# ---- pool_obuf ----
### Wires at chosen ports, followed through buffers, pool_obuf

Bar = 20 um.
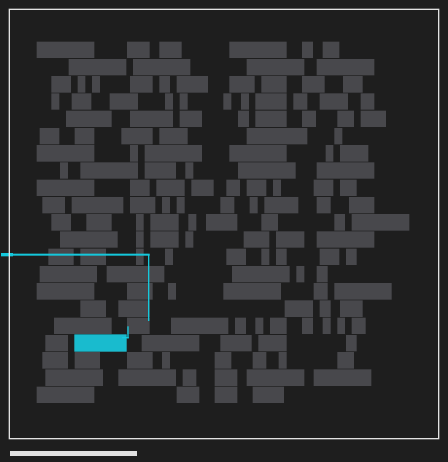

[src/rtl/pool_obuf_pkg.sv]
// Shared defaults for the binary CNN layers (window buffer, conv, pooling).
// Contents:
//   DEF_IMG_DIM, DEF_KERNEL_DIM, DEF_CHANNELS, DEF_FIFO_DEPTH - default geometry
//   out_dim()  - side length of a valid (no padding) windowed output map
package pool_obuf_pkg;

    localparam int DEF_IMG_DIM    = 28;
    localparam int DEF_KERNEL_DIM = 2;
    localparam int DEF_CHANNELS   = 1;
    localparam int DEF_FIFO_DEPTH = 4;

    // Number of window positions along one axis when the window never
    // leaves the image. Only ever evaluated at elaboration time.
    function automatic int out_dim(input int img_dim, input int kernel_dim, input int stride);
        return (img_dim - kernel_dim) / stride + 1;
    endfunction

endpackage

[src/rtl/sync_fifo.sv]
// Single-clock first-word-fall-through FIFO.
// Ports:
//   clk, rst   - clock, asynchronous active-high reset (empties the FIFO)
//   push       - write push_data this cycle (ignored while full)
//   push_data  - entry to write
//   full       - occupancy == DEPTH
//   pop        - consume the head entry this cycle (ignored while empty)
//   empty      - occupancy == 0
//   head       - oldest entry, driven straight from the storage registers
module sync_fifo #(
    parameter int WIDTH = 2,
    parameter int DEPTH = 4
) (
    input  logic             clk,
    input  logic             rst,
    input  logic             push,
    input  logic [WIDTH-1:0] push_data,
    output logic             full,
    input  logic             pop,
    output logic             empty,
    output logic [WIDTH-1:0] head
);

    // DEPTH is a power of two, so the pointers wrap on their own.
    localparam int AW = $clog2(DEPTH);

    logic [WIDTH-1:0] mem [DEPTH];
    logic [AW-1:0]    wr_ptr;
    logic [AW-1:0]    rd_ptr;
    logic [AW:0]      count;
    logic             do_push;
    logic             do_pop;

    assign full    = (count == (AW + 1)'(DEPTH));
    assign empty   = (count == '0);
    // No bypass: a push into a full FIFO is refused even if a pop happens.
    assign do_push = push && !full;
    assign do_pop  = pop && !empty;
    assign head    = mem[rd_ptr];

    // Storage is cleared too so the head reads zero out of reset.
    always_ff @(posedge clk or posedge rst) begin
        if (rst) begin
            wr_ptr <= '0;
            rd_ptr <= '0;
            count  <= '0;
            for (int i = 0; i < DEPTH; i++) begin
                mem[i] <= '0;
            end
        end else begin
            if (do_push) begin
                mem[wr_ptr] <= push_data;
                wr_ptr      <= wr_ptr + 1'b1;
            end
            if (do_pop) begin
                rd_ptr <= rd_ptr + 1'b1;
            end
            case ({do_push, do_pop})
                2'b10:   count <= count + 1'b1;
                2'b01:   count <= count - 1'b1;
                default: count <= count;
            endcase
        end
    end

endmodule

[src/rtl/pool_obuf.sv]
// Pooling output stage: tracks the raster position of each incoming pixel,
// keeps only pixels that close a pooling window on the stride grid, and
// queues those pooled values (with an end-of-frame flag) for downstream.
// Ports:
//   clk, rst  - clock, asynchronous active-high reset
//   i_valid   - a pixel enters the line buffer this cycle
//   i_data    - OR-pooled window whose bottom-right corner is that pixel
//   i_ready   - a pixel can be accepted this cycle
//   o_valid   - o_data / o_last hold a pooled output
//   o_data    - pooled output pixel
//   o_last    - final pooled pixel of the frame
//   o_ready   - downstream takes the output this cycle
module pool_obuf
    import pool_obuf_pkg::*;
#(
    parameter int IMG_DIM    = DEF_IMG_DIM,
    parameter int KERNEL_DIM = DEF_KERNEL_DIM,
    parameter int STRIDE     = KERNEL_DIM,
    parameter int CHANNELS   = DEF_CHANNELS,
    parameter int FIFO_DEPTH = DEF_FIFO_DEPTH
) (
    input  logic                clk,
    input  logic                rst,
    input  logic                i_valid,
    input  logic [CHANNELS-1:0] i_data,
    output logic                i_ready,
    output logic                o_valid,
    output logic [CHANNELS-1:0] o_data,
    output logic                o_last,
    input  logic                o_ready
);

    localparam int OUT_DIM = out_dim(IMG_DIM, KERNEL_DIM, STRIDE);
    localparam int PW      = $clog2(IMG_DIM);
    localparam int SW      = $clog2(STRIDE) + 1;

    localparam logic [PW-1:0] POS_MAX   = PW'(IMG_DIM - 1);
    localparam logic [PW-1:0] POS_FIRST = PW'(KERNEL_DIM - 1);
    localparam logic [PW-1:0] POS_LAST  = PW'(KERNEL_DIM - 1 + (OUT_DIM - 1) * STRIDE);
    localparam logic [SW-1:0] PH_MAX    = SW'(STRIDE - 1);

    logic [PW-1:0]       col;
    logic [PW-1:0]       row;
    logic [SW-1:0]       col_ph;
    logic [SW-1:0]       row_ph;
    logic                rdy_en;
    logic                fifo_full;
    logic                fifo_empty;
    logic                xfer;
    logic                emit;
    logic                last;
    logic [CHANNELS:0]   head;

    // Held low through reset and for the first edge after it.
    assign i_ready = rdy_en && !fifo_full;
    assign xfer    = i_valid && i_ready;

    // A phase of zero past the first full window marks a stride-grid
    // position; the phase counters replace a modulo on col/row.
    assign emit = (col >= POS_FIRST) && (row >= POS_FIRST) &&
                  (col_ph == '0) && (row_ph == '0);
    assign last = emit && (col == POS_LAST) && (row == POS_LAST);

    always_ff @(posedge clk or posedge rst) begin
        if (rst) begin
            rdy_en <= 1'b0;
        end else begin
            rdy_en <= 1'b1;
        end
    end

    // Position and phase advance only on an accepted pixel. Phases stay at
    // zero until the first full window, then cycle 0..STRIDE-1.
    always_ff @(posedge clk or posedge rst) begin
        if (rst) begin
            col    <= '0;
            row    <= '0;
            col_ph <= '0;
            row_ph <= '0;
        end else if (xfer) begin
            if (col == POS_MAX) begin
                col    <= '0;
                col_ph <= '0;
                if (row == POS_MAX) begin
                    row    <= '0;
                    row_ph <= '0;
                end else begin
                    row <= row + 1'b1;
                    if (row >= POS_FIRST) begin
                        row_ph <= (row_ph == PH_MAX) ? '0 : row_ph + 1'b1;
                    end
                end
            end else begin
                col <= col + 1'b1;
                if (col >= POS_FIRST) begin
                    col_ph <= (col_ph == PH_MAX) ? '0 : col_ph + 1'b1;
                end
            end
        end
    end

    sync_fifo #(
        .WIDTH (CHANNELS + 1),
        .DEPTH (FIFO_DEPTH)
    ) u_fifo (
        .clk       (clk),
        .rst       (rst),
        .push      (xfer && emit),
        .push_data ({i_data, last}),
        .full      (fifo_full),
        .pop       (o_ready),
        .empty     (fifo_empty),
        .head      (head)
    );

    assign o_valid = !fifo_empty;
    assign o_data  = head[CHANNELS:1];
    assign o_last  = head[0];

endmodule

[config.mk]
export PLATFORM = sky130hd
export DESIGN_NAME = pool_obuf
export DESIGN_NICKNAME = d
export VERILOG_FILES = /design/src/rtl/pool_obuf_pkg.sv /design/src/rtl/sync_fifo.sv /design/src/rtl/pool_obuf.sv
export SDC_FILE = /design/constraint.sdc
export NUM_CORES = 1
export LEC_CHECK = 0
export CAP_MARGIN = 20
export CELL_PAD_IN_SITES_DETAIL_PLACEMENT = 1
export CELL_PAD_IN_SITES_GLOBAL_PLACEMENT = 2
export CORE_MARGIN = 3
export CORE_UTILIZATION = 43
export DETAILED_ROUTE_END_ITERATION = 10
export PLACE_DENSITY = 0.79
export SLEW_MARGIN = 10
export SYNTH_ARGS = -nofsm -noshare
export SYNTH_HDL_FRONTEND = slang
export SYNTH_HIERARCHICAL = 1
export SYNTH_SLANG_ARGS = --single-unit
[constraint.sdc]
create_clock -name clk -period 6.5 [get_ports clk]
set_input_delay 1.3 -clock clk [delete_from_list [all_inputs] [get_ports clk]]
set_output_delay 1.3 -clock clk [all_outputs]
set_load 0.03 [all_outputs]
# ---- mem_arbiter_flat ----
### config.mk
export PLATFORM = sky130hd
export DESIGN_NAME = mem_arbiter_flat
export DESIGN_NICKNAME = d
export VERILOG_FILES = /design/src/rtl/mem_arbiter_if.sv /design/src/rtl/mem_arbiter.sv /design/src/flat_wrapper.sv
export SDC_FILE = /design/constraint.sdc
export NUM_CORES = 1
export LEC_CHECK = 0
export ABC_AREA = 1
export ABC_CLOCK_PERIOD_IN_PS = 1500
export CAP_MARGIN = 25
export CELL_PAD_IN_SITES_DETAIL_PLACEMENT = 1
export CELL_PAD_IN_SITES_GLOBAL_PLACEMENT = 1
export CORE_AREA = 5 5 156 158
export CTS_CLUSTER_DIAMETER = 30
export DETAILED_ROUTE_END_ITERATION = 10
export DIE_AREA = 0 0 161 163
export GPL_TIMING_DRIVEN = 0
export PLACE_DENSITY_LB_ADDON = 0.1
export RECOVER_POWER = 25
export SYNTH_ARGS = -nofsm -noshare
export SYNTH_HDL_FRONTEND = slang
export SYNTH_SLANG_ARGS = --single-unit
### constraint.sdc
create_clock -name clk -period 1.5 [get_ports clk]
set_input_delay 0.225 -clock clk [delete_from_list [all_inputs] [get_ports clk]]
set_output_delay 0.225 -clock clk [all_outputs]
set_load 0.02 [all_outputs]
### src/rtl/mem_arbiter_if.sv
// Bus bundle between the core's fetch/data ports, the arbiter and the ram.
// The arbiter takes the slave view; the core/ram side takes the master view.
interface mem_arbiter_if #(
    parameter int AW = 32,
    parameter int DW = 32
);
    logic          if_req_i;
    logic [AW-1:0] if_addr_i;
    logic          if_gnt_o;
    logic          if_rvalid_o;
    logic [DW-1:0] if_rdata_o;

    logic          d_req_i;
    logic          d_we_i;
    logic [AW-1:0] d_addr_i;
    logic [DW-1:0] d_wdata_i;
    logic          d_gnt_o;
    logic          d_rvalid_o;
    logic [DW-1:0] d_rdata_o;

    logic          ram_we_o;
    logic [AW-1:0] ram_addr_o;
    logic [DW-1:0] ram_data_o;
    logic [DW-1:0] ram_data_i;

    modport slave (
        input  if_req_i, if_addr_i,
        output if_gnt_o, if_rvalid_o, if_rdata_o,
        input  d_req_i, d_we_i, d_addr_i, d_wdata_i,
        output d_gnt_o, d_rvalid_o, d_rdata_o,
        output ram_we_o, ram_addr_o, ram_data_o,
        input  ram_data_i
    );

    modport master (
        output if_req_i, if_addr_i,
        input  if_gnt_o, if_rvalid_o, if_rdata_o,
        output d_req_i, d_we_i, d_addr_i, d_wdata_i,
        input  d_gnt_o, d_rvalid_o, d_rdata_o,
        input  ram_we_o, ram_addr_o, ram_data_o,
        output ram_data_i
    );
endinterface

### src/rtl/mem_arbiter.sv
// Round-robin arbiter sharing a single-port ram between instruction fetch
// and load/store; each access runs issue -> wait RD_LAT -> respond.
module mem_arbiter #(
    parameter int AW     = 32,
    parameter int DW     = 32,
    parameter int RD_LAT = 1
) (
    input logic          clk,
    input logic          reset,
    mem_arbiter_if.slave bus
);
    typedef enum logic [1:0] {
        S_IDLE,
        S_ISSUE,
        S_WAIT,
        S_RESP
    } state_t;

    typedef enum logic {
        SRC_IF,
        SRC_D
    } src_t;

    localparam logic [2:0] LAT_M1 = 3'(RD_LAT - 1);

    state_t        r_state;
    src_t          r_last;
    src_t          r_src;
    logic          r_we;
    logic [2:0]    r_cnt;
    logic          r_ram_we;
    logic [AW-1:0] r_ram_addr;
    logic [DW-1:0] r_ram_data;
    logic          r_if_rvalid;
    logic [DW-1:0] r_if_rdata;
    logic          r_d_rvalid;
    logic [DW-1:0] r_d_rdata;

    logic w_idle;
    logic w_if_wins;
    logic w_if_gnt;
    logic w_d_gnt;

    // Fetch wins when alone, or on a tie when data went last.
    assign w_idle    = (r_state == S_IDLE) & reset;
    assign w_if_wins = bus.if_req_i & (~bus.d_req_i | (r_last == SRC_D));
    assign w_if_gnt  = w_idle & w_if_wins;
    assign w_d_gnt   = w_idle & bus.d_req_i & ~w_if_wins;

    always_ff @(posedge clk or negedge reset) begin
        if (!reset) begin
            r_state     <= S_IDLE;
            r_last      <= SRC_D;
            r_src       <= SRC_IF;
            r_we        <= 1'b0;
            r_cnt       <= 3'd0;
            r_ram_we    <= 1'b0;
            r_ram_addr  <= '0;
            r_ram_data  <= '0;
            r_if_rvalid <= 1'b0;
            r_if_rdata  <= '0;
            r_d_rvalid  <= 1'b0;
            r_d_rdata   <= '0;
        end else begin
            unique case (r_state)
                S_IDLE: begin
                    unique case (1'b1)
                        w_if_gnt: begin
                            r_src      <= SRC_IF;
                            r_last     <= SRC_IF;
                            r_we       <= 1'b0;
                            r_ram_we   <= 1'b0;
                            r_ram_addr <= bus.if_addr_i;
                            r_state    <= S_ISSUE;
                        end
                        w_d_gnt: begin
                            r_src      <= SRC_D;
                            r_last     <= SRC_D;
                            r_we       <= bus.d_we_i;
                            r_ram_we   <= bus.d_we_i;
                            r_ram_addr <= bus.d_addr_i;
                            if (bus.d_we_i) begin
                                r_ram_data <= bus.d_wdata_i;
                            end
                            r_state    <= S_ISSUE;
                        end
                        default: ;
                    endcase
                end
                S_ISSUE: begin
                    r_ram_we <= 1'b0;
                    if (r_we) begin
                        // Only the data port writes; ack carries zero data.
                        r_d_rvalid <= 1'b1;
                        r_d_rdata  <= '0;
                        r_state    <= S_RESP;
                    end else begin
                        r_cnt   <= 3'd0;
                        r_state <= S_WAIT;
                    end
                end
                S_WAIT: begin
                    if (r_cnt == LAT_M1) begin
                        r_state <= S_RESP;
                        if (r_src == SRC_IF) begin
                            r_if_rvalid <= 1'b1;
                            r_if_rdata  <= bus.ram_data_i;
                        end else begin
                            r_d_rvalid <= 1'b1;
                            r_d_rdata  <= bus.ram_data_i;
                        end
                    end else begin
                        r_cnt <= r_cnt + 3'd1;
                    end
                end
                S_RESP: begin
                    r_if_rvalid <= 1'b0;
                    r_if_rdata  <= '0;
                    r_d_rvalid  <= 1'b0;
                    r_d_rdata   <= '0;
                    r_state     <= S_IDLE;
                end
                default: r_state <= S_IDLE;
            endcase
        end
    end

    assign bus.if_gnt_o    = w_if_gnt;
    assign bus.d_gnt_o     = w_d_gnt;
    assign bus.if_rvalid_o = r_if_rvalid;
    assign bus.if_rdata_o  = r_if_rdata;
    assign bus.d_rvalid_o  = r_d_rvalid;
    assign bus.d_rdata_o   = r_d_rdata;
    assign bus.ram_we_o    = r_ram_we;
    assign bus.ram_addr_o  = r_ram_addr;
    assign bus.ram_data_o  = r_ram_data;
endmodule

### src/flat_wrapper.sv
// flat-port wrapper written by rule: the top's interface ports become plain ports
module mem_arbiter_flat 
#(
    parameter int AW     = 32,
    parameter int DW     = 32,
    parameter int RD_LAT = 1
)
  (clk, reset, bus_if_req_i, bus_if_addr_i, bus_if_gnt_o, bus_if_rvalid_o, bus_if_rdata_o, bus_d_req_i, bus_d_we_i, bus_d_addr_i, bus_d_wdata_i, bus_d_gnt_o, bus_d_rvalid_o, bus_d_rdata_o, bus_ram_we_o, bus_ram_addr_o, bus_ram_data_o, bus_ram_data_i);
  mem_arbiter_if #(.AW(AW), .DW(DW)) bus_i ();
  input logic clk;
  input logic reset;
  input wire logic [$bits(bus_i.if_req_i)-1:0] bus_if_req_i;
  input wire logic [$bits(bus_i.if_addr_i)-1:0] bus_if_addr_i;
  output wire logic [$bits(bus_i.if_gnt_o)-1:0] bus_if_gnt_o;
  output wire logic [$bits(bus_i.if_rvalid_o)-1:0] bus_if_rvalid_o;
  output wire logic [$bits(bus_i.if_rdata_o)-1:0] bus_if_rdata_o;
  input wire logic [$bits(bus_i.d_req_i)-1:0] bus_d_req_i;
  input wire logic [$bits(bus_i.d_we_i)-1:0] bus_d_we_i;
  input wire logic [$bits(bus_i.d_addr_i)-1:0] bus_d_addr_i;
  input wire logic [$bits(bus_i.d_wdata_i)-1:0] bus_d_wdata_i;
  output wire logic [$bits(bus_i.d_gnt_o)-1:0] bus_d_gnt_o;
  output wire logic [$bits(bus_i.d_rvalid_o)-1:0] bus_d_rvalid_o;
  output wire logic [$bits(bus_i.d_rdata_o)-1:0] bus_d_rdata_o;
  output wire logic [$bits(bus_i.ram_we_o)-1:0] bus_ram_we_o;
  output wire logic [$bits(bus_i.ram_addr_o)-1:0] bus_ram_addr_o;
  output wire logic [$bits(bus_i.ram_data_o)-1:0] bus_ram_data_o;
  input wire logic [$bits(bus_i.ram_data_i)-1:0] bus_ram_data_i;
  assign bus_i.if_req_i = bus_if_req_i;
  assign bus_i.if_addr_i = bus_if_addr_i;
  assign bus_if_gnt_o = bus_i.if_gnt_o;
  assign bus_if_rvalid_o = bus_i.if_rvalid_o;
  assign bus_if_rdata_o = bus_i.if_rdata_o;
  assign bus_i.d_req_i = bus_d_req_i;
  assign bus_i.d_we_i = bus_d_we_i;
  assign bus_i.d_addr_i = bus_d_addr_i;
  assign bus_i.d_wdata_i = bus_d_wdata_i;
  assign bus_d_gnt_o = bus_i.d_gnt_o;
  assign bus_d_rvalid_o = bus_i.d_rvalid_o;
  assign bus_d_rdata_o = bus_i.d_rdata_o;
  assign bus_ram_we_o = bus_i.ram_we_o;
  assign bus_ram_addr_o = bus_i.ram_addr_o;
  assign bus_ram_data_o = bus_i.ram_data_o;
  assign bus_i.ram_data_i = bus_ram_data_i;
  mem_arbiter #(.AW(AW), .DW(DW), .RD_LAT(RD_LAT)) u_core (.clk(clk), .reset(reset), .bus(bus_i));
endmodule
# ---- writeback_scoreboard_flat ----
File: src/rtl/writeback_scoreboard_if.sv
// Bundle of the issue, result and register-file-write signals around the writeback scoreboard.
// The master side drives decode/execute inputs; the slave side is the scoreboard itself.
interface writeback_scoreboard_if #(
  parameter int DATA_W = 32,
  parameter int ADDR_W = 5
);
  localparam int NREG = 1 << ADDR_W;

  logic              issue_valid;
  logic [ADDR_W-1:0] issue_dst;
  logic [ADDR_W-1:0] src_a;
  logic [ADDR_W-1:0] src_b;
  logic              stall;
  logic              res_valid;
  logic              res_ready;
  logic              res_wen;
  logic [ADDR_W-1:0] res_dst;
  logic [DATA_W-1:0] res_data;
  logic              wb_hold;
  logic              wr_en;
  logic [ADDR_W-1:0] wr_addr;
  logic [DATA_W-1:0] wr_data;
  logic [NREG-1:0]   busy;
  logic              sb_err;

  modport master (
    output issue_valid, issue_dst, src_a, src_b,
    output res_valid, res_wen, res_dst, res_data, wb_hold,
    input  stall, res_ready, wr_en, wr_addr, wr_data, busy, sb_err
  );

  modport slave (
    input  issue_valid, issue_dst, src_a, src_b,
    input  res_valid, res_wen, res_dst, res_data, wb_hold,
    output stall, res_ready, wr_en, wr_addr, wr_data, busy, sb_err
  );
endinterface

File: src/rtl/writeback_scoreboard.sv
// Writeback holding register feeding the register file port, plus per-register
// pending-write counters that stall decode on read-after-write hazards.
module writeback_scoreboard #(
  parameter int DATA_W = 32,
  parameter int ADDR_W = 5,
  parameter int PEND_W = 2
) (
  input  logic                  elk,
  input  logic                  nrst,
  writeback_scoreboard_if.slave bus
);
  localparam int NREG = 1 << ADDR_W;
  localparam logic [PEND_W-1:0] CNT_MAX = '1;

  logic              full_q,   full_d;
  logic              q_wen_q,  q_wen_d;
  logic [ADDR_W-1:0] q_dst_q,  q_dst_d;
  logic [DATA_W-1:0] q_data_q, q_data_d;
  logic              sb_err_q, sb_err_d;
  logic [PEND_W-1:0] cnt_q [NREG];
  logic [PEND_W-1:0] cnt_d [NREG];

  logic            accept;
  logic            retire;
  logic            issue;
  logic            stall;
  logic [NREG-1:0] busy;

  always_comb begin
    busy = '0;
    for (int r = 1; r < NREG; r++) begin
      busy[r] = |cnt_q[r];
    end
  end

  // A full counter blocks further issues to that register so it can never wrap.
  assign stall  = busy[bus.src_a] | busy[bus.src_b] |
                  (bus.issue_valid && (cnt_q[bus.issue_dst] == CNT_MAX));
  assign issue  = bus.issue_valid && !stall && (bus.issue_dst != '0);
  assign retire = full_q && !bus.wb_hold && q_wen_q && (q_dst_q != '0);
  assign accept = bus.res_valid && (!full_q || !bus.wb_hold);

  assign bus.stall     = stall;
  assign bus.busy      = busy;
  assign bus.res_ready = !full_q || !bus.wb_hold;
  assign bus.wr_en     = retire;
  assign bus.wr_addr   = full_q ? q_dst_q  : '0;
  assign bus.wr_data   = full_q ? q_data_q : '0;
  assign bus.sb_err    = sb_err_q;

  always_comb begin
    full_d   = full_q;
    q_wen_d  = q_wen_q;
    q_dst_d  = q_dst_q;
    q_data_d = q_data_q;
    if (accept) begin
      full_d   = 1'b1;
      q_wen_d  = bus.res_wen;
      q_dst_d  = bus.res_dst;
      q_data_d = bus.res_data;
    end else if (full_q && !bus.wb_hold) begin
      full_d = 1'b0;
    end
  end

  // Issue and retire to the same register on one edge cancel out.
  always_comb begin
    sb_err_d = sb_err_q;
    for (int r = 0; r < NREG; r++) begin
      cnt_d[r] = cnt_q[r];
      if (issue && (bus.issue_dst == ADDR_W'(r)) &&
          !(retire && (q_dst_q == ADDR_W'(r)))) begin
        cnt_d[r] = cnt_q[r] + PEND_W'(1);
      end else if (retire && (q_dst_q == ADDR_W'(r)) &&
                   !(issue && (bus.issue_dst == ADDR_W'(r)))) begin
        if (cnt_q[r] != '0) begin
          cnt_d[r] = cnt_q[r] - PEND_W'(1);
        end else begin
          sb_err_d = 1'b1;
        end
      end
    end
  end

  always_ff @(posedge elk or posedge nrst) begin
    if (nrst) begin
      full_q   <= 1'b0;
      q_wen_q  <= 1'b0;
      q_dst_q  <= '0;
      q_data_q <= '0;
      sb_err_q <= 1'b0;
      for (int r = 0; r < NREG; r++) begin
        cnt_q[r] <= '0;
      end
    end else begin
      full_q   <= full_d;
      q_wen_q  <= q_wen_d;
      q_dst_q  <= q_dst_d;
      q_data_q <= q_data_d;
      sb_err_q <= sb_err_d;
      for (int r = 0; r < NREG; r++) begin
        cnt_q[r] <= cnt_d[r];
      end
    end
  end
endmodule

File: src/flat_wrapper.sv
// flat-port wrapper written by rule: the top's interface ports become plain ports
module writeback_scoreboard_flat 
#(
  parameter int DATA_W = 32,
  parameter int ADDR_W = 5,
  parameter int PEND_W = 2
)
  (elk, nrst, bus_issue_valid, bus_issue_dst, bus_src_a, bus_src_b, bus_res_valid, bus_res_wen, bus_res_dst, bus_res_data, bus_wb_hold, bus_stall, bus_res_ready, bus_wr_en, bus_wr_addr, bus_wr_data, bus_busy, bus_sb_err);
  writeback_scoreboard_if #(.DATA_W(DATA_W), .ADDR_W(ADDR_W)) bus_i ();
  input  logic elk;
  input  logic nrst;
  input wire logic [$bits(bus_i.issue_valid)-1:0] bus_issue_valid;
  input wire logic [$bits(bus_i.issue_dst)-1:0] bus_issue_dst;
  input wire logic [$bits(bus_i.src_a)-1:0] bus_src_a;
  input wire logic [$bits(bus_i.src_b)-1:0] bus_src_b;
  input wire logic [$bits(bus_i.res_valid)-1:0] bus_res_valid;
  input wire logic [$bits(bus_i.res_wen)-1:0] bus_res_wen;
  input wire logic [$bits(bus_i.res_dst)-1:0] bus_res_dst;
  input wire logic [$bits(bus_i.res_data)-1:0] bus_res_data;
  input wire logic [$bits(bus_i.wb_hold)-1:0] bus_wb_hold;
  output wire logic [$bits(bus_i.stall)-1:0] bus_stall;
  output wire logic [$bits(bus_i.res_ready)-1:0] bus_res_ready;
  output wire logic [$bits(bus_i.wr_en)-1:0] bus_wr_en;
  output wire logic [$bits(bus_i.wr_addr)-1:0] bus_wr_addr;
  output wire logic [$bits(bus_i.wr_data)-1:0] bus_wr_data;
  output wire logic [$bits(bus_i.busy)-1:0] bus_busy;
  output wire logic [$bits(bus_i.sb_err)-1:0] bus_sb_err;
  assign bus_i.issue_valid = bus_issue_valid;
  assign bus_i.issue_dst = bus_issue_dst;
  assign bus_i.src_a = bus_src_a;
  assign bus_i.src_b = bus_src_b;
  assign bus_i.res_valid = bus_res_valid;
  assign bus_i.res_wen = bus_res_wen;
  assign bus_i.res_dst = bus_res_dst;
  assign bus_i.res_data = bus_res_data;
  assign bus_i.wb_hold = bus_wb_hold;
  assign bus_stall = bus_i.stall;
  assign bus_res_ready = bus_i.res_ready;
  assign bus_wr_en = bus_i.wr_en;
  assign bus_wr_addr = bus_i.wr_addr;
  assign bus_wr_data = bus_i.wr_data;
  assign bus_busy = bus_i.busy;
  assign bus_sb_err = bus_i.sb_err;
  writeback_scoreboard #(.DATA_W(DATA_W), .ADDR_W(ADDR_W), .PEND_W(PEND_W)) u_core (.elk(elk), .nrst(nrst), .bus(bus_i));
endmodule
File: config.mk
export PLATFORM = sky130hd
export DESIGN_NAME = writeback_scoreboard_flat
export DESIGN_NICKNAME = d
export VERILOG_FILES = /design/src/rtl/writeback_scoreboard_if.sv /design/src/rtl/writeback_scoreboard.sv /design/src/flat_wrapper.sv
export SDC_FILE = /design/constraint.sdc
export NUM_CORES = 1
export LEC_CHECK = 0
export CAP_MARGIN = 20
export CORE_MARGIN = 5
export CORE_UTILIZATION = 55
export CTS_CLUSTER_SIZE = 12
export DETAILED_ROUTE_END_ITERATION = 8
export PLACE_DENSITY_LB_ADDON = 0.05
export SYNTH_ARGS = -nofsm -noshare
export SYNTH_HDL_FRONTEND = slang
export SYNTH_SLANG_ARGS = --single-unit
File: constraint.sdc
create_clock -name elk -period 6.4 [get_ports elk]
set_clock_uncertainty 0.1 [all_clocks]
set_input_delay 1.92 -clock elk [delete_from_list [all_inputs] [get_ports elk]]
set_output_delay 1.92 -clock elk [all_outputs]
set_load 0.03 [all_outputs]
# ---- i2s_tx ----
## src/rtl/i2s_tx_pkg.sv

```systemverilog
// Shared I2S definitions: frame geometry, LRCLK channel encoding and parameter range checks.
// Reused by the transmitter and by the future receiver / loopback checker.
package i2s_tx_pkg;

    localparam int SAMPLE_W_MIN = 8;
    localparam int SAMPLE_W_MAX = 32;
    localparam int BCLK_DIV_MIN = 1;

    // Word-select level on the wire: low selects the left channel.
    typedef enum logic {
        CH_LEFT  = 1'b0,
        CH_RIGHT = 1'b1
    } channel_e;

    function automatic int frame_len(input int sample_w);
        return 2 * sample_w;
    endfunction

    // Counter width that stays at least one bit for a modulus of 1.
    function automatic int cnt_width(input int modulus);
        return (modulus > 1) ? $clog2(modulus) : 1;
    endfunction

    function automatic bit sample_w_ok(input int sample_w);
        return (sample_w >= SAMPLE_W_MIN) && (sample_w <= SAMPLE_W_MAX);
    endfunction

    function automatic bit bclk_div_ok(input int bclk_div);
        return bclk_div >= BCLK_DIV_MIN;
    endfunction

endpackage

```

## src/rtl/i2s_bclk_gen.sv

```systemverilog
// Bit-clock generator: divides the fabric clock down to BCLK and counts bit slots in a frame,
// producing the falling-event and frame-start strobes that pace the serializer.
module i2s_bclk_gen
    import i2s_tx_pkg::*;
#(
    parameter  int SAMPLE_W  = 16,
    parameter  int BCLK_DIV  = 4,
    localparam int FRAME_LEN = frame_len(SAMPLE_W),
    localparam int BIT_W     = cnt_width(FRAME_LEN)
) (
    input  logic             clock_in,
    input  logic             reset,
    output logic             bclk,
    output logic             fall_event,
    output logic             frame_start,
    output logic [BIT_W-1:0] bit_cnt_next
);

    localparam int               DIV_W    = cnt_width(BCLK_DIV);
    localparam logic [DIV_W-1:0] DIV_LAST = DIV_W'(BCLK_DIV - 1);
    localparam logic [BIT_W-1:0] BIT_LAST = BIT_W'(FRAME_LEN - 1);

    logic [DIV_W-1:0] div_cnt;
    logic [BIT_W-1:0] bit_cnt;
    logic             div_tc;

    assign div_tc       = (div_cnt == DIV_LAST);
    // A terminal count while BCLK is high means this edge drives BCLK low.
    assign fall_event   = div_tc && bclk;
    assign frame_start  = fall_event && (bit_cnt == BIT_LAST);
    assign bit_cnt_next = (bit_cnt == BIT_LAST) ? '0 : bit_cnt + BIT_W'(1);

    // NOTE: state registers use non-blocking assignments so every flop samples pre-edge values.
    always_ff @(posedge clock_in or posedge reset) begin
        if (reset) begin
            div_cnt <= '0;
            bclk    <= 1'b0;
            bit_cnt <= BIT_LAST;
        end else begin
            if (div_tc) begin
                div_cnt <= '0;
                bclk    <= ~bclk;
            end else begin
                div_cnt <= div_cnt + DIV_W'(1);
            end
            if (fall_event) begin
                bit_cnt <= bit_cnt_next;
            end
        end
    end

endmodule

```

## src/rtl/i2s_tx.sv

```systemverilog
// Philips I2S transmitter: accepts stereo pairs on a valid/ready handshake into a one-entry
// buffer and serializes them MSB-first, delayed one BCLK behind each LRCLK edge.
module i2s_tx
    import i2s_tx_pkg::*;
#(
    parameter int SAMPLE_W = 16,
    parameter int BCLK_DIV = 4
) (
    input  logic                clock_in,
    input  logic                reset,
    input  logic [SAMPLE_W-1:0] sample_left,
    input  logic [SAMPLE_W-1:0] sample_right,
    input  logic                sample_valid,
    output logic                sample_ready,
    output logic                i2s_bclk,
    output logic                i2s_lrclk,
    output logic                i2s_sdata,
    output logic                underrun
);

    localparam int FRAME_LEN = frame_len(SAMPLE_W);
    localparam int BIT_W     = cnt_width(FRAME_LEN);

    if (!sample_w_ok(SAMPLE_W)) begin : g_bad_sample_w
        $error("i2s_tx: SAMPLE_W must be within 8..32");
    end
    if (!bclk_div_ok(BCLK_DIV)) begin : g_bad_bclk_div
        $error("i2s_tx: BCLK_DIV must be at least 1");
    end

    logic                 fall_event;
    logic                 frame_start;
    logic [BIT_W-1:0]     bit_cnt_next;

    logic [FRAME_LEN-1:0] shreg;
    logic [SAMPLE_W-1:0]  pend_left;
    logic [SAMPLE_W-1:0]  pend_right;
    logic                 pending_full;
    logic                 sdata_q;
    logic                 underrun_q;
    channel_e             lr_q;
    logic                 accept;

    i2s_bclk_gen #(
        .SAMPLE_W (SAMPLE_W),
        .BCLK_DIV (BCLK_DIV)
    ) u_bclk_gen (
        .clock_in     (clock_in),
        .reset        (reset),
        .bclk         (i2s_bclk),
        .fall_event   (fall_event),
        .frame_start  (frame_start),
        .bit_cnt_next (bit_cnt_next)
    );

    assign accept = sample_valid && !pending_full;

    // The frame start reads the buffer as it was before this edge; a pair accepted on the
    // same edge waits for the next frame.
    always_ff @(posedge clock_in or posedge reset) begin
        if (reset) begin
            shreg        <= '0;
            sdata_q      <= 1'b0;
            lr_q         <= CH_RIGHT;
            underrun_q   <= 1'b0;
            pending_full <= 1'b0;
        end else begin
            underrun_q <= 1'b0;
            if (fall_event) begin
                sdata_q <= shreg[FRAME_LEN-1];
                lr_q    <= (bit_cnt_next >= BIT_W'(SAMPLE_W)) ? CH_RIGHT : CH_LEFT;
                if (frame_start) begin
                    if (pending_full) begin
                        shreg <= {pend_left, pend_right};
                    end else begin
                        shreg      <= '0;
                        underrun_q <= 1'b1;
                    end
                end else begin
                    shreg <= {shreg[FRAME_LEN-2:0], 1'b0};
                end
            end
            if (accept) begin
                pending_full <= 1'b1;
            end else if (frame_start) begin
                pending_full <= 1'b0;
            end
        end
    end

    // NOTE: the buffer payload has no reset; pending_full gates every use of it.
    always_ff @(posedge clock_in) begin
        if (accept) begin
            pend_left  <= sample_left;
            pend_right <= sample_right;
        end
    end

    assign sample_ready = !pending_full;
    assign i2s_lrclk    = lr_q;
    assign i2s_sdata    = sdata_q;
    assign underrun     = underrun_q;

endmodule

```

## config.mk

```make
export PLATFORM = sky130hd
export DESIGN_NAME = i2s_tx
export DESIGN_NICKNAME = d
export VERILOG_FILES = /design/src/rtl/i2s_tx_pkg.sv /design/src/rtl/i2s_bclk_gen.sv /design/src/rtl/i2s_tx.sv
export SDC_FILE = /design/constraint.sdc
export NUM_CORES = 1
export LEC_CHECK = 0
export CORE_ASPECT_RATIO = 0.9
export CORE_MARGIN = 2
export CORE_UTILIZATION = 40
export DETAILED_ROUTE_END_ITERATION = 16
export HOLD_SLACK_MARGIN = 0.08
export PLACE_DENSITY_LB_ADDON = 0.1
export SLEW_MARGIN = 0
export SYNTH_ARGS = -nofsm -noshare
export SYNTH_HDL_FRONTEND = slang
export SYNTH_SLANG_ARGS = --single-unit
```

## constraint.sdc

```tcl
create_clock -name clock_in -period 4.2 [get_ports clock_in]
set_clock_uncertainty 0.1 [all_clocks]
set_input_delay 0.42 -clock clock_in [delete_from_list [all_inputs] [get_ports clock_in]]
set_output_delay 0.42 -clock clock_in [all_outputs]
set_load 0.05 [all_outputs]
```

### Track usage over the die, writeback_scoreboard_flat

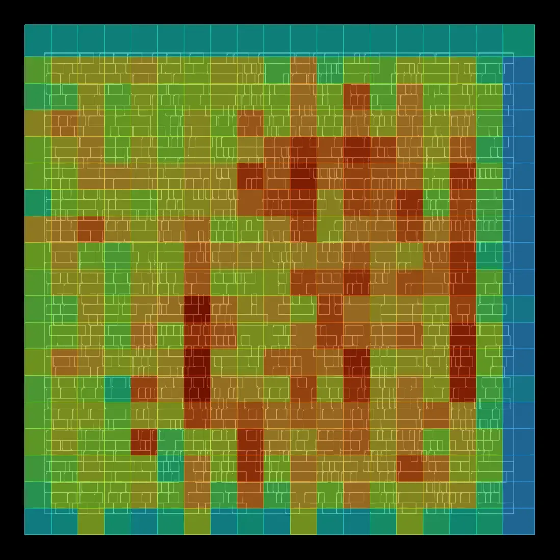
met3 Use GR: 0.0870
Total Routing Usage GR: 0.272

### Routed clock nets over the placement, writeback_scoreboard_flat

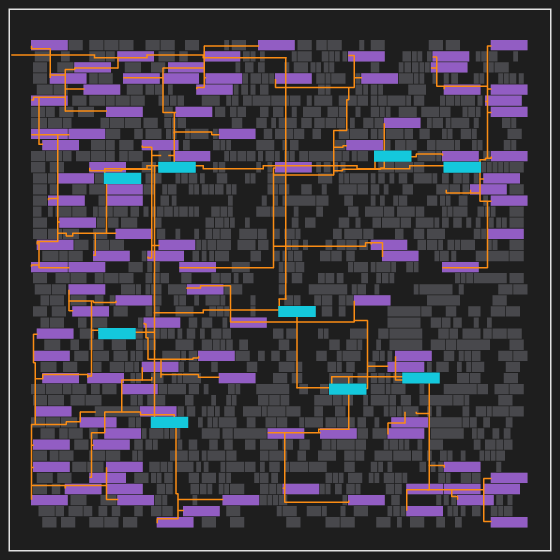
cyan -> clock-net drivers  # count 9
purple -> flip-flops  # count 104
orange -> clock wires  # length 1560 um
flops lie = spread over the die
routed clock nets = 10

==> impl_metrics.csv, writeback_scoreboard_flat <==
group,metric,value,unit
cells_and_area,reg_top3,"u_core.cnt_q: 64 flops, u_core.q_data_q: 32 flops, u_core.q_dst_q: 5 flops",
synth,compound_area_frac,0.0888,
global_route,antenna_found_initial,0,
routing,drt_iter0_drc,691,
cts,post_cts_buffers,0,
global_route,grt_overflow_total,0,
cells_and_area,syn2layout_area_growth,21.7,%
pwr,power.switching,0.811,mW
cells_and_area,clock_area_frac,0.0319,
cts,cts_tree,"yes",
pwr,p_int,1.35,mW
critical_path,reg2reg_from,"u_core.cnt_q[24]$_DFFE_PP0P_",
place,dp_cells,1277,
run_status,status,"complete, no violations",
synth,synth_cells,985,
routing,finalWirelength,23900,um
==> writeback_scoreboard_flat: how the worst min path moves through the flow <==
| stage | start | endpoint | depth (start not counted) |
|---|---|---|---|
| floorplan | u_core.cnt_q[62]$_DFFE_PP0P_ | u_core.cnt_q[62]$_DFFE_PP0P_ | 1 |
| CTS | u_core.cnt_q[62]$_DFFE_PP0P_ | u_core.cnt_q[62]$_DFFE_PP0P_ | 0 |
| global placement | u_core.cnt_q[63]$_DFFE_PP0P_ | u_core.cnt_q[63]$_DFFE_PP0P_ | 0 |
| finish | u_core.cnt_q[62]$_DFFE_PP0P_ | u_core.cnt_q[62]$_DFFE_PP0P_ | 0 |
| global route | u_core.cnt_q[63]$_DFFE_PP0P_ | u_core.cnt_q[63]$_DFFE_PP0P_ | 0 |
| detailed placement | u_core.cnt_q[62]$_DFFE_PP0P_ | u_core.cnt_q[62]$_DFFE_PP0P_ | 0 |
==> writeback_scoreboard_flat: per-layer routing <==
layer,GRT usage,up-vias
li1,-,3658
met2,0.398,321
met1,0.390,3545
met3,0.0870,35
met4,0.0707,0
met5,0,-
### Wires at chosen ports, followed through buffers, mem_arbiter_flat

Bar = 50 um.
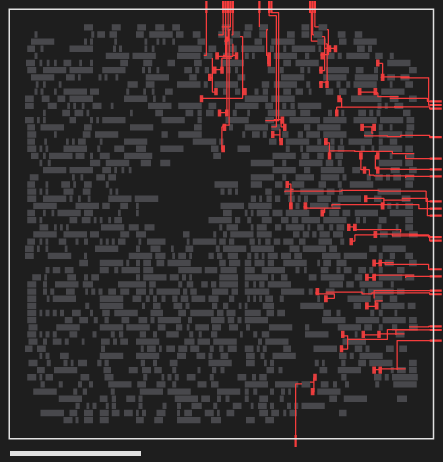
red -> bus_ram_data_i  # bits 32, direction input, edge 19 right, 12 top, 1 bottom, end cells 64, buffers 32, wire 1270 um

### Track usage over the die, mem_arbiter_flat

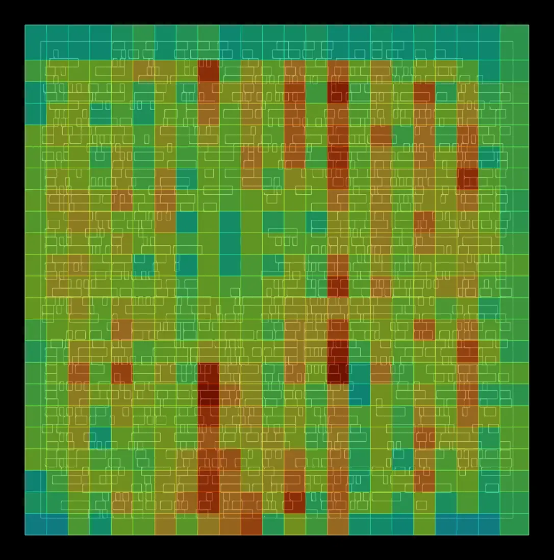
routing usage on met2: 0.286
Total Routing Usage GR: 0.172
M1 GR Usage: 0.207
Avg WL per Cell: 17.6 um

==> impl_metrics.csv, mem_arbiter_flat <==
group,metric,value,unit
final_timing,fin_worst_skew,0.00767,ns
final_timing,fin_tns_setup,-24.73,ns
final_timing,setup_ws,-0.333,ns
place,place.gp.congestion,0.753,
place,dp_hpwl,15700,um
synth,yosysWarningCount,0,
critical_path,reg2reg_from,"u_core.r_state[0]$_DFFE_PN0P_",
synth,edf_count,0,
pwr,power_leakage,5.43,nW
synth,top_area_cell,"dfrtp_1",
synth,yosys-top-cells-count,"nand2_1, dfrtp_1, nand3_1, inv_1, o21ai_0",
cells_and_area,fin_util,0.463,
final_timing,hold_ws,-0.217,ns
die,dieArea,0.0262,mm2
synth,synth_cells,671,
cells_and_area,n_fill_cell,2616,
cells_and_area,drive_above_1_share,0.199,
cells_and_area,layout_top_cells,"nand2_1, dfrtp_1, nand3_1, clkdlybuf4s50_1, dlygate4sd2_1",
global_route,grt_max_degree,82,
run_status,status,"finished with violations",
cts,cts_root_buffer,"clkbuf_16",
critical_path,worst_r2r_path_depth,11,
final_timing,setup_viol,136,
die,row_count,56,
synth,synthArstFlopShare,1.00,
final_timing,fin_crit_sh,1.22,
synth,area_leaders,"dfrtp_1, nand2_1, nand3_1, o21ai_2, o21ai_0",
global_route,grt_pass1_vias,6302,
final_timing,timing.slew.headroom,0.586,
global_route,antenna_found_initial,0,
pwr,power_sequential,6.37,mW
final_timing,final-hold-violation-count,58,
synth,ys_sh_adder,0.0145,
run,drv_cap,0,
place,portBuffers,265,
run_status,violations,"hold timing, setup timing",
critical_path,setup.worst_path.start,"u_core.r_state[0]$_DFFE_PN0P_",
critical_path,r2r_slack,-0.32,ns
synth,yosysUniqueCellTypes,26,
==> mem_arbiter_flat: repair_timing <==
item,CTS,global route
resized,265,67
cloned,5,8
endpoints found under the setup margin,272,139
pin swaps,3,8
buffers inserted,23,18
endpoints found under the hold margin,58,58
==> mem_arbiter_flat: layout make-up <==
type,instances,area (um2),area share
timing repair buffer,315,3120,0.293
clock buffer,18,429,0.0403
tap,290,363,0.0341
multi-input combinational,445,2350,0.221
buffer,40,508,0.0477
clock inverter,14,208,0.0195
inverter,47,191,0.0180
sequential,139,3480,0.327
==> mem_arbiter_flat: critical path, stage by stage (launching register included) <==
cell and delay (ns):
dfrtp_1 0.41, inv_2 0.11, ha_4 0.16, nand2_4 0.05, inv_4 0.10, nand3_4 0.09
inv_4 0.07, buf_8 0.09, buf_6 0.10
==> mem_arbiter_flat: metal layers <==
metal | share of wire | vias to the layer above | global-route usage
met5 | 0 | - | 0
li1 | - | 2849 | -
met1 | 0.42 | 2822 | 0.207
met4 | 0.0081 | 0 | 0.0361
met2 | 0.49 | 170 | 0.286
met3 | 0.083 | 11 | 0.0749
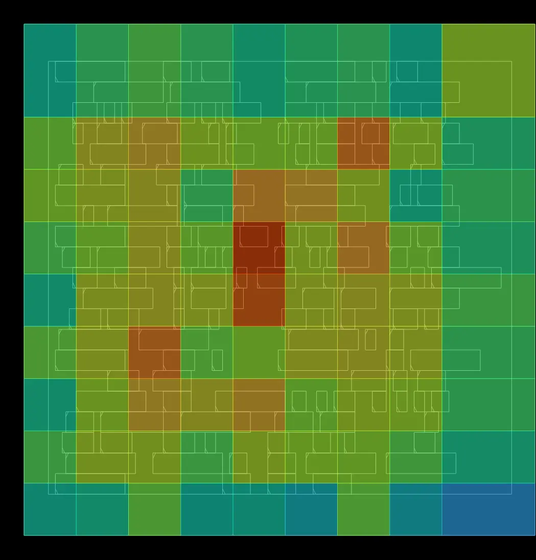
*Track usage over the die, pool_obuf*
met3 Use GR: 0.0499
Avg WL per Cell: 15.7 um
Total Routing Usage GR: 0.163
busiest metal layer after global routing: met2
routing usage on met2: 0.277

### Routed clock nets over the placement, pool_obuf

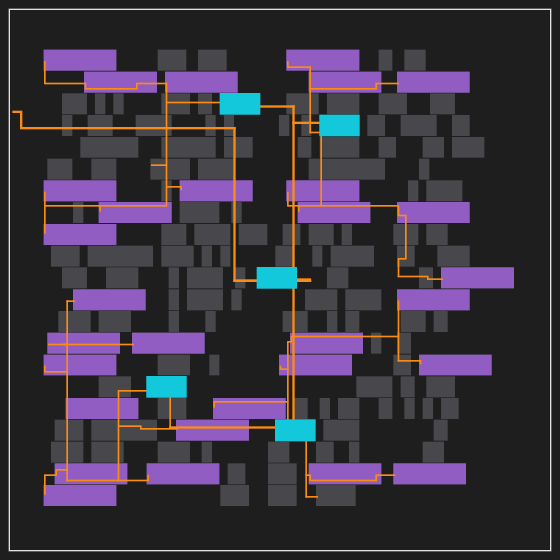
orange -> clock wires  # length 427 um
cyan -> clock-net drivers  # count 5
purple -> flip-flops  # count 30
routed clock nets = 6
flops lie = spread over the die

## Picture notes: 'Wires at chosen ports, followed through buffers' of pool_obuf
cyan -> o_data  # bits 1, direction output, edge left, end cells 1, buffers 1, wire 34.4 um

==> impl_metrics.csv, pool_obuf <==
group,metric,value,unit
final_timing,final-hold-violation-count,0,
final_timing,max_clock_freq,0.270,GHz
routing,wl_met2,1600,um
place,dp_slack,2.49,ns
cts,clk_path_buf_depth,2,
critical_path,crit_arrival,3.86,ns
synth,ys_ff,30,
routing,dr_wl_met3,94,um
die,num_tap_cells,46,
cells_and_area,clock_area_frac,0.0595,
synth,yosysSeqAreaShare,0.462,
die,row_count,21,
routing,highest_layer,"met4",
final_timing,tightestPinTransition,0.909,ns
cells_and_area,syn2layout_area_growth,13.8,%
cts,cts_root_buffer,"clkbuf_8",
synth,yosys-top-cells-count,"dfrtp_1, mux2_2, inv_1, ha_1, nand2_1",
final_timing,fin_crit_sh,0.570,
final_timing,fin_worst_skew,0.00145,ns
cts,post_cts_buffers,0,
synth,top_area_cell,"dfrtp_1",
cells_and_area,diodes,0,
run_status,status,"complete, no violations",
pwr,power_leakage,0.841,nW
die,core,0.00349,mm2
critical_path,reg2reg_from,"col[0]$_DFFE_PP0P_",
pwr,power.total,0.660,mW
critical_path,r2r_slack,3.55,ns
place,place_area,0.00174,mm2
final_timing,fin_tns_setup,0,ns
synth,flop_cell,"dfrtp_1",
routing,drc,0,
critical_path,cp-end-kind,"register",
critical_path,cp.depth,10,
global_route,grt_max_degree,16,
worst_hold_path,hold_path_end,"row_ph[1]$_DFFE_PP0P_",
place,dp_hpwl,2320,um
synth,synthTopLogicFamily,"simple AND/OR/NAND/NOR gates",
critical_path,endpoint,"u_fifo/count[2]$_DFFE_PP0P_",
cells_and_area,n_clock_buffer,8,
[pool_obuf: placed cells by master, fill, tap and decap left out, types with 2 or more instances in the layout]
master           synthesis  final
inv_1                   12     12
nor2b_1                  3      3
dfrtp_1                 30     30
o31ai_1                  2      2
xor2_1                   3      3
o31a_1                   2      2
clkbuf_8                 0      8
clkdlybuf4s50_1          0      8
nand3_1                  3      3
xnor2_1                  3      3
nor4_1                   3      3
o21ai_0                  4      4
nor2_1                   8      8
nor3_1                   3      3
ha_1                     9      9
or4_1                    2      2
mux4_2                   2      2
and4b_1                  2      2
nand2_1                  9      9
mux2_2                  13     13
[pool_obuf: sequential cells by signal (all words and copies together), names as in the netlist]
name / count
rdy_en: 1
col: 5
col_ph: 2
row_ph: 2
row: 5
u_fifo/mem: 8
u_fifo/count: 3
u_fifo/wr_ptr: 2
u_fifo/rd_ptr: 2
[pool_obuf: power breakdown]
group          total, mW  internal [mW]  leakage (nW)  switching, mW
combinational      0.192         0.0950         0.391         0.0969
sequential         0.291          0.231         0.393         0.0598
clock              0.177          0.107        0.0575         0.0703
### Wires at chosen ports, followed through buffers, i2s_tx

Bar = 20 um.
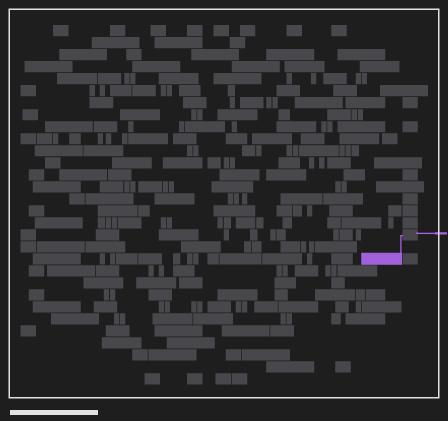
purple -> underrun  # bits 1, direction output, edge right, end cells 1, buffers 1, wire 9.00 um
# IOs: 40
Port Buffers: 39

==> impl_metrics.csv, i2s_tx <==
group,metric,value,unit
critical_path,reg2reg_from,"u_bclk_gen.bit_cnt[0]$_DFFE_PP1N_",
critical_path,path_cells,"ha_1 > and3_1 > ha_1 > inv_1 > buf_4 > nand2_1 > o21ai_0",
pwr,switching_share,0.221,
place,dp_hpwl,2930,um
run_status,status,"complete, no violations",
synth,yosysWarningCount,0,
pwr,power_leakage,1.57,nW
cells_and_area,logic_gate_count,129,
global_route,grt_use_met1,0.185,
cells_and_area,seq_share,0.560,
cells_and_area,seq_cells,75,
global_route,top_usage_layer,"met2",
cts,post_cts_buffers,0,
die,die_h,87.6,um
synth,synthArstFlopShare,0.573,
final_timing,fin_crit_sh,0.630,
cells_and_area,largest-register,"shreg",
synth,edf_count,32,
-- i2s_tx: how the worst max path moves through the flow --
stage	to	depth (start not counted)	slack, ns	start
2_1_floorplan	shreg[20]$_DFFE_PP0N_	7	2.33	u_bclk_gen.bit_cnt[0]$_DFFE_PP1N_
6_report	u_bclk_gen.bit_cnt[2]$_DFFE_PP1N_	7	1.56	u_bclk_gen.bit_cnt[0]$_DFFE_PP1N_
3_3_place_gp	u_bclk_gen.bit_cnt[2]$_DFFE_PP1N_	7	1.61	u_bclk_gen.bit_cnt[0]$_DFFE_PP1N_
4_1_cts	u_bclk_gen.bit_cnt[2]$_DFFE_PP1N_	7	1.55	u_bclk_gen.bit_cnt[0]$_DFFE_PP1N_
3_5_place_dp	u_bclk_gen.bit_cnt[2]$_DFFE_PP1N_	7	1.57	u_bclk_gen.bit_cnt[0]$_DFFE_PP1N_
5_1_grt	u_bclk_gen.bit_cnt[0]$_DFFE_PP1N_	7	1.33	u_bclk_gen.bit_cnt[0]$_DFFE_PP1N_

## Gallery

Met1 routing.
panel A
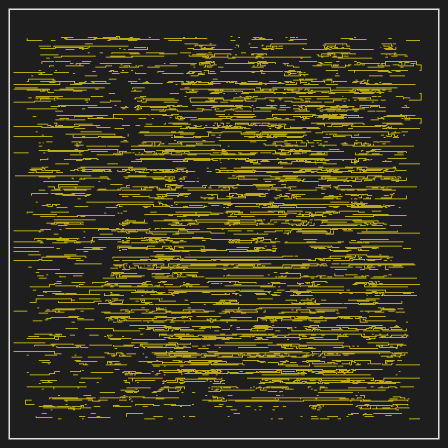
panel B
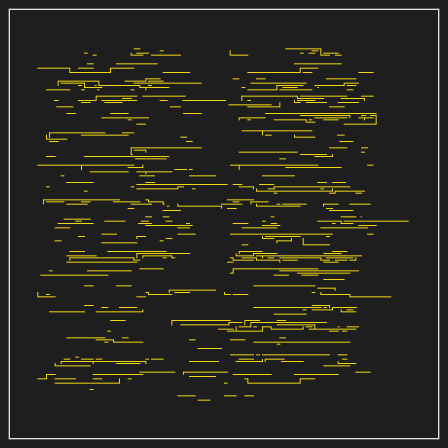
panel C
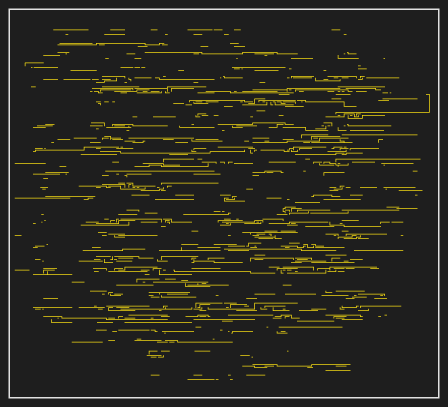
panel D
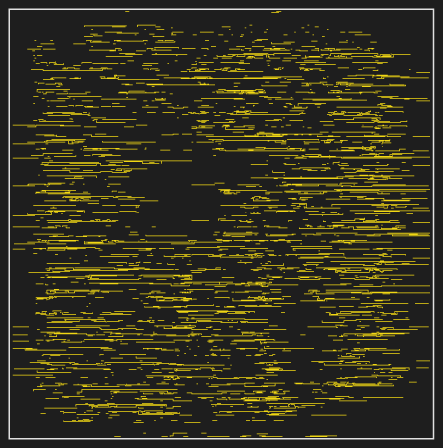
writeback_scoreboard_flat: panel A
mem_arbiter_flat: panel D
i2s_tx: panel C
pool_obuf: panel B


# ---- vec_load_unit ----
### Sequential cells colored by netlist name, vec_load_unit

Other sequential cells in the stronger gray, the rest of the logic in the fainter gray.
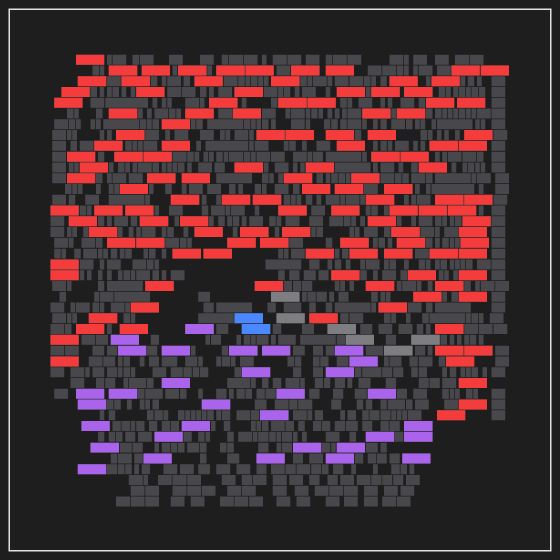

<file path="src/rtl/vec_load_unit.sv">
// Vector load unit: gathers DEPTH lanes from a synchronous word memory, one read per cycle.
// Optional feature macro VLU_STRIDE_EN adds a stride port; otherwise lanes are contiguous words.
module vec_load_unit #(
    parameter int unsigned WIDTH      = 32,
    parameter int unsigned DEPTH      = 4,
    parameter int unsigned ADDR_WIDTH = 32
) (
    input  logic                  clk,
    input  logic                  reset,
    input  logic                  start,
    input  logic [ADDR_WIDTH-1:0] base_addr,
`ifdef VLU_STRIDE_EN
    input  logic [ADDR_WIDTH-1:0] stride,
`endif
    output logic                  mem_rd_en,
    output logic [ADDR_WIDTH-1:0] mem_addr,
    input  logic [WIDTH-1:0]      mem_rdata,
    output logic                  busy,
    output logic                  done,
    output logic [WIDTH-1:0]      vec_out [0:DEPTH-1]
);

    localparam int unsigned IdxW = (DEPTH > 1) ? $clog2(DEPTH) : 1;
    localparam logic [IdxW-1:0] LastIdx = IdxW'(DEPTH - 1);

    typedef enum logic [1:0] {
        StIdle,
        StFetch,
        StDrain
    } state_e;

    state_e                r_state;
    state_e                w_state_next;
    logic [ADDR_WIDTH-1:0] r_mem_addr;
    logic [ADDR_WIDTH-1:0] w_step;
    logic [IdxW-1:0]       r_idx;
    logic [IdxW-1:0]       r_rd_idx;
    logic                  r_rd_pend;
    logic                  r_done;
    logic [WIDTH-1:0]      r_vec [0:DEPTH-1];
    logic                  w_accept;
    logic                  w_last_issue;

    assign w_accept     = (r_state == StIdle) && start;
    assign w_last_issue = (r_state == StFetch) && (r_idx == LastIdx);

`ifdef VLU_STRIDE_EN
    logic [ADDR_WIDTH-1:0] r_step;

    always_ff @(posedge clk) begin
        if (reset) begin
            r_step <= '0;
        end else if (w_accept) begin
            r_step <= stride;
        end
    end

    assign w_step = r_step;
`else
    assign w_step = ADDR_WIDTH'(1);
`endif

    always_ff @(posedge clk) begin
        if (reset) begin
            r_state <= StIdle;
        end else begin
            r_state <= w_state_next;
        end
    end

    always_comb begin
        w_state_next = r_state;
        unique case (r_state)
            StIdle:  if (start) w_state_next = StFetch;
            StFetch: if (r_idx == LastIdx) w_state_next = StDrain;
            StDrain: w_state_next = StIdle;
            default: w_state_next = StIdle;
        endcase
    end

    // Read data returns one cycle after the issue, so capture lags the issue by one edge.
    always_ff @(posedge clk) begin
        if (reset) begin
            r_mem_addr <= '0;
            r_idx      <= '0;
            r_rd_pend  <= 1'b0;
            r_rd_idx   <= '0;
            r_done     <= 1'b0;
            for (int i = 0; i < int'(DEPTH); i++) begin
                r_vec[i] <= '0;
            end
        end else begin
            r_done    <= (r_state == StDrain);
            r_rd_pend <= (r_state == StFetch);
            r_rd_idx  <= r_idx;
            if (w_accept) begin
                r_mem_addr <= base_addr;
                r_idx      <= '0;
            end else if ((r_state == StFetch) && !w_last_issue) begin
                r_mem_addr <= r_mem_addr + w_step;
                r_idx      <= r_idx + 1'b1;
            end
            if (r_rd_pend) begin
                r_vec[r_rd_idx] <= mem_rdata;
            end
        end
    end

    assign mem_rd_en = (r_state == StFetch);
    assign mem_addr  = r_mem_addr;
    assign busy      = (r_state != StIdle);
    assign done      = r_done;
    assign vec_out   = r_vec;

endmodule

</file>
<file path="config.mk">
export PLATFORM = sky130hd
export DESIGN_NAME = vec_load_unit
export DESIGN_NICKNAME = d
export VERILOG_FILES = /design/src/rtl/vec_load_unit.sv
export SDC_FILE = /design/constraint.sdc
export NUM_CORES = 1
export LEC_CHECK = 0
export CAP_MARGIN = 10
export CORE_MARGIN = 10
export CORE_UTILIZATION = 49
export DETAILED_ROUTE_END_ITERATION = 16
export MAX_ROUTING_LAYER = met4
export PLACE_DENSITY = 0.86
export SYNTH_ARGS = -nofsm -noshare
export SYNTH_HDL_FRONTEND = slang
export SYNTH_SLANG_ARGS = --single-unit
</file>
<file path="constraint.sdc">
create_clock -name clk -period 4.25 [get_ports clk]
set_input_delay 0.85 -clock clk [delete_from_list [all_inputs] [get_ports clk]]
set_output_delay 0.85 -clock clk [all_outputs]
set_load 0.01 [all_outputs]
</file>
# ---- busca_pc ----
## config.mk

```make
export PLATFORM = sky130hd
export DESIGN_NAME = busca_pc
export DESIGN_NICKNAME = d
export VERILOG_FILES = /design/src/rtl/busca_pc.sv
export SDC_FILE = /design/constraint.sdc
export NUM_CORES = 1
export LEC_CHECK = 0
export ABC_CLOCK_PERIOD_IN_PS = 2840
export CORE_ASPECT_RATIO = 0.9
export CORE_UTILIZATION = 45
export DETAILED_ROUTE_END_ITERATION = 10
export PLACE_DENSITY_LB_ADDON = 0.3
export SYNTH_ARGS = -nofsm -noshare
export SYNTH_HDL_FRONTEND = slang
export SYNTH_SLANG_ARGS = --single-unit
```

## constraint.sdc

```tcl
create_clock -name clock -period 2.84 [get_ports clock]
set_input_delay 0.71 -clock clock [delete_from_list [all_inputs] [get_ports clock]]
set_output_delay 0.71 -clock clock [all_outputs]
set_load 0.005 [all_outputs]
```

## src/rtl/busca_pc.sv

```systemverilog
// rtl/busca_pc.sv - nRisk program-counter / fetch stage with return-address stack
// Sequences fall-through, branch, call and return; freezes in HALT until reset.
module busca_pc #(
  parameter  int ADDR_W      = 8,
  parameter  int MEM_DEPTH   = 16,
  parameter  int RESET_VEC   = 0,
  parameter  int STACK_DEPTH = 4,
  localparam int NIVEL_W     = $clog2(STACK_DEPTH) + 1
) (
  input  logic               clock,
  input  logic               reset,
  input  logic               stall,
  input  logic               halt,
  input  logic               desvio,
  input  logic               chamada,
  input  logic               retorno,
  input  logic [ADDR_W-1:0]  alvo,
  output logic [ADDR_W-1:0]  linha,
  output logic               valido,
  output logic               parado,
  output logic [1:0]         erro,
  output logic [NIVEL_W-1:0] nivel
);

  typedef enum logic [1:0] {
    S_BOOT = 2'd0,
    S_RUN  = 2'd1,
    S_HALT = 2'd2
  } state_t;

  localparam logic [ADDR_W-1:0]  L_RESET = ADDR_W'(RESET_VEC);
  localparam logic [ADDR_W-1:0]  L_LAST  = ADDR_W'(MEM_DEPTH - 1);
  localparam logic [ADDR_W:0]    L_DEPTH = (ADDR_W + 1)'(MEM_DEPTH);
  localparam logic [NIVEL_W-1:0] L_FULL  = NIVEL_W'(STACK_DEPTH);

  localparam logic [1:0] E_OVF  = 2'd1;
  localparam logic [1:0] E_UNF  = 2'd2;
  localparam logic [1:0] E_CTRL = 2'd3;

  state_t             r_state;
  state_t             w_state_nxt;
  logic [ADDR_W-1:0]  r_linha;
  logic [ADDR_W-1:0]  w_linha_nxt;
  logic [NIVEL_W-1:0] r_nivel;
  logic [NIVEL_W-1:0] w_nivel_nxt;
  logic [1:0]         r_erro;
  logic [1:0]         w_erro_nxt;
  logic               w_push;
  logic [ADDR_W-1:0]  w_seq;
  logic               w_conflict;
  logic               w_bad_tgt;
  logic [NIVEL_W-2:0] w_push_idx;
  logic [NIVEL_W-2:0] w_top_idx;

  logic [ADDR_W-1:0]  r_stack [STACK_DEPTH];

  // Addresses stay below MEM_DEPTH, so wrapping only needs the last-line test.
  assign w_seq      = (r_linha == L_LAST) ? '0 : r_linha + 1'b1;
  assign w_conflict = (desvio & chamada) | (desvio & retorno) | (chamada & retorno);
  assign w_bad_tgt  = (desvio | chamada) & ({1'b0, alvo} >= L_DEPTH);
  assign w_push_idx = r_nivel[NIVEL_W-2:0];
  // Low bits of a full count wrap to zero, so subtracting one still gives the top slot.
  assign w_top_idx  = r_nivel[NIVEL_W-2:0] - 1'b1;

  always_ff @(posedge clock or posedge reset) begin
    if (reset) begin
      r_state <= S_BOOT;
      r_linha <= L_RESET;
      r_nivel <= '0;
      r_erro  <= '0;
    end else begin
      r_state <= w_state_nxt;
      r_linha <= w_linha_nxt;
      r_nivel <= w_nivel_nxt;
      r_erro  <= w_erro_nxt;
    end
  end

  always_ff @(posedge clock) begin
    if (w_push) begin
      r_stack[w_push_idx] <= w_seq;
    end
  end

  always_comb begin
    w_state_nxt = r_state;
    w_linha_nxt = r_linha;
    w_nivel_nxt = r_nivel;
    w_erro_nxt  = r_erro;
    w_push      = 1'b0;
    case (r_state)
      S_BOOT: begin
        w_state_nxt = S_RUN;
      end
      S_RUN: begin
        if (w_conflict || w_bad_tgt) begin
          w_state_nxt = S_HALT;
          w_erro_nxt  = E_CTRL;
        end else if (halt) begin
          w_state_nxt = S_HALT;
        end else if (stall) begin
          w_linha_nxt = r_linha;
        end else if (retorno) begin
          if (r_nivel == '0) begin
            w_state_nxt = S_HALT;
            w_erro_nxt  = E_UNF;
          end else begin
            w_linha_nxt = r_stack[w_top_idx];
            w_nivel_nxt = r_nivel - 1'b1;
          end
        end else if (chamada) begin
          if (r_nivel == L_FULL) begin
            w_state_nxt = S_HALT;
            w_erro_nxt  = E_OVF;
          end else begin
            w_push      = 1'b1;
            w_linha_nxt = alvo;
            w_nivel_nxt = r_nivel + 1'b1;
          end
        end else if (desvio) begin
          w_linha_nxt = alvo;
        end else begin
          w_linha_nxt = w_seq;
        end
      end
      default: begin
        w_state_nxt = S_HALT;
      end
    endcase
  end

  always_comb begin
    valido = 1'b0;
    parado = 1'b0;
    case (r_state)
      S_RUN:   valido = 1'b1;
      S_HALT:  parado = 1'b1;
      default: begin
        valido = 1'b0;
        parado = 1'b0;
      end
    endcase
  end

  assign linha = r_linha;
  assign nivel = r_nivel;
  assign erro  = r_erro;

endmodule

```

# ---- l2_line_writer_flat ----
===== config.mk =====
export PLATFORM = sky130hd
export DESIGN_NAME = l2_line_writer_flat
export DESIGN_NICKNAME = d
export VERILOG_FILES = /design/src/rtl/l2_line_writer_if.sv /design/src/rtl/l2_line_writer.sv /design/src/flat_wrapper.sv
export SDC_FILE = /design/constraint.sdc
export NUM_CORES = 1
export LEC_CHECK = 0
export CORE_ASPECT_RATIO = 0.9
export CORE_MARGIN = 2
export CORE_UTILIZATION = 50
export CTS_BUF_LIST = sky130_fd_sc_hd__clkbuf_8 sky130_fd_sc_hd__clkbuf_16
export CTS_CLUSTER_DIAMETER = 50
export DETAILED_ROUTE_END_ITERATION = 10
export MAX_ROUTING_LAYER = met4
export PLACE_DENSITY_LB_ADDON = 0.25
export SYNTH_ARGS = -nofsm -noshare
export SYNTH_HDL_FRONTEND = slang
export SYNTH_SLANG_ARGS = --single-unit

===== constraint.sdc =====
create_clock -name clk -period 5.55 [get_ports clk]
set_input_delay 1.665 -clock clk [delete_from_list [all_inputs] [get_ports clk]]
set_output_delay 1.665 -clock clk [all_outputs]
set_load 0.05 [all_outputs]

===== src/rtl/l2_line_writer_if.sv =====
// Command / write-port bundle of the L2 line writer.
//   master: the L2 controller side (drives req_*, receives ready, writes, done)
//   slave : the line writer itself
// Signals: req_valid/req_ready handshake, req_mode/set/way/tag/word_mask/
// states/cur_states command fields, wr_* tag/state array write port,
// done_valid/done_line_empty completion report.
interface l2_line_writer_if #(
  parameter int WORDS      = 4,
  parameter int WAY_BITS   = 3,
  parameter int WORD_BITS  = 2,
  parameter int SET_BITS   = 9,
  parameter int TAG_BITS   = 16,
  parameter int STATE_BITS = 3
);
  logic                        req_valid;
  logic                        req_ready;
  logic [1:0]                  req_mode;
  logic [SET_BITS-1:0]         req_set;
  logic [WAY_BITS-1:0]         req_way;
  logic [TAG_BITS-1:0]         req_tag;
  logic [WORDS-1:0]            req_word_mask;
  logic [WORDS*STATE_BITS-1:0] req_states;
  logic [WORDS*STATE_BITS-1:0] req_cur_states;

  logic                        wr_tag_en;
  logic [TAG_BITS-1:0]         wr_tag_data;
  logic                        wr_state_en;
  logic [STATE_BITS-1:0]       wr_state_data;
  logic [SET_BITS-1:0]         wr_set;
  logic [WAY_BITS-1:0]         wr_way;
  logic [WORD_BITS-1:0]        wr_word;

  logic                        done_valid;
  logic                        done_line_empty;

  modport master (
    output req_valid, req_mode, req_set, req_way, req_tag, req_word_mask,
           req_states, req_cur_states,
    input  req_ready, wr_tag_en, wr_tag_data, wr_state_en, wr_state_data,
           wr_set, wr_way, wr_word, done_valid, done_line_empty
  );

  modport slave (
    input  req_valid, req_mode, req_set, req_way, req_tag, req_word_mask,
           req_states, req_cur_states,
    output req_ready, wr_tag_en, wr_tag_data, wr_state_en, wr_state_data,
           wr_set, wr_way, wr_word, done_valid, done_line_empty
  );
endinterface


===== src/rtl/l2_line_writer.sv =====
// L2 line writer: takes one line-update command (FILL / UPDATE / INVALIDATE)
// and serialises it into one tag write (FILL only) followed by one state
// write per pending word, then pulses done with a line-empty indication.
// Ports:
//   clk  - clock
//   rst  - synchronous active-high reset
//   bus  - l2_line_writer_if.slave (command handshake, array write port, done)
//
// state    | meaning
// ---------+-----------------------------------------------
// ST_IDLE  | ready for a command
// ST_TAG   | FILL only: tag array write
// ST_WORDS | one state write per pending word, lowest first
// ST_DONE  | one-cycle completion pulse
module l2_line_writer #(
  parameter int WAYS       = 8,
  parameter int WORDS      = 4,
  parameter int WAY_BITS   = 3,
  parameter int WORD_BITS  = 2,
  parameter int SET_BITS   = 9,
  parameter int TAG_BITS   = 16,
  parameter int STATE_BITS = 3,
  parameter int SPX_I_VAL  = 0
) (
  input logic              clk,
  input logic              rst,
  l2_line_writer_if.slave  bus
);
  if ((1 << WAY_BITS) != WAYS) begin : g_bad_way_bits
    $error("WAY_BITS must equal log2(WAYS)");
  end

  localparam logic [STATE_BITS-1:0] SPX_I = STATE_BITS'(SPX_I_VAL);
  localparam logic [1:0] MODE_FILL   = 2'd0;
  localparam logic [1:0] MODE_UPDATE = 2'd1;
  localparam logic [1:0] MODE_INVAL  = 2'd2;

  typedef enum logic [1:0] {ST_IDLE, ST_TAG, ST_WORDS, ST_DONE} state_t;

  state_t                 state_q, state_d;
  logic [SET_BITS-1:0]    set_q;
  logic [WAY_BITS-1:0]    way_q;
  logic [TAG_BITS-1:0]    tag_q;
  logic [WORDS-1:0]       pend_q;
  logic [STATE_BITS-1:0]  final_q [WORDS];
  logic                   empty_q;

  logic [TAG_BITS-1:0]    last_tag;
  logic [STATE_BITS-1:0]  last_state;
  logic [SET_BITS-1:0]    last_set;
  logic [WAY_BITS-1:0]    last_way;
  logic [WORD_BITS-1:0]   last_word;

  logic [WORDS-1:0]       acc_mask;
  logic [STATE_BITS-1:0]  acc_final [WORDS];
  logic                   acc_empty;
  logic [WORD_BITS-1:0]   sel;
  logic [WORDS-1:0]       sel_oh;
  logic                   accept, tag_en, st_en, done;

  // Final per-word states and pending mask, evaluated on the live request.
  always_comb begin
    acc_mask  = '0;
    acc_empty = 1'b1;
    for (int j = 0; j < WORDS; j++) begin
      acc_final[j] = bus.req_cur_states[j*STATE_BITS +: STATE_BITS];
      case (bus.req_mode)
        MODE_FILL: begin
          acc_mask[j]  = 1'b1;
          acc_final[j] = bus.req_word_mask[j] ?
                         bus.req_states[j*STATE_BITS +: STATE_BITS] : SPX_I;
        end
        MODE_UPDATE: begin
          acc_mask[j] = bus.req_word_mask[j];
          if (bus.req_word_mask[j])
            acc_final[j] = bus.req_states[j*STATE_BITS +: STATE_BITS];
        end
        MODE_INVAL: begin
          acc_mask[j] = bus.req_word_mask[j];
          if (bus.req_word_mask[j])
            acc_final[j] = SPX_I;
        end
        default: ;
      endcase
      if (acc_final[j] != SPX_I)
        acc_empty = 1'b0;
    end
  end

  // Lowest pending word.
  always_comb begin
    sel = '0;
    for (int j = WORDS - 1; j >= 0; j--)
      if (pend_q[j])
        sel = WORD_BITS'(j);
  end
  assign sel_oh = WORDS'(1) << sel;

  assign accept = bus.req_valid && (state_q == ST_IDLE);

  // Strobes are gated by rst so an abort is visible in the reset cycle itself.
  always_comb begin
    state_d = state_q;
    tag_en  = 1'b0;
    st_en   = 1'b0;
    done    = 1'b0;
    case (state_q)
      ST_IDLE: begin
        if (accept) begin
          if (bus.req_mode == MODE_FILL) state_d = ST_TAG;
          else if (acc_mask != '0)      state_d = ST_WORDS;
          else                          state_d = ST_DONE;
        end
      end
      ST_TAG: begin
        tag_en  = !rst;
        state_d = ST_WORDS;
      end
      ST_WORDS: begin
        st_en = !rst;
        if ((pend_q & ~sel_oh) == '0)
          state_d = ST_DONE;
      end
      ST_DONE: begin
        done    = !rst;
        state_d = ST_IDLE;
      end
      default: state_d = ST_IDLE;
    endcase
  end

  always_ff @(posedge clk) begin
    if (rst) begin
      state_q    <= ST_IDLE;
      set_q      <= '0;
      way_q      <= '0;
      tag_q      <= '0;
      pend_q     <= '0;
      final_q    <= '{default: '0};
      empty_q    <= 1'b0;
      last_tag   <= '0;
      last_state <= '0;
      last_set   <= '0;
      last_way   <= '0;
      last_word  <= '0;
    end else begin
      state_q <= state_d;
      if (accept) begin
        set_q   <= bus.req_set;
        way_q   <= bus.req_way;
        tag_q   <= bus.req_tag;
        pend_q  <= acc_mask;
        final_q <= acc_final;
        empty_q <= acc_empty;
      end else if (st_en) begin
        pend_q <= pend_q & ~sel_oh;
      end
      if (tag_en)
        last_tag <= tag_q;
      if (tag_en || st_en) begin
        last_set <= set_q;
        last_way <= way_q;
      end
      if (st_en) begin
        last_word  <= sel;
        last_state <= final_q[sel];
      end
    end
  end

  // Write-port fields show live values during a strobe, else the last written.
  assign bus.req_ready       = (state_q == ST_IDLE);
  assign bus.wr_tag_en       = tag_en;
  assign bus.wr_state_en     = st_en;
  assign bus.wr_tag_data     = tag_en ? tag_q : last_tag;
  assign bus.wr_state_data   = st_en ? final_q[sel] : last_state;
  assign bus.wr_set          = (tag_en || st_en) ? set_q : last_set;
  assign bus.wr_way          = (tag_en || st_en) ? way_q : last_way;
  assign bus.wr_word         = st_en ? sel : last_word;
  assign bus.done_valid      = done;
  assign bus.done_line_empty = done && empty_q;
endmodule


===== src/flat_wrapper.sv =====
// flat-port wrapper written by rule: the top's interface ports become plain ports
module l2_line_writer_flat 
#(
  parameter int WAYS       = 8,
  parameter int WORDS      = 4,
  parameter int WAY_BITS   = 3,
  parameter int WORD_BITS  = 2,
  parameter int SET_BITS   = 9,
  parameter int TAG_BITS   = 16,
  parameter int STATE_BITS = 3,
  parameter int SPX_I_VAL  = 0
)
  (clk, rst, bus_req_valid, bus_req_mode, bus_req_set, bus_req_way, bus_req_tag, bus_req_word_mask, bus_req_states, bus_req_cur_states, bus_req_ready, bus_wr_tag_en, bus_wr_tag_data, bus_wr_state_en, bus_wr_state_data, bus_wr_set, bus_wr_way, bus_wr_word, bus_done_valid, bus_done_line_empty);
  l2_line_writer_if #(.WORDS(WORDS), .WAY_BITS(WAY_BITS), .WORD_BITS(WORD_BITS), .SET_BITS(SET_BITS), .TAG_BITS(TAG_BITS), .STATE_BITS(STATE_BITS)) bus_i ();
  input logic clk;
  input logic rst;
  input wire logic [$bits(bus_i.req_valid)-1:0] bus_req_valid;
  input wire logic [$bits(bus_i.req_mode)-1:0] bus_req_mode;
  input wire logic [$bits(bus_i.req_set)-1:0] bus_req_set;
  input wire logic [$bits(bus_i.req_way)-1:0] bus_req_way;
  input wire logic [$bits(bus_i.req_tag)-1:0] bus_req_tag;
  input wire logic [$bits(bus_i.req_word_mask)-1:0] bus_req_word_mask;
  input wire logic [$bits(bus_i.req_states)-1:0] bus_req_states;
  input wire logic [$bits(bus_i.req_cur_states)-1:0] bus_req_cur_states;
  output wire logic [$bits(bus_i.req_ready)-1:0] bus_req_ready;
  output wire logic [$bits(bus_i.wr_tag_en)-1:0] bus_wr_tag_en;
  output wire logic [$bits(bus_i.wr_tag_data)-1:0] bus_wr_tag_data;
  output wire logic [$bits(bus_i.wr_state_en)-1:0] bus_wr_state_en;
  output wire logic [$bits(bus_i.wr_state_data)-1:0] bus_wr_state_data;
  output wire logic [$bits(bus_i.wr_set)-1:0] bus_wr_set;
  output wire logic [$bits(bus_i.wr_way)-1:0] bus_wr_way;
  output wire logic [$bits(bus_i.wr_word)-1:0] bus_wr_word;
  output wire logic [$bits(bus_i.done_valid)-1:0] bus_done_valid;
  output wire logic [$bits(bus_i.done_line_empty)-1:0] bus_done_line_empty;
  assign bus_i.req_valid = bus_req_valid;
  assign bus_i.req_mode = bus_req_mode;
  assign bus_i.req_set = bus_req_set;
  assign bus_i.req_way = bus_req_way;
  assign bus_i.req_tag = bus_req_tag;
  assign bus_i.req_word_mask = bus_req_word_mask;
  assign bus_i.req_states = bus_req_states;
  assign bus_i.req_cur_states = bus_req_cur_states;
  assign bus_req_ready = bus_i.req_ready;
  assign bus_wr_tag_en = bus_i.wr_tag_en;
  assign bus_wr_tag_data = bus_i.wr_tag_data;
  assign bus_wr_state_en = bus_i.wr_state_en;
  assign bus_wr_state_data = bus_i.wr_state_data;
  assign bus_wr_set = bus_i.wr_set;
  assign bus_wr_way = bus_i.wr_way;
  assign bus_wr_word = bus_i.wr_word;
  assign bus_done_valid = bus_i.done_valid;
  assign bus_done_line_empty = bus_i.done_line_empty;
  l2_line_writer #(.WAYS(WAYS), .WORDS(WORDS), .WAY_BITS(WAY_BITS), .WORD_BITS(WORD_BITS), .SET_BITS(SET_BITS), .TAG_BITS(TAG_BITS), .STATE_BITS(STATE_BITS), .SPX_I_VAL(SPX_I_VAL)) u_core (.clk(clk), .rst(rst), .bus(bus_i));
endmodule

# ---- ps2_scan_decoder ----
[src/rtl/ps2_scan_decoder.sv]
// PS/2 scan-code set 2 sequence decoder: turns received bytes into
// {ext, brk, code} key events queued in a first-word-fall-through FIFO.
module ps2_scan_decoder #(
  parameter int DEPTH   = 8,
  parameter int TIMEOUT = 200000
) (
  input  logic                     ck,
  input  logic                     reset,
  input  logic                     word_ready,
  input  logic [7:0]               wordIN,
  input  logic                     rd,
  input  logic                     clr_ovf,
  output logic                     key_valid,
  output logic [7:0]               key_code,
  output logic                     key_ext,
  output logic                     key_break,
  output logic                     fifo_full,
  output logic                     overflow,
  output logic [$clog2(DEPTH):0]   level
);

  localparam int AW = $clog2(DEPTH);
  localparam int TW = ($clog2(TIMEOUT + 1) > 18) ? $clog2(TIMEOUT + 1) : 18;
  localparam logic [TW-1:0] TO_LAST  = TW'(TIMEOUT - 1);
  localparam logic [AW:0]   FULL_LVL = (AW + 1)'(DEPTH);

  typedef enum logic [1:0] {IDLE, PFX, PAUSE} state_t;

  state_t          state;
  logic            ext_f;
  logic            brk_f;
  logic [2:0]      pcnt;
  logic [TW-1:0]   tcnt;

  logic            push_req;
  logic [9:0]      push_data;

  logic [9:0]      mem [DEPTH];
  logic [AW-1:0]   wptr;
  logic [AW-1:0]   rptr;
  logic [AW:0]     count;
  logic            do_pop;
  logic            do_push;
  logic            drop;

  // Host-protocol responses that never form key events when seen in IDLE.
  function automatic logic is_filtered(input logic [7:0] b);
    case (b)
      8'h00, 8'hAA, 8'hEE, 8'hFA, 8'hFC, 8'hFD, 8'hFE, 8'hFF: return 1'b1;
      default: return 1'b0;
    endcase
  endfunction

  always_comb begin
    push_req  = 1'b0;
    push_data = {ext_f, brk_f, wordIN};
    if (word_ready) begin
      case (state)
        IDLE: begin
          if (wordIN != 8'hE0 && wordIN != 8'hF0 && wordIN != 8'hE1 && !is_filtered(wordIN)) begin
            push_req  = 1'b1;
            push_data = {2'b00, wordIN};
          end
        end
        PFX: begin
          if (wordIN != 8'hE0 && wordIN != 8'hF0) push_req = 1'b1;
        end
        PAUSE: begin
          if (pcnt == 3'd1) begin
            push_req  = 1'b1;
            push_data = {2'b10, 8'hE1};
          end
        end
        default: ;
      endcase
    end
  end

  // A byte arriving on the timeout cycle takes the word_ready branch, so it wins.
  always_ff @(posedge ck or negedge reset) begin
    if (!reset) begin
      state <= IDLE;
      ext_f <= 1'b0;
      brk_f <= 1'b0;
      pcnt  <= '0;
      tcnt  <= '0;
    end else if (word_ready) begin
      tcnt <= '0;
      case (state)
        IDLE: begin
          case (wordIN)
            8'hE0: begin ext_f <= 1'b1; state <= PFX; end
            8'hF0: begin brk_f <= 1'b1; state <= PFX; end
            8'hE1: begin pcnt <= 3'd7; state <= PAUSE; end
            default: ;
          endcase
        end
        PFX: begin
          if (wordIN == 8'hE0) ext_f <= 1'b1;
          else if (wordIN == 8'hF0) brk_f <= 1'b1;
          else begin
            ext_f <= 1'b0;
            brk_f <= 1'b0;
            state <= IDLE;
          end
        end
        PAUSE: begin
          pcnt <= pcnt - 3'd1;
          if (pcnt == 3'd1) state <= IDLE;
        end
        default: state <= IDLE;
      endcase
    end else if (state != IDLE) begin
      if (tcnt == TO_LAST) begin
        state <= IDLE;
        ext_f <= 1'b0;
        brk_f <= 1'b0;
        pcnt  <= '0;
        tcnt  <= '0;
      end else begin
        tcnt <= tcnt + 1'b1;
      end
    end
  end

  always_comb begin
    do_pop  = rd && (count != '0);
    do_push = push_req && ((count != FULL_LVL) || do_pop);
    drop    = push_req && (count == FULL_LVL) && !do_pop;
  end

  always_ff @(posedge ck or negedge reset) begin
    if (!reset) begin
      for (int unsigned i = 0; i < unsigned'(DEPTH); i++) mem[i] <= '0;
      wptr     <= '0;
      rptr     <= '0;
      count    <= '0;
      overflow <= 1'b0;
    end else begin
      if (do_push) begin
        mem[wptr] <= push_data;
        wptr      <= wptr + 1'b1;
      end
      if (do_pop) rptr <= rptr + 1'b1;
      case ({do_push, do_pop})
        2'b10:   count <= count + 1'b1;
        2'b01:   count <= count - 1'b1;
        default: ;
      endcase
      if (drop) overflow <= 1'b1;
      else if (clr_ovf) overflow <= 1'b0;
    end
  end

  always_comb begin
    key_valid = (count != '0);
    fifo_full = (count == FULL_LVL);
    level     = count;
    {key_ext, key_break, key_code} = mem[rptr];
  end

endmodule

[config.mk]
export PLATFORM = sky130hd
export DESIGN_NAME = ps2_scan_decoder
export DESIGN_NICKNAME = d
export VERILOG_FILES = /design/src/rtl/ps2_scan_decoder.sv
export SDC_FILE = /design/constraint.sdc
export NUM_CORES = 1
export LEC_CHECK = 0
export CAP_MARGIN = 20
export CORE_MARGIN = 1
export CORE_UTILIZATION = 45
export DETAILED_ROUTE_END_ITERATION = 10
export GPL_TIMING_DRIVEN = 1
export PLACE_DENSITY = 0.72
export SLEW_MARGIN = 20
export SYNTH_ARGS = -nofsm -noshare
export SYNTH_HDL_FRONTEND = slang
export SYNTH_SLANG_ARGS = --single-unit
[constraint.sdc]
create_clock -name ck -period 4.67 [get_ports ck]
set_input_delay 0.934 -clock ck [delete_from_list [all_inputs] [get_ports ck]]
set_output_delay 0.934 -clock ck [all_outputs]
set_load 0.05 [all_outputs]

==> screenshots <==
Sequential cells colored by netlist name.
Other sequential cells in the stronger gray, the rest of the logic in the fainter gray.
Plate I
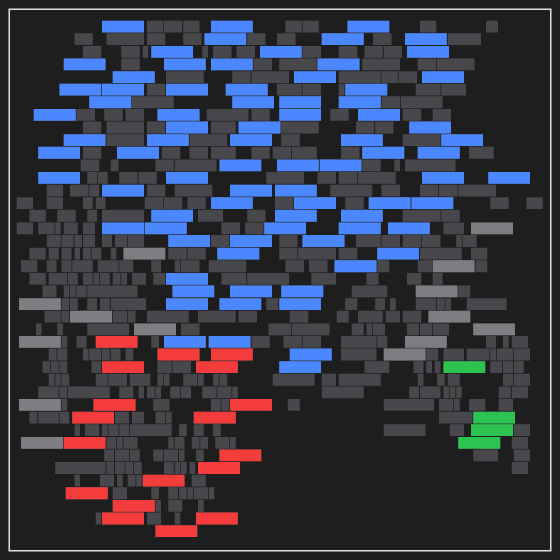
Plate II
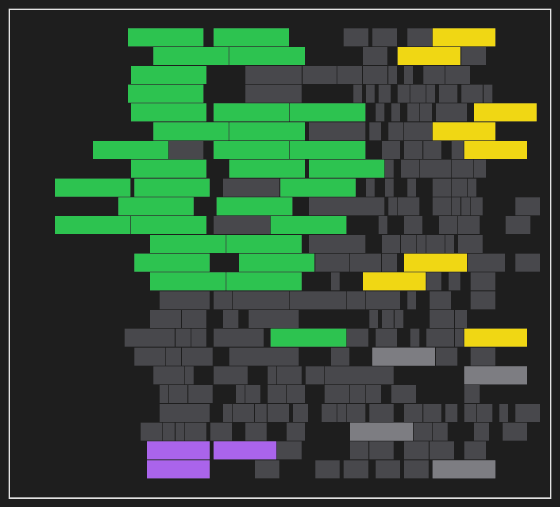
Plate III
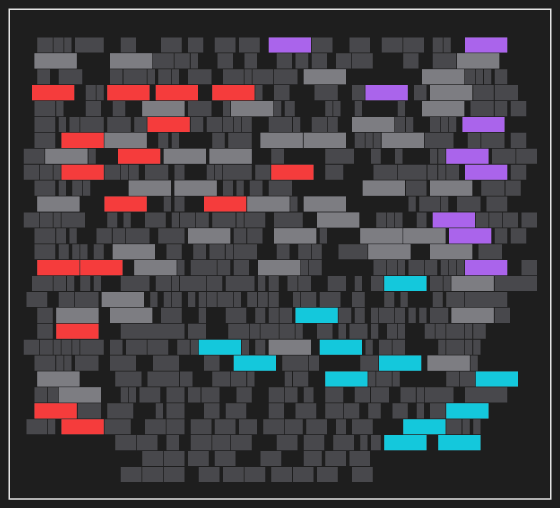
busca_pc is Plate II.
l2_line_writer_flat is Plate III.
ps2_scan_decoder is Plate I.

### Wires at chosen ports, followed through buffers, ps2_scan_decoder

Bar = 20 um.
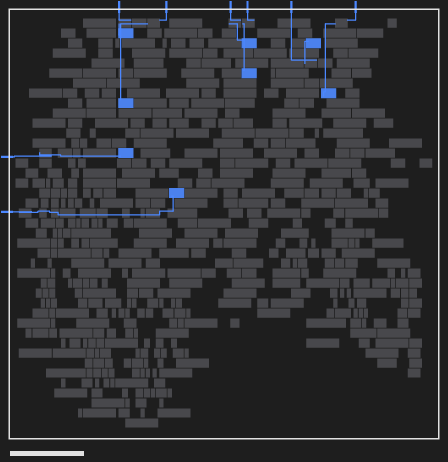
blue -> key_code  # bits 8, direction output, edge 6 top, 2 left, end cells 8, buffers 8, wire 216 um
Port Buffers: 29
# IOs: 30

==> impl_metrics.csv, ps2_scan_decoder <==
group,metric,value,unit
run_status,status,"complete, no violations",
cts,cts_made_buffers,17,
cells_and_area,nNonClkBuffers,42,
pwr,powerDensity,727,mW/mm2
synth,yosysSeqAreaShare,0.492,
cts,cts_hold_buf,0,
routing,routedLengthMet1,5650,um
synth,synth_area_per_cell,13.1,um2
final_timing,setup_ws,0.785,ns
synth,edf_count,0,
synth,fp_nets,472,
cells_and_area,n_clock_buffer,22,
critical_path,cp_common_cell,"nand2_1",
synth,ys_chip_area,0.00590,mm2
final_timing,timing.slew.headroom,0.254,
routing,drt_iter0_drc,185,
pwr,power.total,5.12,mW
critical_path,crit_buf_inv,2,
global_route,grt_overflow_total,0,
critical_path,r2r_slack,1.50,ns
critical_path,worstPathMaxFanout,9,
place,dp_hpwl,7800,um
critical_path,path_cells,"clkdlybuf4s50_1 > nand4bb_1 > a2111oi_0 > a211oi_2 > a31oi_4 > nand2_1 > inv_1 > ha_1 > a21o_1 > a21oi_1 > nor2_1 > nand2_1 > mux2i_1 > a22oi_1",
global_route,antenna_found_initial,0,
synth,top_cell_area_share,0.492,
routing,highest_layer,"met4",
synth,yosysUniqueCellTypes,56,
routing,wl_per_cell,17.8,um
critical_path,setup.worst_path.start,"wordIN[0]",
pwr,irDropWorstVdd,0.342,mV
cells_and_area,nNetsFinal,511,
routing,wl_met2,5790,um
final_timing,drv_slew,0,
synth,synthArstFlopShare,1.00,
cells_and_area,syn2layout_area_growth,19.4,%
synth,synthSimpleGateAreaFrac,0.122,
run,drv_cap,0,
cells_and_area,final-comb-area,0.00288,mm2
run,tool_warnings,27,
routing,vias,3809,
global_route,top_usage_layer,"met2",
synth,yosys_cells,451,
==> ps2_scan_decoder: cells in the mapped netlist (all sizes together) (2+ instances only) <==
cell type and count:
nand4bb 2, ha 7, and2 5, mux2i 3, a21o 2, nand2 20, a211oi 2, mux2 94
mux4 20, or3 3, buf 14, and3 4, nand4 4, o211ai 2, or4 3, nand2b 12
clkbuf 8, nand3 18, nor2b 4, a31oi 7, nor4b 6, a22o 2, a21oi 6, o21ai 7
xor2 14, inv 9, dfrtp 116, nor2 27, nor4 9, xnor2 5
==> ps2_scan_decoder: placed cells by master, fill, tap and decap left out, drive strengths merged, types with 12 or more instances in the layout <==
cell type	n
nor2	27
mux2	94
mux4	20
dfrtp	116
clkbuf	22
nand3	18
buf	14
nand2	20
xor2	14
nand2b	12
clkdlybuf4s50	28
==> ps2_scan_decoder: stage by stage <==
step | hold slack [ns] | instance area, um2 | instances | utilization
3_5_place_dp | 0.491 | 6410 | 642 | 0.504
3_3_place_gp | 0.484 | 6410 | 642 | 0.504
2_1_floorplan | 0.464 | 5900 | 451 | -
5_1_grt | 0.497 | 7040 | 674 | 0.553
6_report | 0.479 | 7040 | 674 | 0.553
4_1_cts | 0.501 | 7020 | 673 | 0.552
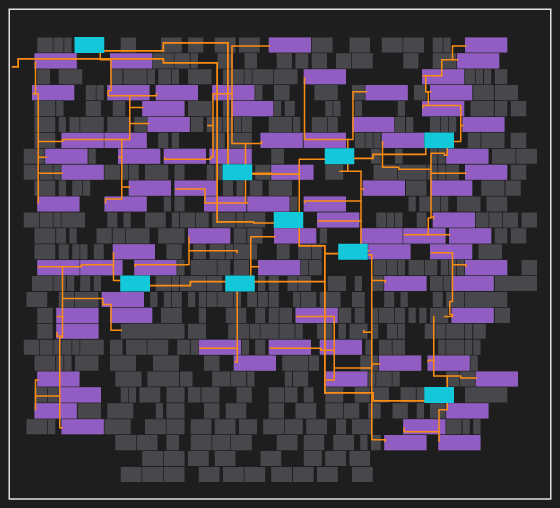
*Routed clock nets over the placement, l2_line_writer_flat*
purple -> flip-flops  # count 80
orange -> clock wires  # length 877 um
cyan -> clock-net drivers  # count 9
routed clock nets = 10
clk ins delay skew pair: 0.35 ns
Worst Skew: 0.00515 ns
Clock power frac: 0.242
clock distribution power: 0.446 mW

### Wires at chosen ports, followed through buffers, l2_line_writer_flat

Bar = 20 um.
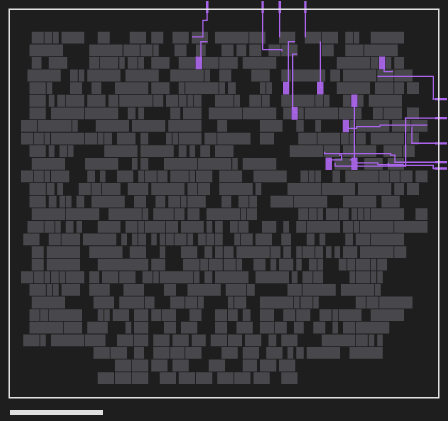
purple -> bus_req_set  # bits 9, direction input, edge 5 right, 4 top, end cells 9, buffers 9, wire 221 um

==> impl_metrics.csv, l2_line_writer_flat <==
group,metric,value,unit
run_status,status,"complete, no violations",
routing,first_pass_iters,4,
synth,synth_area_per_cell,8.80,um2
critical_path,crit_arrival,3.34,ns
critical_path,worstPathMaxFanout,12,
routing,dr_wl_met3,459,um
global_route,grt_overflow_total,0,
final_timing,max_clock_freq,0.200,GHz
pwr,irDropWorstVdd,0.263,mV
synth,fp_nets,468,
synth,yosys_cells,399,
die,row_count,28,
final_timing,rsz0062_at_grt,"no",
global_route,grt_pass1_vias,2972,
synth,edf_count,0,
critical_path,endpoint,"bus_wr_set[7]",
global_route,met2_usage,0.370,
synth,ys_chip_area,0.00351,mm2
routing,routedLengthMet1,3680,um
pwr,power.total,1.84,mW
critical_path,startpoint_type,"input port",
cts,cts_num_sinks,80,
synth,yosys-top-cells-count,"dfxtp_1, nand2_1, a21oi_1, nor2b_1, nor2_1",
critical_path,worstSetupPathType,"in -> out",
routing,finalWirelength,8340,um
synth,area_leaders,"dfxtp_1, mux2_2, nand2_1, nor2b_1, a21oi_1",
routing,wl_per_cell,14.3,um
synth,synthSimpleGateAreaFrac,0.204,
worst_hold_path,worstHoldStart,"u_core.tag_q[12]$_SDFFE_PP0P_",
cells_and_area,final_cell_area,0.00470,mm2
critical_path,reg2reg_from,"u_core.state_q[0]$_SDFFE_PP0P_",
cts,cts_resized,0,
## l2_line_writer_flat: critical path: stages
cell and delay [ns]:
buf_2 0.17, nand2b_1 0.12, buf_4 0.17, inv_1 0.07
nor2_2 0.51, mux2_2 0.43, buf_4 0.19
## l2_line_writer_flat: power by group
part           leakage [nW]  switching, mW  internal [mW]
Combinational          1.15          0.417          0.262
Sequential            0.652         0.0525          0.667
Clock                 0.105          0.220          0.226
Total                  1.91          0.689           1.15
## l2_line_writer_flat: layout make-up
cell class | count | area, um2
clock buffers | 10 | 138
clock inverters | 6 | 75.1
fillers | 537 | 1990
inverters | 9 | 33.8
multi-input cells | 284 | 1770
flip-flops and latches | 80 | 1600
well taps | 90 | 113
repair buffers | 103 | 966
## l2_line_writer_flat: cell usage in the layout (no fill, tap or decap), types with 7 or more instances in the layout
cell type        count
clkdlybuf4s50_1     63
mux2_2              28
a32oi_1             12
clkbuf_8            10
buf_4               36
a21oi_1             41
o21ai_0              7
nor2b_1             38
inv_1                9
nor2_1              30
ha_1                 8
a211oi_1            13
dfxtp_1             80
nand2_1             66
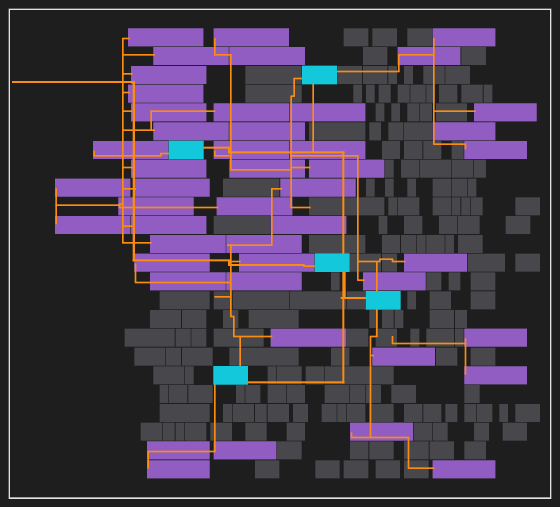
*Routed clock nets over the placement, busca_pc*
orange -> clock wires  # length 577 um
purple -> flip-flops  # count 47
cyan -> clock-net drivers  # count 5
routed clock nets = 6
Clock power frac: 0.364
clock distribution power: 0.504 mW
clk ins delay skew pair: 0.31 ns
Worst Skew: 0.00666 ns

==> impl_metrics.csv, busca_pc <==
group,metric,value,unit
cts,cts_resized,0,
critical_path,cp_top_family,"AND-OR/OR-AND gates",
pwr,p_int,1.07,mW
synth,synth-xor-area-share,0.0298,
routing,drc,0,
run_status,status,"complete, no violations",
cells_and_area,diodes,0,
pwr,power.total,1.38,mW
global_route,grt_pass1_vias,1563,
synth,yosysSeqAreaShare,0.568,
cells_and_area,buf_share,0.156,
cells_and_area,n_fill_cell,394,
worst_hold_path,hp-class,"reg -> reg",
cells_and_area,comb_share,0.316,
pwr,comb_power_share,0.095,
synth,edf_count,32,
final_timing,drv_slew,0,
pwr,power_sequential,0.748,mW
pwr,pwr-share-seq,0.541,
synth,synthTopLogicFamily,"AND-OR/OR-AND gates",
critical_path,worstSetupPathType,"in -> reg",
synth,syn_area,0.00235,mm2
global_route,grt_use_met1,0.258,
synth,top_cell_area_share,0.408,
final_timing,timing.slew.headroom,0.603,
critical_path,worstPathMaxFanout,8,
routing,drtAntennaViolNets,0,
cts,clk_path_buf_depth,2,
routing,drt_iter0_drc,72,
cells_and_area,nNonClkBuffers,45,
cells_and_area,final_cell_area,0.00295,mm2
final_timing,setup_ws,0.307,ns
place,place.gp.congestion,0.794,
critical_path,cp.depth,7,
synth,yosysUniqueCellTypes,52,
place,place_area,0.00283,mm2
busca_pc: routing by layer:
| layer | wire length (um) | vias up |
|---|---|---|
| li1 | - | 727 |
| met1 | 2200 | 733 |
| met2 | 2150 | 34 |
| met3 | 188 | 13 |
| met4 | 127 | 0 |
| met5 | 0 | - |
busca_pc: synth_stat cells, types with 2 or more instances:
| cell | count |
|---|---|
| nor2_1 | 13 |
| edfxtp_1 | 32 |
| dfrtp_1 | 15 |
| a21oi_1 | 3 |
| nand3_1 | 4 |
| o211ai_1 | 3 |
| ha_1 | 5 |
| nand2_1 | 14 |
| and2_1 | 5 |
| o31ai_1 | 2 |
| xnor2_1 | 2 |
| xor2_1 | 6 |
| mux4_2 | 8 |
| and2b_2 | 2 |
| a31oi_2 | 2 |
| o21ai_0 | 7 |
| inv_1 | 5 |
| nor2_2 | 2 |
| nor2b_1 | 4 |
| clkbuf_1 | 2 |
| o32a_1 | 2 |
| nand2b_1 | 3 |
| nor3b_1 | 2 |
busca_pc: flip-flops by register name, indices dropped and copies added, names as in the netlist:
signal / cells
r_state: 2
nivel: 3
r_stack: 32
erro: 2
linha: 8
### Routed clock nets over the placement, vec_load_unit

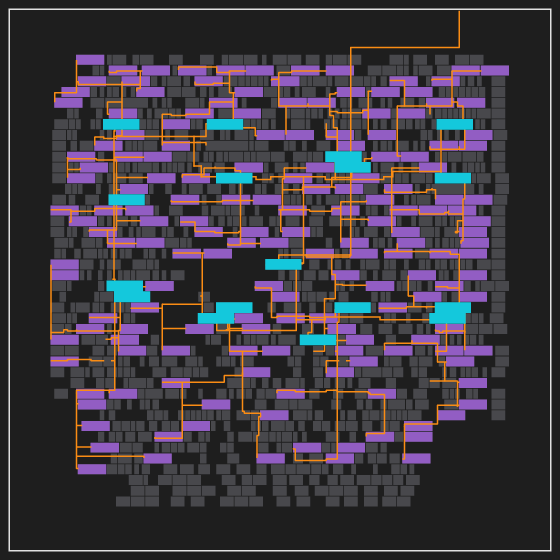
orange -> clock wires  # length 1840 um
purple -> flip-flops  # count 168
cyan -> clock-net drivers  # count 17
routed clock nets = 18
Worst Skew: 0.00893 ns
clock distribution power: 1.57 mW
clk ins delay skew pair: 0.42 ns
Clock power frac: 0.441

### Met1 routing, vec_load_unit

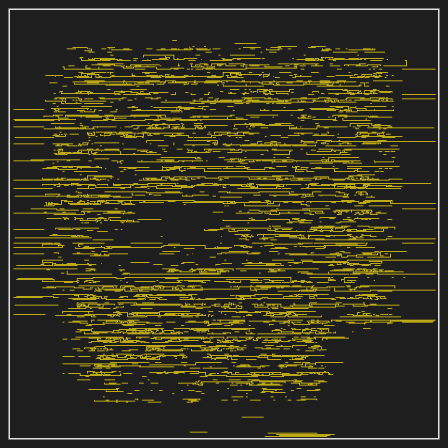
longest straight run = 52.9 um
wire length on this layer = 9070 um
main direction = horizontal

## Picture notes: 'Sequential cells colored by netlist name' of vec_load_unit
purple -> mem_addr  # sequential cells 32
red -> vec_out  # sequential cells 128
blue -> r_idx  # sequential cells 2
not colored = 6

==> impl_metrics.csv, vec_load_unit <==
group,metric,value,unit
run,tool_warnings,26,
routing,wl_met2,11000,um
synth,yosys_cells,842,
cts,cts_max_level,4,
global_route,grt_pass1_vias,6369,
place,dp_cells,1197,
cts,cts_root_buffer,"clkbuf_16",
cts,clkTransAtPathRegs,0.06,ns
die,io_pins,230,
synth,syn_area,0.00663,mm2
synth,yosys-top-cells-count,"nand2_1, dfxtp_1, a21oi_1, clkbuf_1, nand3_1",
cells_and_area,seq_area,0.00336,mm2
critical_path,reg2reg_to,"mem_addr[30]$_SDFFE_PP0P_",
cts,clk_path_buf_depth,2,
pwr,power_leader,"sequential cells",
critical_path,required,3.40,ns
run_status,status,"complete, no violations",
cts,cts_tree,"yes",
final_timing,fin_tns_setup,0,ns
synth,edf_count,0,
routing,finalWirelength,22600,um
routing,via_per_inst,5.57,
cts,cts_made_buffers,17,
cells_and_area,final_cell_area,0.00958,mm2
global_route,grt_overflow_total,0,
pwr,power.switching,0.861,mW
synth,flop_cell,"dfxtp_1",
synth,area_leaders,"dfxtp_1, nand2_1, a21oi_1, clkbuf_1, nand3_1",
pwr,comb-power,0.332,mW
final_timing,final-hold-violation-count,0,
pwr,power_leakage,3.18,nW
pwr,switching_share,0.241,
routing,vias,6841,
critical_path,setup.worst_path.start,"r_state[0]$_SDFFE_PP0P_",
synth,synthArstFlopShare,0,
critical_path,worst_r2r_path_depth,6,
global_route,grt_max_degree,85,
[vec_load_unit: flip-flops by register name, indices dropped and copies added, names as in the netlist]
name       count
done           1
mem_addr      32
r_idx          2
r_rd_idx       2
r_rd_pend      1
r_state        2
vec_out      128
[vec_load_unit: area by class of cell]
cell class,instances,area share
Sequential cell,168,0.351
Clock buffer,17,0.0444
Timing Repair Buffer,238,0.246
Multi-Input combinational cell,613,0.316
Inverter,2,0.000784
Tap cell,176,0.0230
Clock inverter,15,0.0184
[vec_load_unit: critical path, stage by stage, from the launching register on]
cell,delay (ns)
dfxtp_1,0.52
and2b_1,0.20
clkdlybuf4s50_1,0.58
[vec_load_unit: cell families (layout without fill, tap and decap cells)]
kind of cell | after synthesis | after routing | synth area share
AND/OR/NAND/NOR | 402 | 402 | 0.268
AND-OR/OR-AND | 204 | 204 | 0.178
flip-flops | 168 | 168 | 0.508
buffers and inverters | 61 | 272 | 0.0363
XOR/XNOR | 3 | 3 | 0.00397
adder cells (fa/ha/maj) | 2 | 2 | 0.00378
multiplexers | 2 | 2 | 0.00302
[vec_load_unit: routing by layer]
metal,up-vias,track usage
met5,-,-
met3,48,0.0616
met4,0,0.0834
li1,3268,-
met1,3245,0.277
met2,280,0.387

# ---- pending_write_scoreboard ----
### Wires at chosen ports, followed through buffers, pending_write_scoreboard

Bar = 20 um.
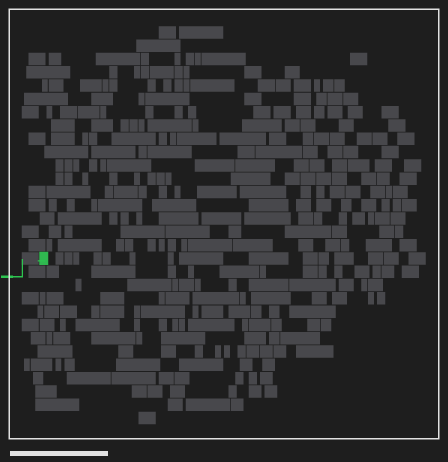

===== src/rtl/pending_write_scoreboard_pkg.sv =====
// Shared constants and entry layout for the pending-write scoreboard.
package pending_write_scoreboard_pkg;

    localparam int GPR_AW = 5;
    localparam logic [GPR_AW-1:0] ZERO_REG = '0;
    localparam int ENTRY_W = GPR_AW + 2;

    typedef struct packed {
        logic              valid;
        logic [GPR_AW-1:0] addr;
        logic              ready;
    } sb_entry_t;

endpackage


===== src/rtl/sb_youngest_match.sv =====
// Finds the youngest valid entry writing a given GPR and reports whether its data exists.
module sb_youngest_match
    import pending_write_scoreboard_pkg::*;
#(
    parameter int DEPTH = 4,
    parameter int PTR_W = 2
) (
    input  sb_entry_t [DEPTH-1:0] entries,
    input  logic [PTR_W-1:0]      head,
    input  logic [GPR_AW-1:0]     src,
    output logic                  hit,
    output logic                  hit_ready
);

    // Walk oldest to youngest so the last match seen is the youngest one.
    always_comb begin
        hit       = 1'b0;
        hit_ready = 1'b0;
        for (int i = 0; i < DEPTH; i++) begin
            if (entries[head + PTR_W'(i)].valid && entries[head + PTR_W'(i)].addr == src) begin
                hit       = 1'b1;
                hit_ready = entries[head + PTR_W'(i)].ready;
            end
        end
    end

endmodule


===== src/rtl/pending_write_scoreboard.sv =====
// In-order tracker of GPR writes past ID; stalls ID on dependence on not-yet-produced data.
// Optional SCOREBOARD_STATS_EN adds a saturating stall_cycles counter.
module pending_write_scoreboard
    import pending_write_scoreboard_pkg::*;
#(
    parameter int DEPTH = 4,
    parameter int PTR_W = 2
) (
    input  logic              clk,
    input  logic              resetn,
    input  logic              flush,
    input  logic              issue_valid,
    input  logic              issue_wen,
    input  logic [GPR_AW-1:0] issue_waddr,
    input  logic              issue_late,
    output logic              issue_ready,
    input  logic              complete_valid,
    input  logic              retire_valid,
    input  logic [GPR_AW-1:0] r1_addr,
    input  logic [GPR_AW-1:0] r2_addr,
    output logic              stall_id,
`ifdef SCOREBOARD_STATS_EN
    output logic [31:0]       stall_cycles,
`endif
    output logic [PTR_W:0]    count
);

    sb_entry_t [DEPTH-1:0] ent_q, ent_d;
    logic [PTR_W-1:0]      head_q, head_d, tail_q, tail_d;
    logic [PTR_W:0]        count_q, count_d;
    logic                  issue_acc, retire_acc, comp_found;
    logic                  r1_hit, r1_rdy, r2_hit, r2_rdy;

    assign issue_ready = (count_q != (PTR_W+1)'(DEPTH));
    assign count       = count_q;

    always_comb begin
        ent_d      = ent_q;
        head_d     = head_q;
        tail_d     = tail_q;
        count_d    = count_q;
        comp_found = 1'b0;
        issue_acc  = issue_valid & issue_wen & issue_ready & (issue_waddr != ZERO_REG);
        retire_acc = retire_valid & (count_q != '0);

        // Valid entries are contiguous from head, so scanning from head is age order.
        if (complete_valid) begin
            for (int i = 0; i < DEPTH; i++) begin
                if (!comp_found && ent_q[head_q + PTR_W'(i)].valid && !ent_q[head_q + PTR_W'(i)].ready) begin
                    ent_d[head_q + PTR_W'(i)].ready = 1'b1;
                    comp_found = 1'b1;
                end
            end
        end

        if (retire_acc) begin
            ent_d[head_q].valid = 1'b0;
            head_d = head_q + 1'b1;
        end

        if (issue_acc) begin
            ent_d[tail_q].valid = 1'b1;
            ent_d[tail_q].addr  = issue_waddr;
            ent_d[tail_q].ready = ~issue_late;
            tail_d = tail_q + 1'b1;
        end

        count_d = count_q + (PTR_W+1)'(issue_acc) - (PTR_W+1)'(retire_acc);

        if (flush) begin
            ent_d   = '0;
            head_d  = '0;
            tail_d  = '0;
            count_d = '0;
        end
    end

    always_ff @(posedge clk or negedge resetn) begin
        if (!resetn) begin
            ent_q   <= '0;
            head_q  <= '0;
            tail_q  <= '0;
            count_q <= '0;
        end else begin
            ent_q   <= ent_d;
            head_q  <= head_d;
            tail_q  <= tail_d;
            count_q <= count_d;
        end
    end

    sb_youngest_match #(.DEPTH(DEPTH), .PTR_W(PTR_W)) u_match_r1 (
        .entries   (ent_q),
        .head      (head_q),
        .src       (r1_addr),
        .hit       (r1_hit),
        .hit_ready (r1_rdy)
    );

    sb_youngest_match #(.DEPTH(DEPTH), .PTR_W(PTR_W)) u_match_r2 (
        .entries   (ent_q),
        .head      (head_q),
        .src       (r2_addr),
        .hit       (r2_hit),
        .hit_ready (r2_rdy)
    );

    assign stall_id = ((r1_addr != ZERO_REG) & r1_hit & ~r1_rdy)
                    | ((r2_addr != ZERO_REG) & r2_hit & ~r2_rdy);

`ifdef SCOREBOARD_STATS_EN
    logic [31:0] stall_cycles_q, stall_cycles_d;

    always_comb begin
        stall_cycles_d = stall_cycles_q;
        if (stall_id && stall_cycles_q != '1)
            stall_cycles_d = stall_cycles_q + 32'd1;
    end

    // Deliberately survives flush; only reset clears it.
    always_ff @(posedge clk or negedge resetn) begin
        if (!resetn) stall_cycles_q <= '0;
        else         stall_cycles_q <= stall_cycles_d;
    end

    assign stall_cycles = stall_cycles_q;
`endif

endmodule


===== config.mk =====
export PLATFORM = sky130hd
export DESIGN_NAME = pending_write_scoreboard
export DESIGN_NICKNAME = d
export VERILOG_FILES = /design/src/rtl/pending_write_scoreboard_pkg.sv /design/src/rtl/sb_youngest_match.sv /design/src/rtl/pending_write_scoreboard.sv
export SDC_FILE = /design/constraint.sdc
export NUM_CORES = 1
export LEC_CHECK = 0
export CAP_MARGIN = 20
export CORE_MARGIN = 2
export CORE_UTILIZATION = 45
export DETAILED_ROUTE_END_ITERATION = 8
export HOLD_SLACK_MARGIN = 0.15
export PLACE_DENSITY = 0.64
export SLEW_MARGIN = 20
export SYNTH_ARGS = -nofsm -noshare
export SYNTH_HDL_FRONTEND = slang
export SYNTH_SLANG_ARGS = --single-unit

===== constraint.sdc =====
create_clock -name clk -period 6.9 [get_ports clk]
set_clock_uncertainty 0.1 [all_clocks]
set_input_delay 1.035 -clock clk [delete_from_list [all_inputs] [get_ports clk]]
set_output_delay 1.035 -clock clk [all_outputs]
set_load 0.005 [all_outputs]

# ---- pulse_train_scheduler_flat ----
<file path="src/rtl/pulse_train_scheduler_if.sv">
// ----------------------------------------------------------------------------
// pulse_train_scheduler_if
// Groups the control, configuration and status signals of the pulse train
// scheduler. The clock (sampleclk) and reset stay plain module ports.
//   master : trigger/register-block side. Drives arm, abort, trigger_in and
//            cfg_*, and observes pulse_out and the status outputs.
//   slave  : the scheduler itself.
// ----------------------------------------------------------------------------
interface pulse_train_scheduler_if #(
   parameter int CNT_W = 16,
   parameter int NUM_W = 8
);
   logic             arm;
   logic             abort;
   logic             trigger_in;
   logic [CNT_W-1:0] cfg_delay;
   logic [CNT_W-1:0] cfg_width;
   logic [CNT_W-1:0] cfg_gap;
   logic [NUM_W-1:0] cfg_count;
   logic             cfg_rearm;
   logic             pulse_out;
   logic             armed;
   logic             busy;
   logic             done;
   logic [NUM_W-1:0] pulse_index;

   modport master (
      output arm, abort, trigger_in, cfg_delay, cfg_width, cfg_gap,
             cfg_count, cfg_rearm,
      input  pulse_out, armed, busy, done, pulse_index
   );

   modport slave (
      input  arm, abort, trigger_in, cfg_delay, cfg_width, cfg_gap,
             cfg_count, cfg_rearm,
      output pulse_out, armed, busy, done, pulse_index
   );
endinterface

</file>
<file path="src/rtl/pulse_train_scheduler.sv">
// ----------------------------------------------------------------------------
// pulse_train_scheduler
// Once armed, waits for a rising edge on trigger_in. It then waits cfg_delay
// cycles and emits cfg_count pulses, each cfg_width cycles high, separated by
// cfg_gap low cycles. A width or gap of 0 is treated as 1.
// Ports:
//   sampleclk : sole clock, rising edge
//   reset     : synchronous, active-high
//   bus       : pulse_train_scheduler_if.slave
//               inputs  arm, abort, trigger_in, cfg_delay/width/gap/count,
//                       cfg_rearm
//               outputs pulse_out, armed, busy, done, pulse_index
// ----------------------------------------------------------------------------
module pulse_train_scheduler #(
   parameter int CNT_W = 16,
   parameter int NUM_W = 8
) (
   input  logic                    sampleclk,
   input  logic                    reset,
   pulse_train_scheduler_if.slave  bus
);
   typedef enum logic [2:0] {
      S_IDLE, S_ARMED, S_DELAY, S_PULSE, S_GAP, S_DONE
   } state_t;

   state_t           state_q;
   logic             trig_q;
   logic [CNT_W-1:0] cnt_q;
   logic [CNT_W-1:0] delay_q;
   logic [CNT_W-1:0] width_q;   // already clamped to >= 1
   logic [CNT_W-1:0] gap_q;     // already clamped to >= 1
   logic [NUM_W-1:0] count_q;
   logic             pulse_q;
   logic             done_q;
   logic [NUM_W-1:0] index_q;

   logic             edge_d;
   logic [CNT_W-1:0] width_d;
   logic [CNT_W-1:0] gap_d;

   assign edge_d  = bus.trigger_in & ~trig_q;
   assign width_d = (bus.cfg_width == '0) ? CNT_W'(1) : bus.cfg_width;
   assign gap_d   = (bus.cfg_gap   == '0) ? CNT_W'(1) : bus.cfg_gap;

   // The counter runs 1..limit and is compared for equality, so a limit of
   // 2^CNT_W-1 never wraps.
   always_ff @(posedge sampleclk) begin
      if (reset) begin
         state_q <= S_IDLE;
         trig_q  <= 1'b0;
         cnt_q   <= '0;
         delay_q <= '0;
         width_q <= '0;
         gap_q   <= '0;
         count_q <= '0;
         pulse_q <= 1'b0;
         done_q  <= 1'b0;
         index_q <= '0;
      end else begin
         trig_q <= bus.trigger_in;
         done_q <= 1'b0;
         if (bus.abort) begin
            // pulse_index is kept so the aborted position can be inspected
            state_q <= S_IDLE;
            pulse_q <= 1'b0;
         end else begin
            case (state_q)
               S_IDLE: begin
                  // an edge in the arming cycle is deliberately not used
                  if (bus.arm) begin
                     state_q <= S_ARMED;
                     index_q <= '0;
                  end
               end
               S_ARMED: begin
                  if (edge_d) begin
                     delay_q <= bus.cfg_delay;
                     width_q <= width_d;
                     gap_q   <= gap_d;
                     count_q <= bus.cfg_count;
                     cnt_q   <= CNT_W'(1);
                     if (bus.cfg_count == '0) begin
                        state_q <= S_DONE;
                        done_q  <= 1'b1;
                     end else if (bus.cfg_delay == '0) begin
                        state_q <= S_PULSE;
                        pulse_q <= 1'b1;
                        index_q <= index_q + NUM_W'(1);
                     end else begin
                        state_q <= S_DELAY;
                     end
                  end
               end
               S_DELAY: begin
                  if (cnt_q == delay_q) begin
                     state_q <= S_PULSE;
                     pulse_q <= 1'b1;
                     cnt_q   <= CNT_W'(1);
                     index_q <= index_q + NUM_W'(1);
                  end else begin
                     cnt_q <= cnt_q + CNT_W'(1);
                  end
               end
               S_PULSE: begin
                  if (cnt_q == width_q) begin
                     pulse_q <= 1'b0;
                     cnt_q   <= CNT_W'(1);
                     if (index_q == count_q) begin
                        state_q <= S_DONE;
                        done_q  <= 1'b1;
                     end else begin
                        state_q <= S_GAP;
                     end
                  end else begin
                     cnt_q <= cnt_q + CNT_W'(1);
                  end
               end
               S_GAP: begin
                  if (cnt_q == gap_q) begin
                     state_q <= S_PULSE;
                     pulse_q <= 1'b1;
                     cnt_q   <= CNT_W'(1);
                     index_q <= index_q + NUM_W'(1);
                  end else begin
                     cnt_q <= cnt_q + CNT_W'(1);
                  end
               end
               S_DONE: begin
                  if (bus.cfg_rearm) begin
                     state_q <= S_ARMED;
                     index_q <= '0;
                  end else begin
                     state_q <= S_IDLE;
                  end
               end
               default: begin
                  state_q <= S_IDLE;
                  pulse_q <= 1'b0;
               end
            endcase
         end
      end
   end

   assign bus.pulse_out   = pulse_q;
   assign bus.done        = done_q;
   assign bus.pulse_index = index_q;
   assign bus.armed       = (state_q == S_ARMED);
   assign bus.busy        = (state_q == S_DELAY) || (state_q == S_PULSE) ||
                            (state_q == S_GAP);
endmodule

</file>
<file path="src/flat_wrapper.sv">
// flat-port wrapper written by rule: the top's interface ports become plain ports
module pulse_train_scheduler_flat 
#(
   parameter int CNT_W = 16,
   parameter int NUM_W = 8
)
  (sampleclk, reset, bus_arm, bus_abort, bus_trigger_in, bus_cfg_delay, bus_cfg_width, bus_cfg_gap, bus_cfg_count, bus_cfg_rearm, bus_pulse_out, bus_armed, bus_busy, bus_done, bus_pulse_index);
  pulse_train_scheduler_if #(.CNT_W(CNT_W), .NUM_W(NUM_W)) bus_i ();
  input  logic sampleclk;
  input  logic reset;
  input wire logic [$bits(bus_i.arm)-1:0] bus_arm;
  input wire logic [$bits(bus_i.abort)-1:0] bus_abort;
  input wire logic [$bits(bus_i.trigger_in)-1:0] bus_trigger_in;
  input wire logic [$bits(bus_i.cfg_delay)-1:0] bus_cfg_delay;
  input wire logic [$bits(bus_i.cfg_width)-1:0] bus_cfg_width;
  input wire logic [$bits(bus_i.cfg_gap)-1:0] bus_cfg_gap;
  input wire logic [$bits(bus_i.cfg_count)-1:0] bus_cfg_count;
  input wire logic [$bits(bus_i.cfg_rearm)-1:0] bus_cfg_rearm;
  output wire logic [$bits(bus_i.pulse_out)-1:0] bus_pulse_out;
  output wire logic [$bits(bus_i.armed)-1:0] bus_armed;
  output wire logic [$bits(bus_i.busy)-1:0] bus_busy;
  output wire logic [$bits(bus_i.done)-1:0] bus_done;
  output wire logic [$bits(bus_i.pulse_index)-1:0] bus_pulse_index;
  assign bus_i.arm = bus_arm;
  assign bus_i.abort = bus_abort;
  assign bus_i.trigger_in = bus_trigger_in;
  assign bus_i.cfg_delay = bus_cfg_delay;
  assign bus_i.cfg_width = bus_cfg_width;
  assign bus_i.cfg_gap = bus_cfg_gap;
  assign bus_i.cfg_count = bus_cfg_count;
  assign bus_i.cfg_rearm = bus_cfg_rearm;
  assign bus_pulse_out = bus_i.pulse_out;
  assign bus_armed = bus_i.armed;
  assign bus_busy = bus_i.busy;
  assign bus_done = bus_i.done;
  assign bus_pulse_index = bus_i.pulse_index;
  pulse_train_scheduler #(.CNT_W(CNT_W), .NUM_W(NUM_W)) u_core (.sampleclk(sampleclk), .reset(reset), .bus(bus_i));
endmodule
</file>
<file path="config.mk">
export PLATFORM = sky130hd
export DESIGN_NAME = pulse_train_scheduler_flat
export DESIGN_NICKNAME = d
export VERILOG_FILES = /design/src/rtl/pulse_train_scheduler_if.sv /design/src/rtl/pulse_train_scheduler.sv /design/src/flat_wrapper.sv
export SDC_FILE = /design/constraint.sdc
export NUM_CORES = 1
export LEC_CHECK = 0
export CORE_MARGIN = 2
export CORE_UTILIZATION = 35
export CTS_CLUSTER_DIAMETER = 150
export DETAILED_ROUTE_END_ITERATION = 12
export HOLD_SLACK_MARGIN = 0.12
export PLACE_DENSITY = 0.64
export SYNTH_ARGS = -nofsm -noshare
export SYNTH_HDL_FRONTEND = slang
export SYNTH_SLANG_ARGS = --single-unit
</file>
<file path="constraint.sdc">
create_clock -name sampleclk -period 2.3 [get_ports sampleclk]
set_input_delay 0.69 -clock sampleclk [delete_from_list [all_inputs] [get_ports sampleclk]]
set_output_delay 0.69 -clock sampleclk [all_outputs]
set_load 0.05 [all_outputs]
</file>
### Track usage over the die, pulse_train_scheduler_flat

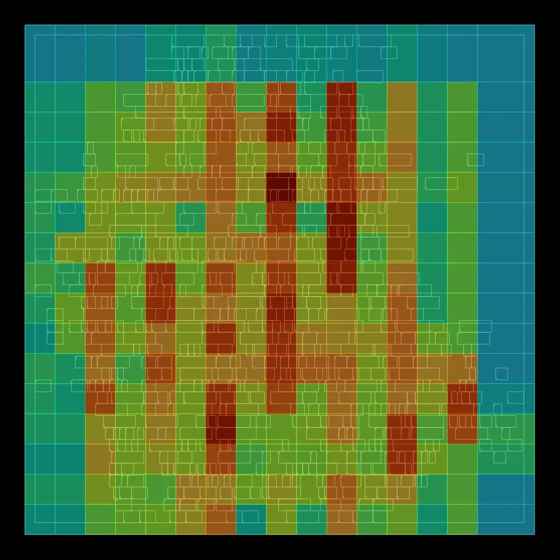
Final Core Density: 0.486
Total Routing Usage GR: 0.186
busiest metal layer after global routing: met2
routing usage on met2: 0.315

==> impl_metrics.csv, pulse_train_scheduler_flat <==
group,metric,value,unit
cells_and_area,stdcell_count,824,
cts,clkLatencyLatePin,0.34,ns
pwr,clockPowerShare,0.446,
critical_path,path_cells,"clkdlybuf4s50_1 > nor4_1 > buf_4 > and2_1 > o21a_1 > nor3_1 > and3_2 > a32o_2",
routing,via_per_inst,5.04,
final_timing,drv_slew,0,
final_timing,hold_ws,0.470,ns
synth,top_cell_area_share,0.389,
global_route,grt_pass1_vias,4084,
synth,ys_ff,86,
cts,post_cts_buffers,0,
critical_path,reg2reg_to,"u_core.bus.pulse_out$_SDFFE_PP0P_",
critical_path,reg2reg_from,"u_core.cnt_q[12]$_SDFFE_PP0P_",
final_timing,fin_crit,2.23,ns
cts,cts_max_level,3,
run,drv_cap,0,
synth,mux_area_frac,0.00678,
cts,cts_made_buffers,9,
cells_and_area,diodes,0,
global_route,grt_use_met1,0.240,
synth,synthArstFlopShare,0,
run_status,status,"complete, no violations",
die,row_count,41,
place,place.gp.congestion,0.937,
cts,cts_num_sinks,86,
synth,top_area_cell,"dfxtp_1",
pwr,power.total,3.42,mW
run,tool_warnings,26,
place,dp_hpwl,9360,um
synth,syn_area,0.00443,mm2
routing,finalWirelength,12100,um
routing,drt_iter0_drc,298,
critical_path,startpoint_type,"input port",
[pulse_train_scheduler_flat: flip-flops by register name (all words and copies together), names as in the netlist]
signal                  flops
u_core.width_q             16
u_core.state_q              3
u_core.trig_q               1
u_core.count_q              8
u_core.bus.pulse_index      8
u_core.cnt_q               16
u_core.delay_q             16
u_core.bus.pulse_out        1
u_core.gap_q               16
u_core.bus.done             1
[pulse_train_scheduler_flat: tightest hold or removal path: stages (launching register included)]
cell	delay, ns
dfxtp_1	0.32
nand2_1	0.05
a21oi_1	0.05
[pulse_train_scheduler_flat: cell type report]
class	count	area (um2)
timing repair buffer	142	1280
clock inverter	3	68.8
clock buffer	13	240
tap	172	215
fill	1194	6410
multi-input combinational	404	2510
sequential	86	1730
inverter	4	15.0
[pulse_train_scheduler_flat: power by group through the flow]
stage                     registers (mW)  logic, mW  clock network [mW]
after floorplan                     1.55      0.143                   0
after CTS                           1.52      0.363                1.55
after detailed placement            1.56      0.364                   0
after global placement              1.56      0.360                   0
after global routing                1.53      0.402                1.60
final                               1.52      0.371                1.53
### Sequential cells colored by netlist name, pending_write_scoreboard

Other sequential cells in the stronger gray, the rest of the logic in the fainter gray.
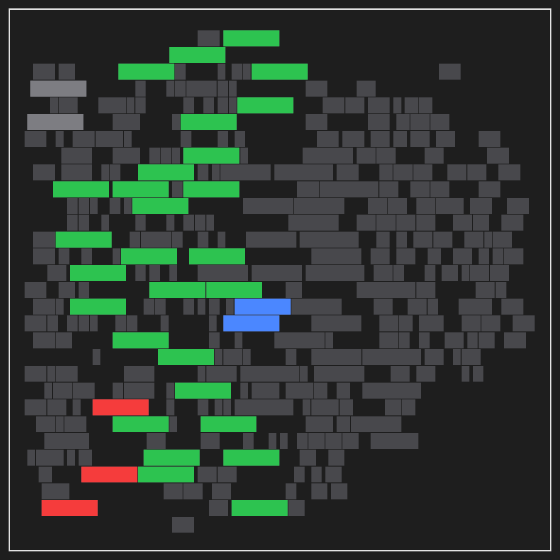
blue -> head_q  # sequential cells 2
green -> ent_q  # sequential cells 28
red -> count  # sequential cells 3
not colored = 2

### Track usage over the die, pending_write_scoreboard

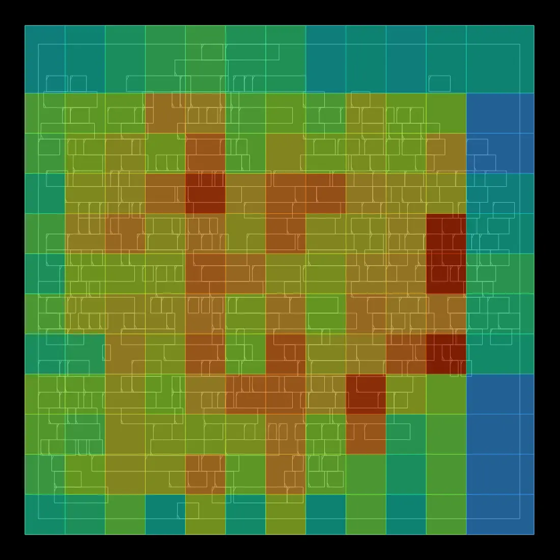
Avg WL per Cell: 18.3 um
Total Routing Usage GR: 0.209
routing usage on met2: 0.324
met3 Use GR: 0.0254
busiest metal layer after global routing: met2

About 'Wires at chosen ports, followed through buffers' of pending_write_scoreboard:
green -> issue_valid  # bits 1, direction input, edge left, end cells 1, buffers 1, wire 7.00 um

==> impl_metrics.csv, pending_write_scoreboard <==
group,metric,value,unit
run_status,status,"complete, no violations",
cells_and_area,diodes,0,
place,place.gp.congestion,0.864,
critical_path,setup.worst_path.start,"head_q[1]$_DFFE_PN0P_",
routing,drt_iter0_drc,227,
worst_hold_path,hold_path_end,"ent_q[18]$_DFFE_PN0P_",
cells_and_area,buf_share,0.0855,
critical_path,reg2reg_from,"head_q[1]$_DFFE_PN0P_",
routing,vias,2546,
cts,cts_max_level,2,
final_timing,fin_crit,5.73,ns
routing,drtAntennaViolNets,0,
synth,synth_cells,320,
cells_and_area,comb_share,0.599,
routing,finalWirelength,7500,um
synth,yosysSeqAreaShare,0.279,
cells_and_area,syn2layout_area_growth,11.8,%
synth,yosysWarningCount,0,
critical_path,path_cells,"inv_1 > ha_1 > mux4_1 > xor2_1 > nor4_1 > and3_1 > mux2_2 > a211o_1 > o221ai_2 > clkdlybuf4s50_1",
synth,synth_area_per_cell,9.81,um2
critical_path,cp-end-kind,"output pin",
cells_and_area,n_clock_buffer,8,
[pending_write_scoreboard: sequential cells by signal, indices dropped and copies added (netlist names)]
| signal | flops |
|---|---|
| count | 3 |
| ent_q | 28 |
| head_q | 2 |
| tail_q | 2 |
[pending_write_scoreboard: metrics by stage]
step                utilization  cells  total power [mW]  setup WS [ns]  cell area (um2)
finish                    0.520    410             0.773           1.17             3510
global route              0.520    410             0.828          0.876             3510
global placement          0.505    402             0.610           1.63             3410
CTS                       0.520    410             0.781           1.17             3510
detailed placement        0.505    402             0.618           1.50             3410
floorplan                     -    320             0.540           2.76             3140
[pending_write_scoreboard: where the power goes]
part | internal (mW) | leakage [nW] | switching, mW
sequential | 0.225 | 0.482 | 0.0288
clock | 0.0911 | 0.0515 | 0.0702
combinational | 0.173 | 0.801 | 0.185
total | 0.489 | 1.33 | 0.284
[pending_write_scoreboard: cell families after synthesis]
family,count (synthesis)
compound gates,59
simple gates,99
xor+xnor,43
mux,35
flops,35
buf+inv,38
fa+ha+maj,11
[pending_write_scoreboard: routing by layer]
metal,track usage,vias to the layer above,share of wire
met5,0,-,0
met2,0.324,70,0.48
met3,0.0254,8,0.034
met1,0.315,1276,0.47
met4,0.0490,0,0.012
li1,-,1192,-


==> gallery <==
Track usage over the die.
shot_01.png
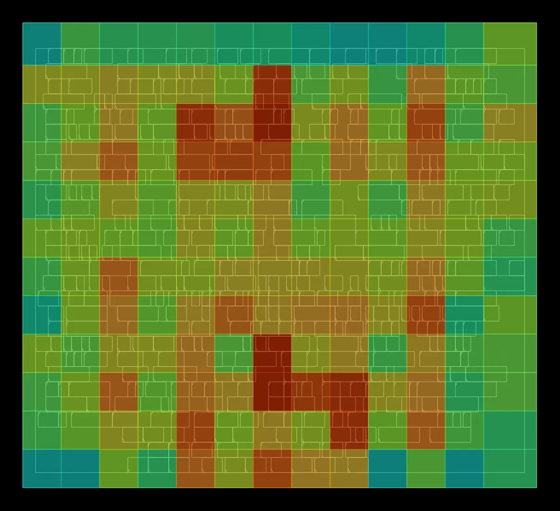
shot_02.png
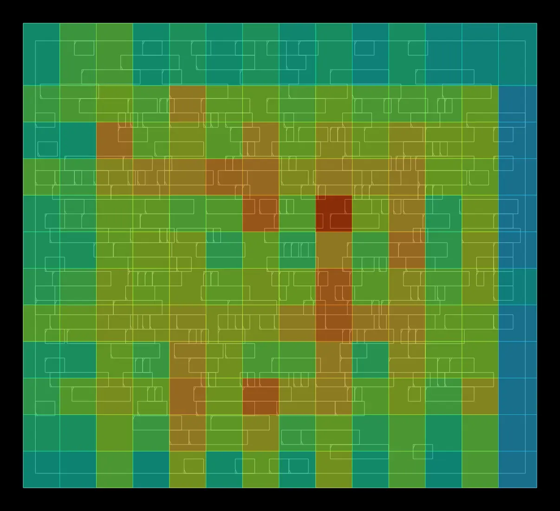
shot_03.png
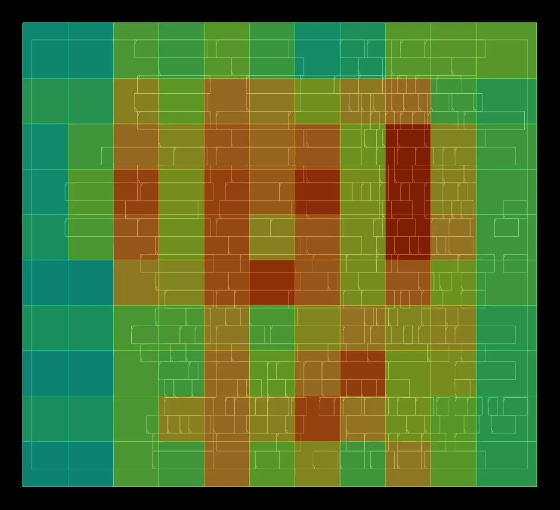
shot_04.png
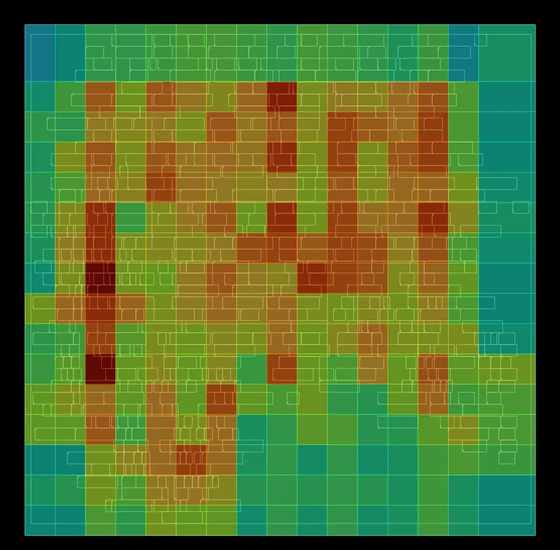
shot_05.png
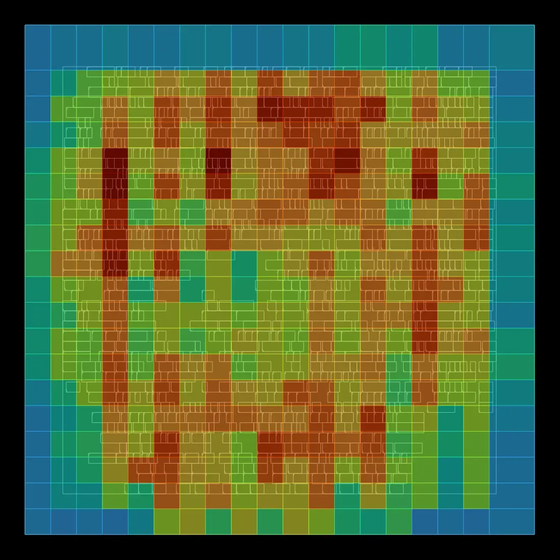
The one with the lowest track usage is shot_02.png.
| from | picture |
|---|---|
| busca_pc | shot_03.png |
| ps2_scan_decoder | shot_04.png |
| i2s_tx | shot_02.png |
| vec_load_unit | shot_05.png |
| l2_line_writer_flat | shot_01.png |


==> gallery <==
Met1 routing.
image #1
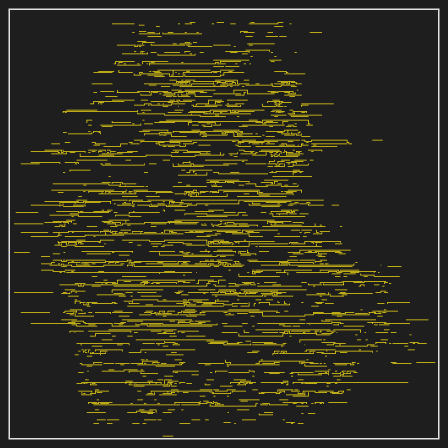
image #2
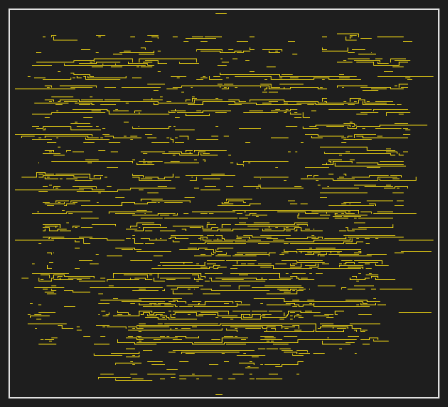
image #3
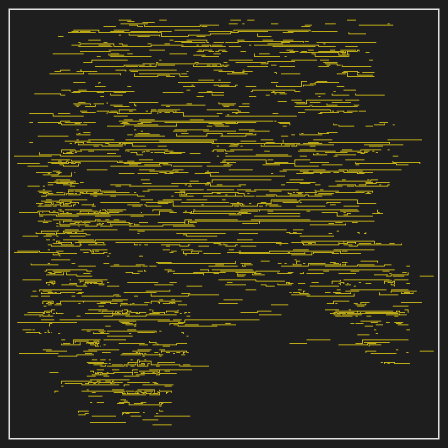
image #4
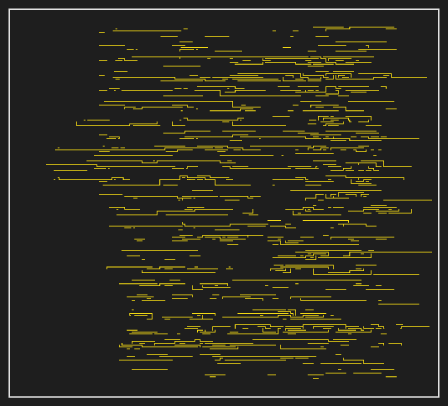
image #5
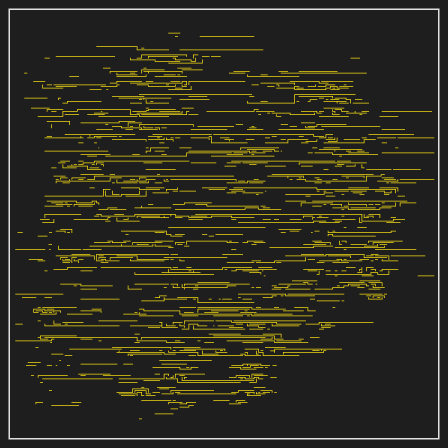
image #3 -> ps2_scan_decoder
image #1 -> pulse_train_scheduler_flat
image #4 -> busca_pc
image #2 -> l2_line_writer_flat
image #5 -> pending_write_scoreboard

Key to image #4:
share of all routed wire = 47%
wire length on this layer = 2200 um
nets with wire on the layer = 215
main direction = horizontal

Power and IR drop assume default switching activity.
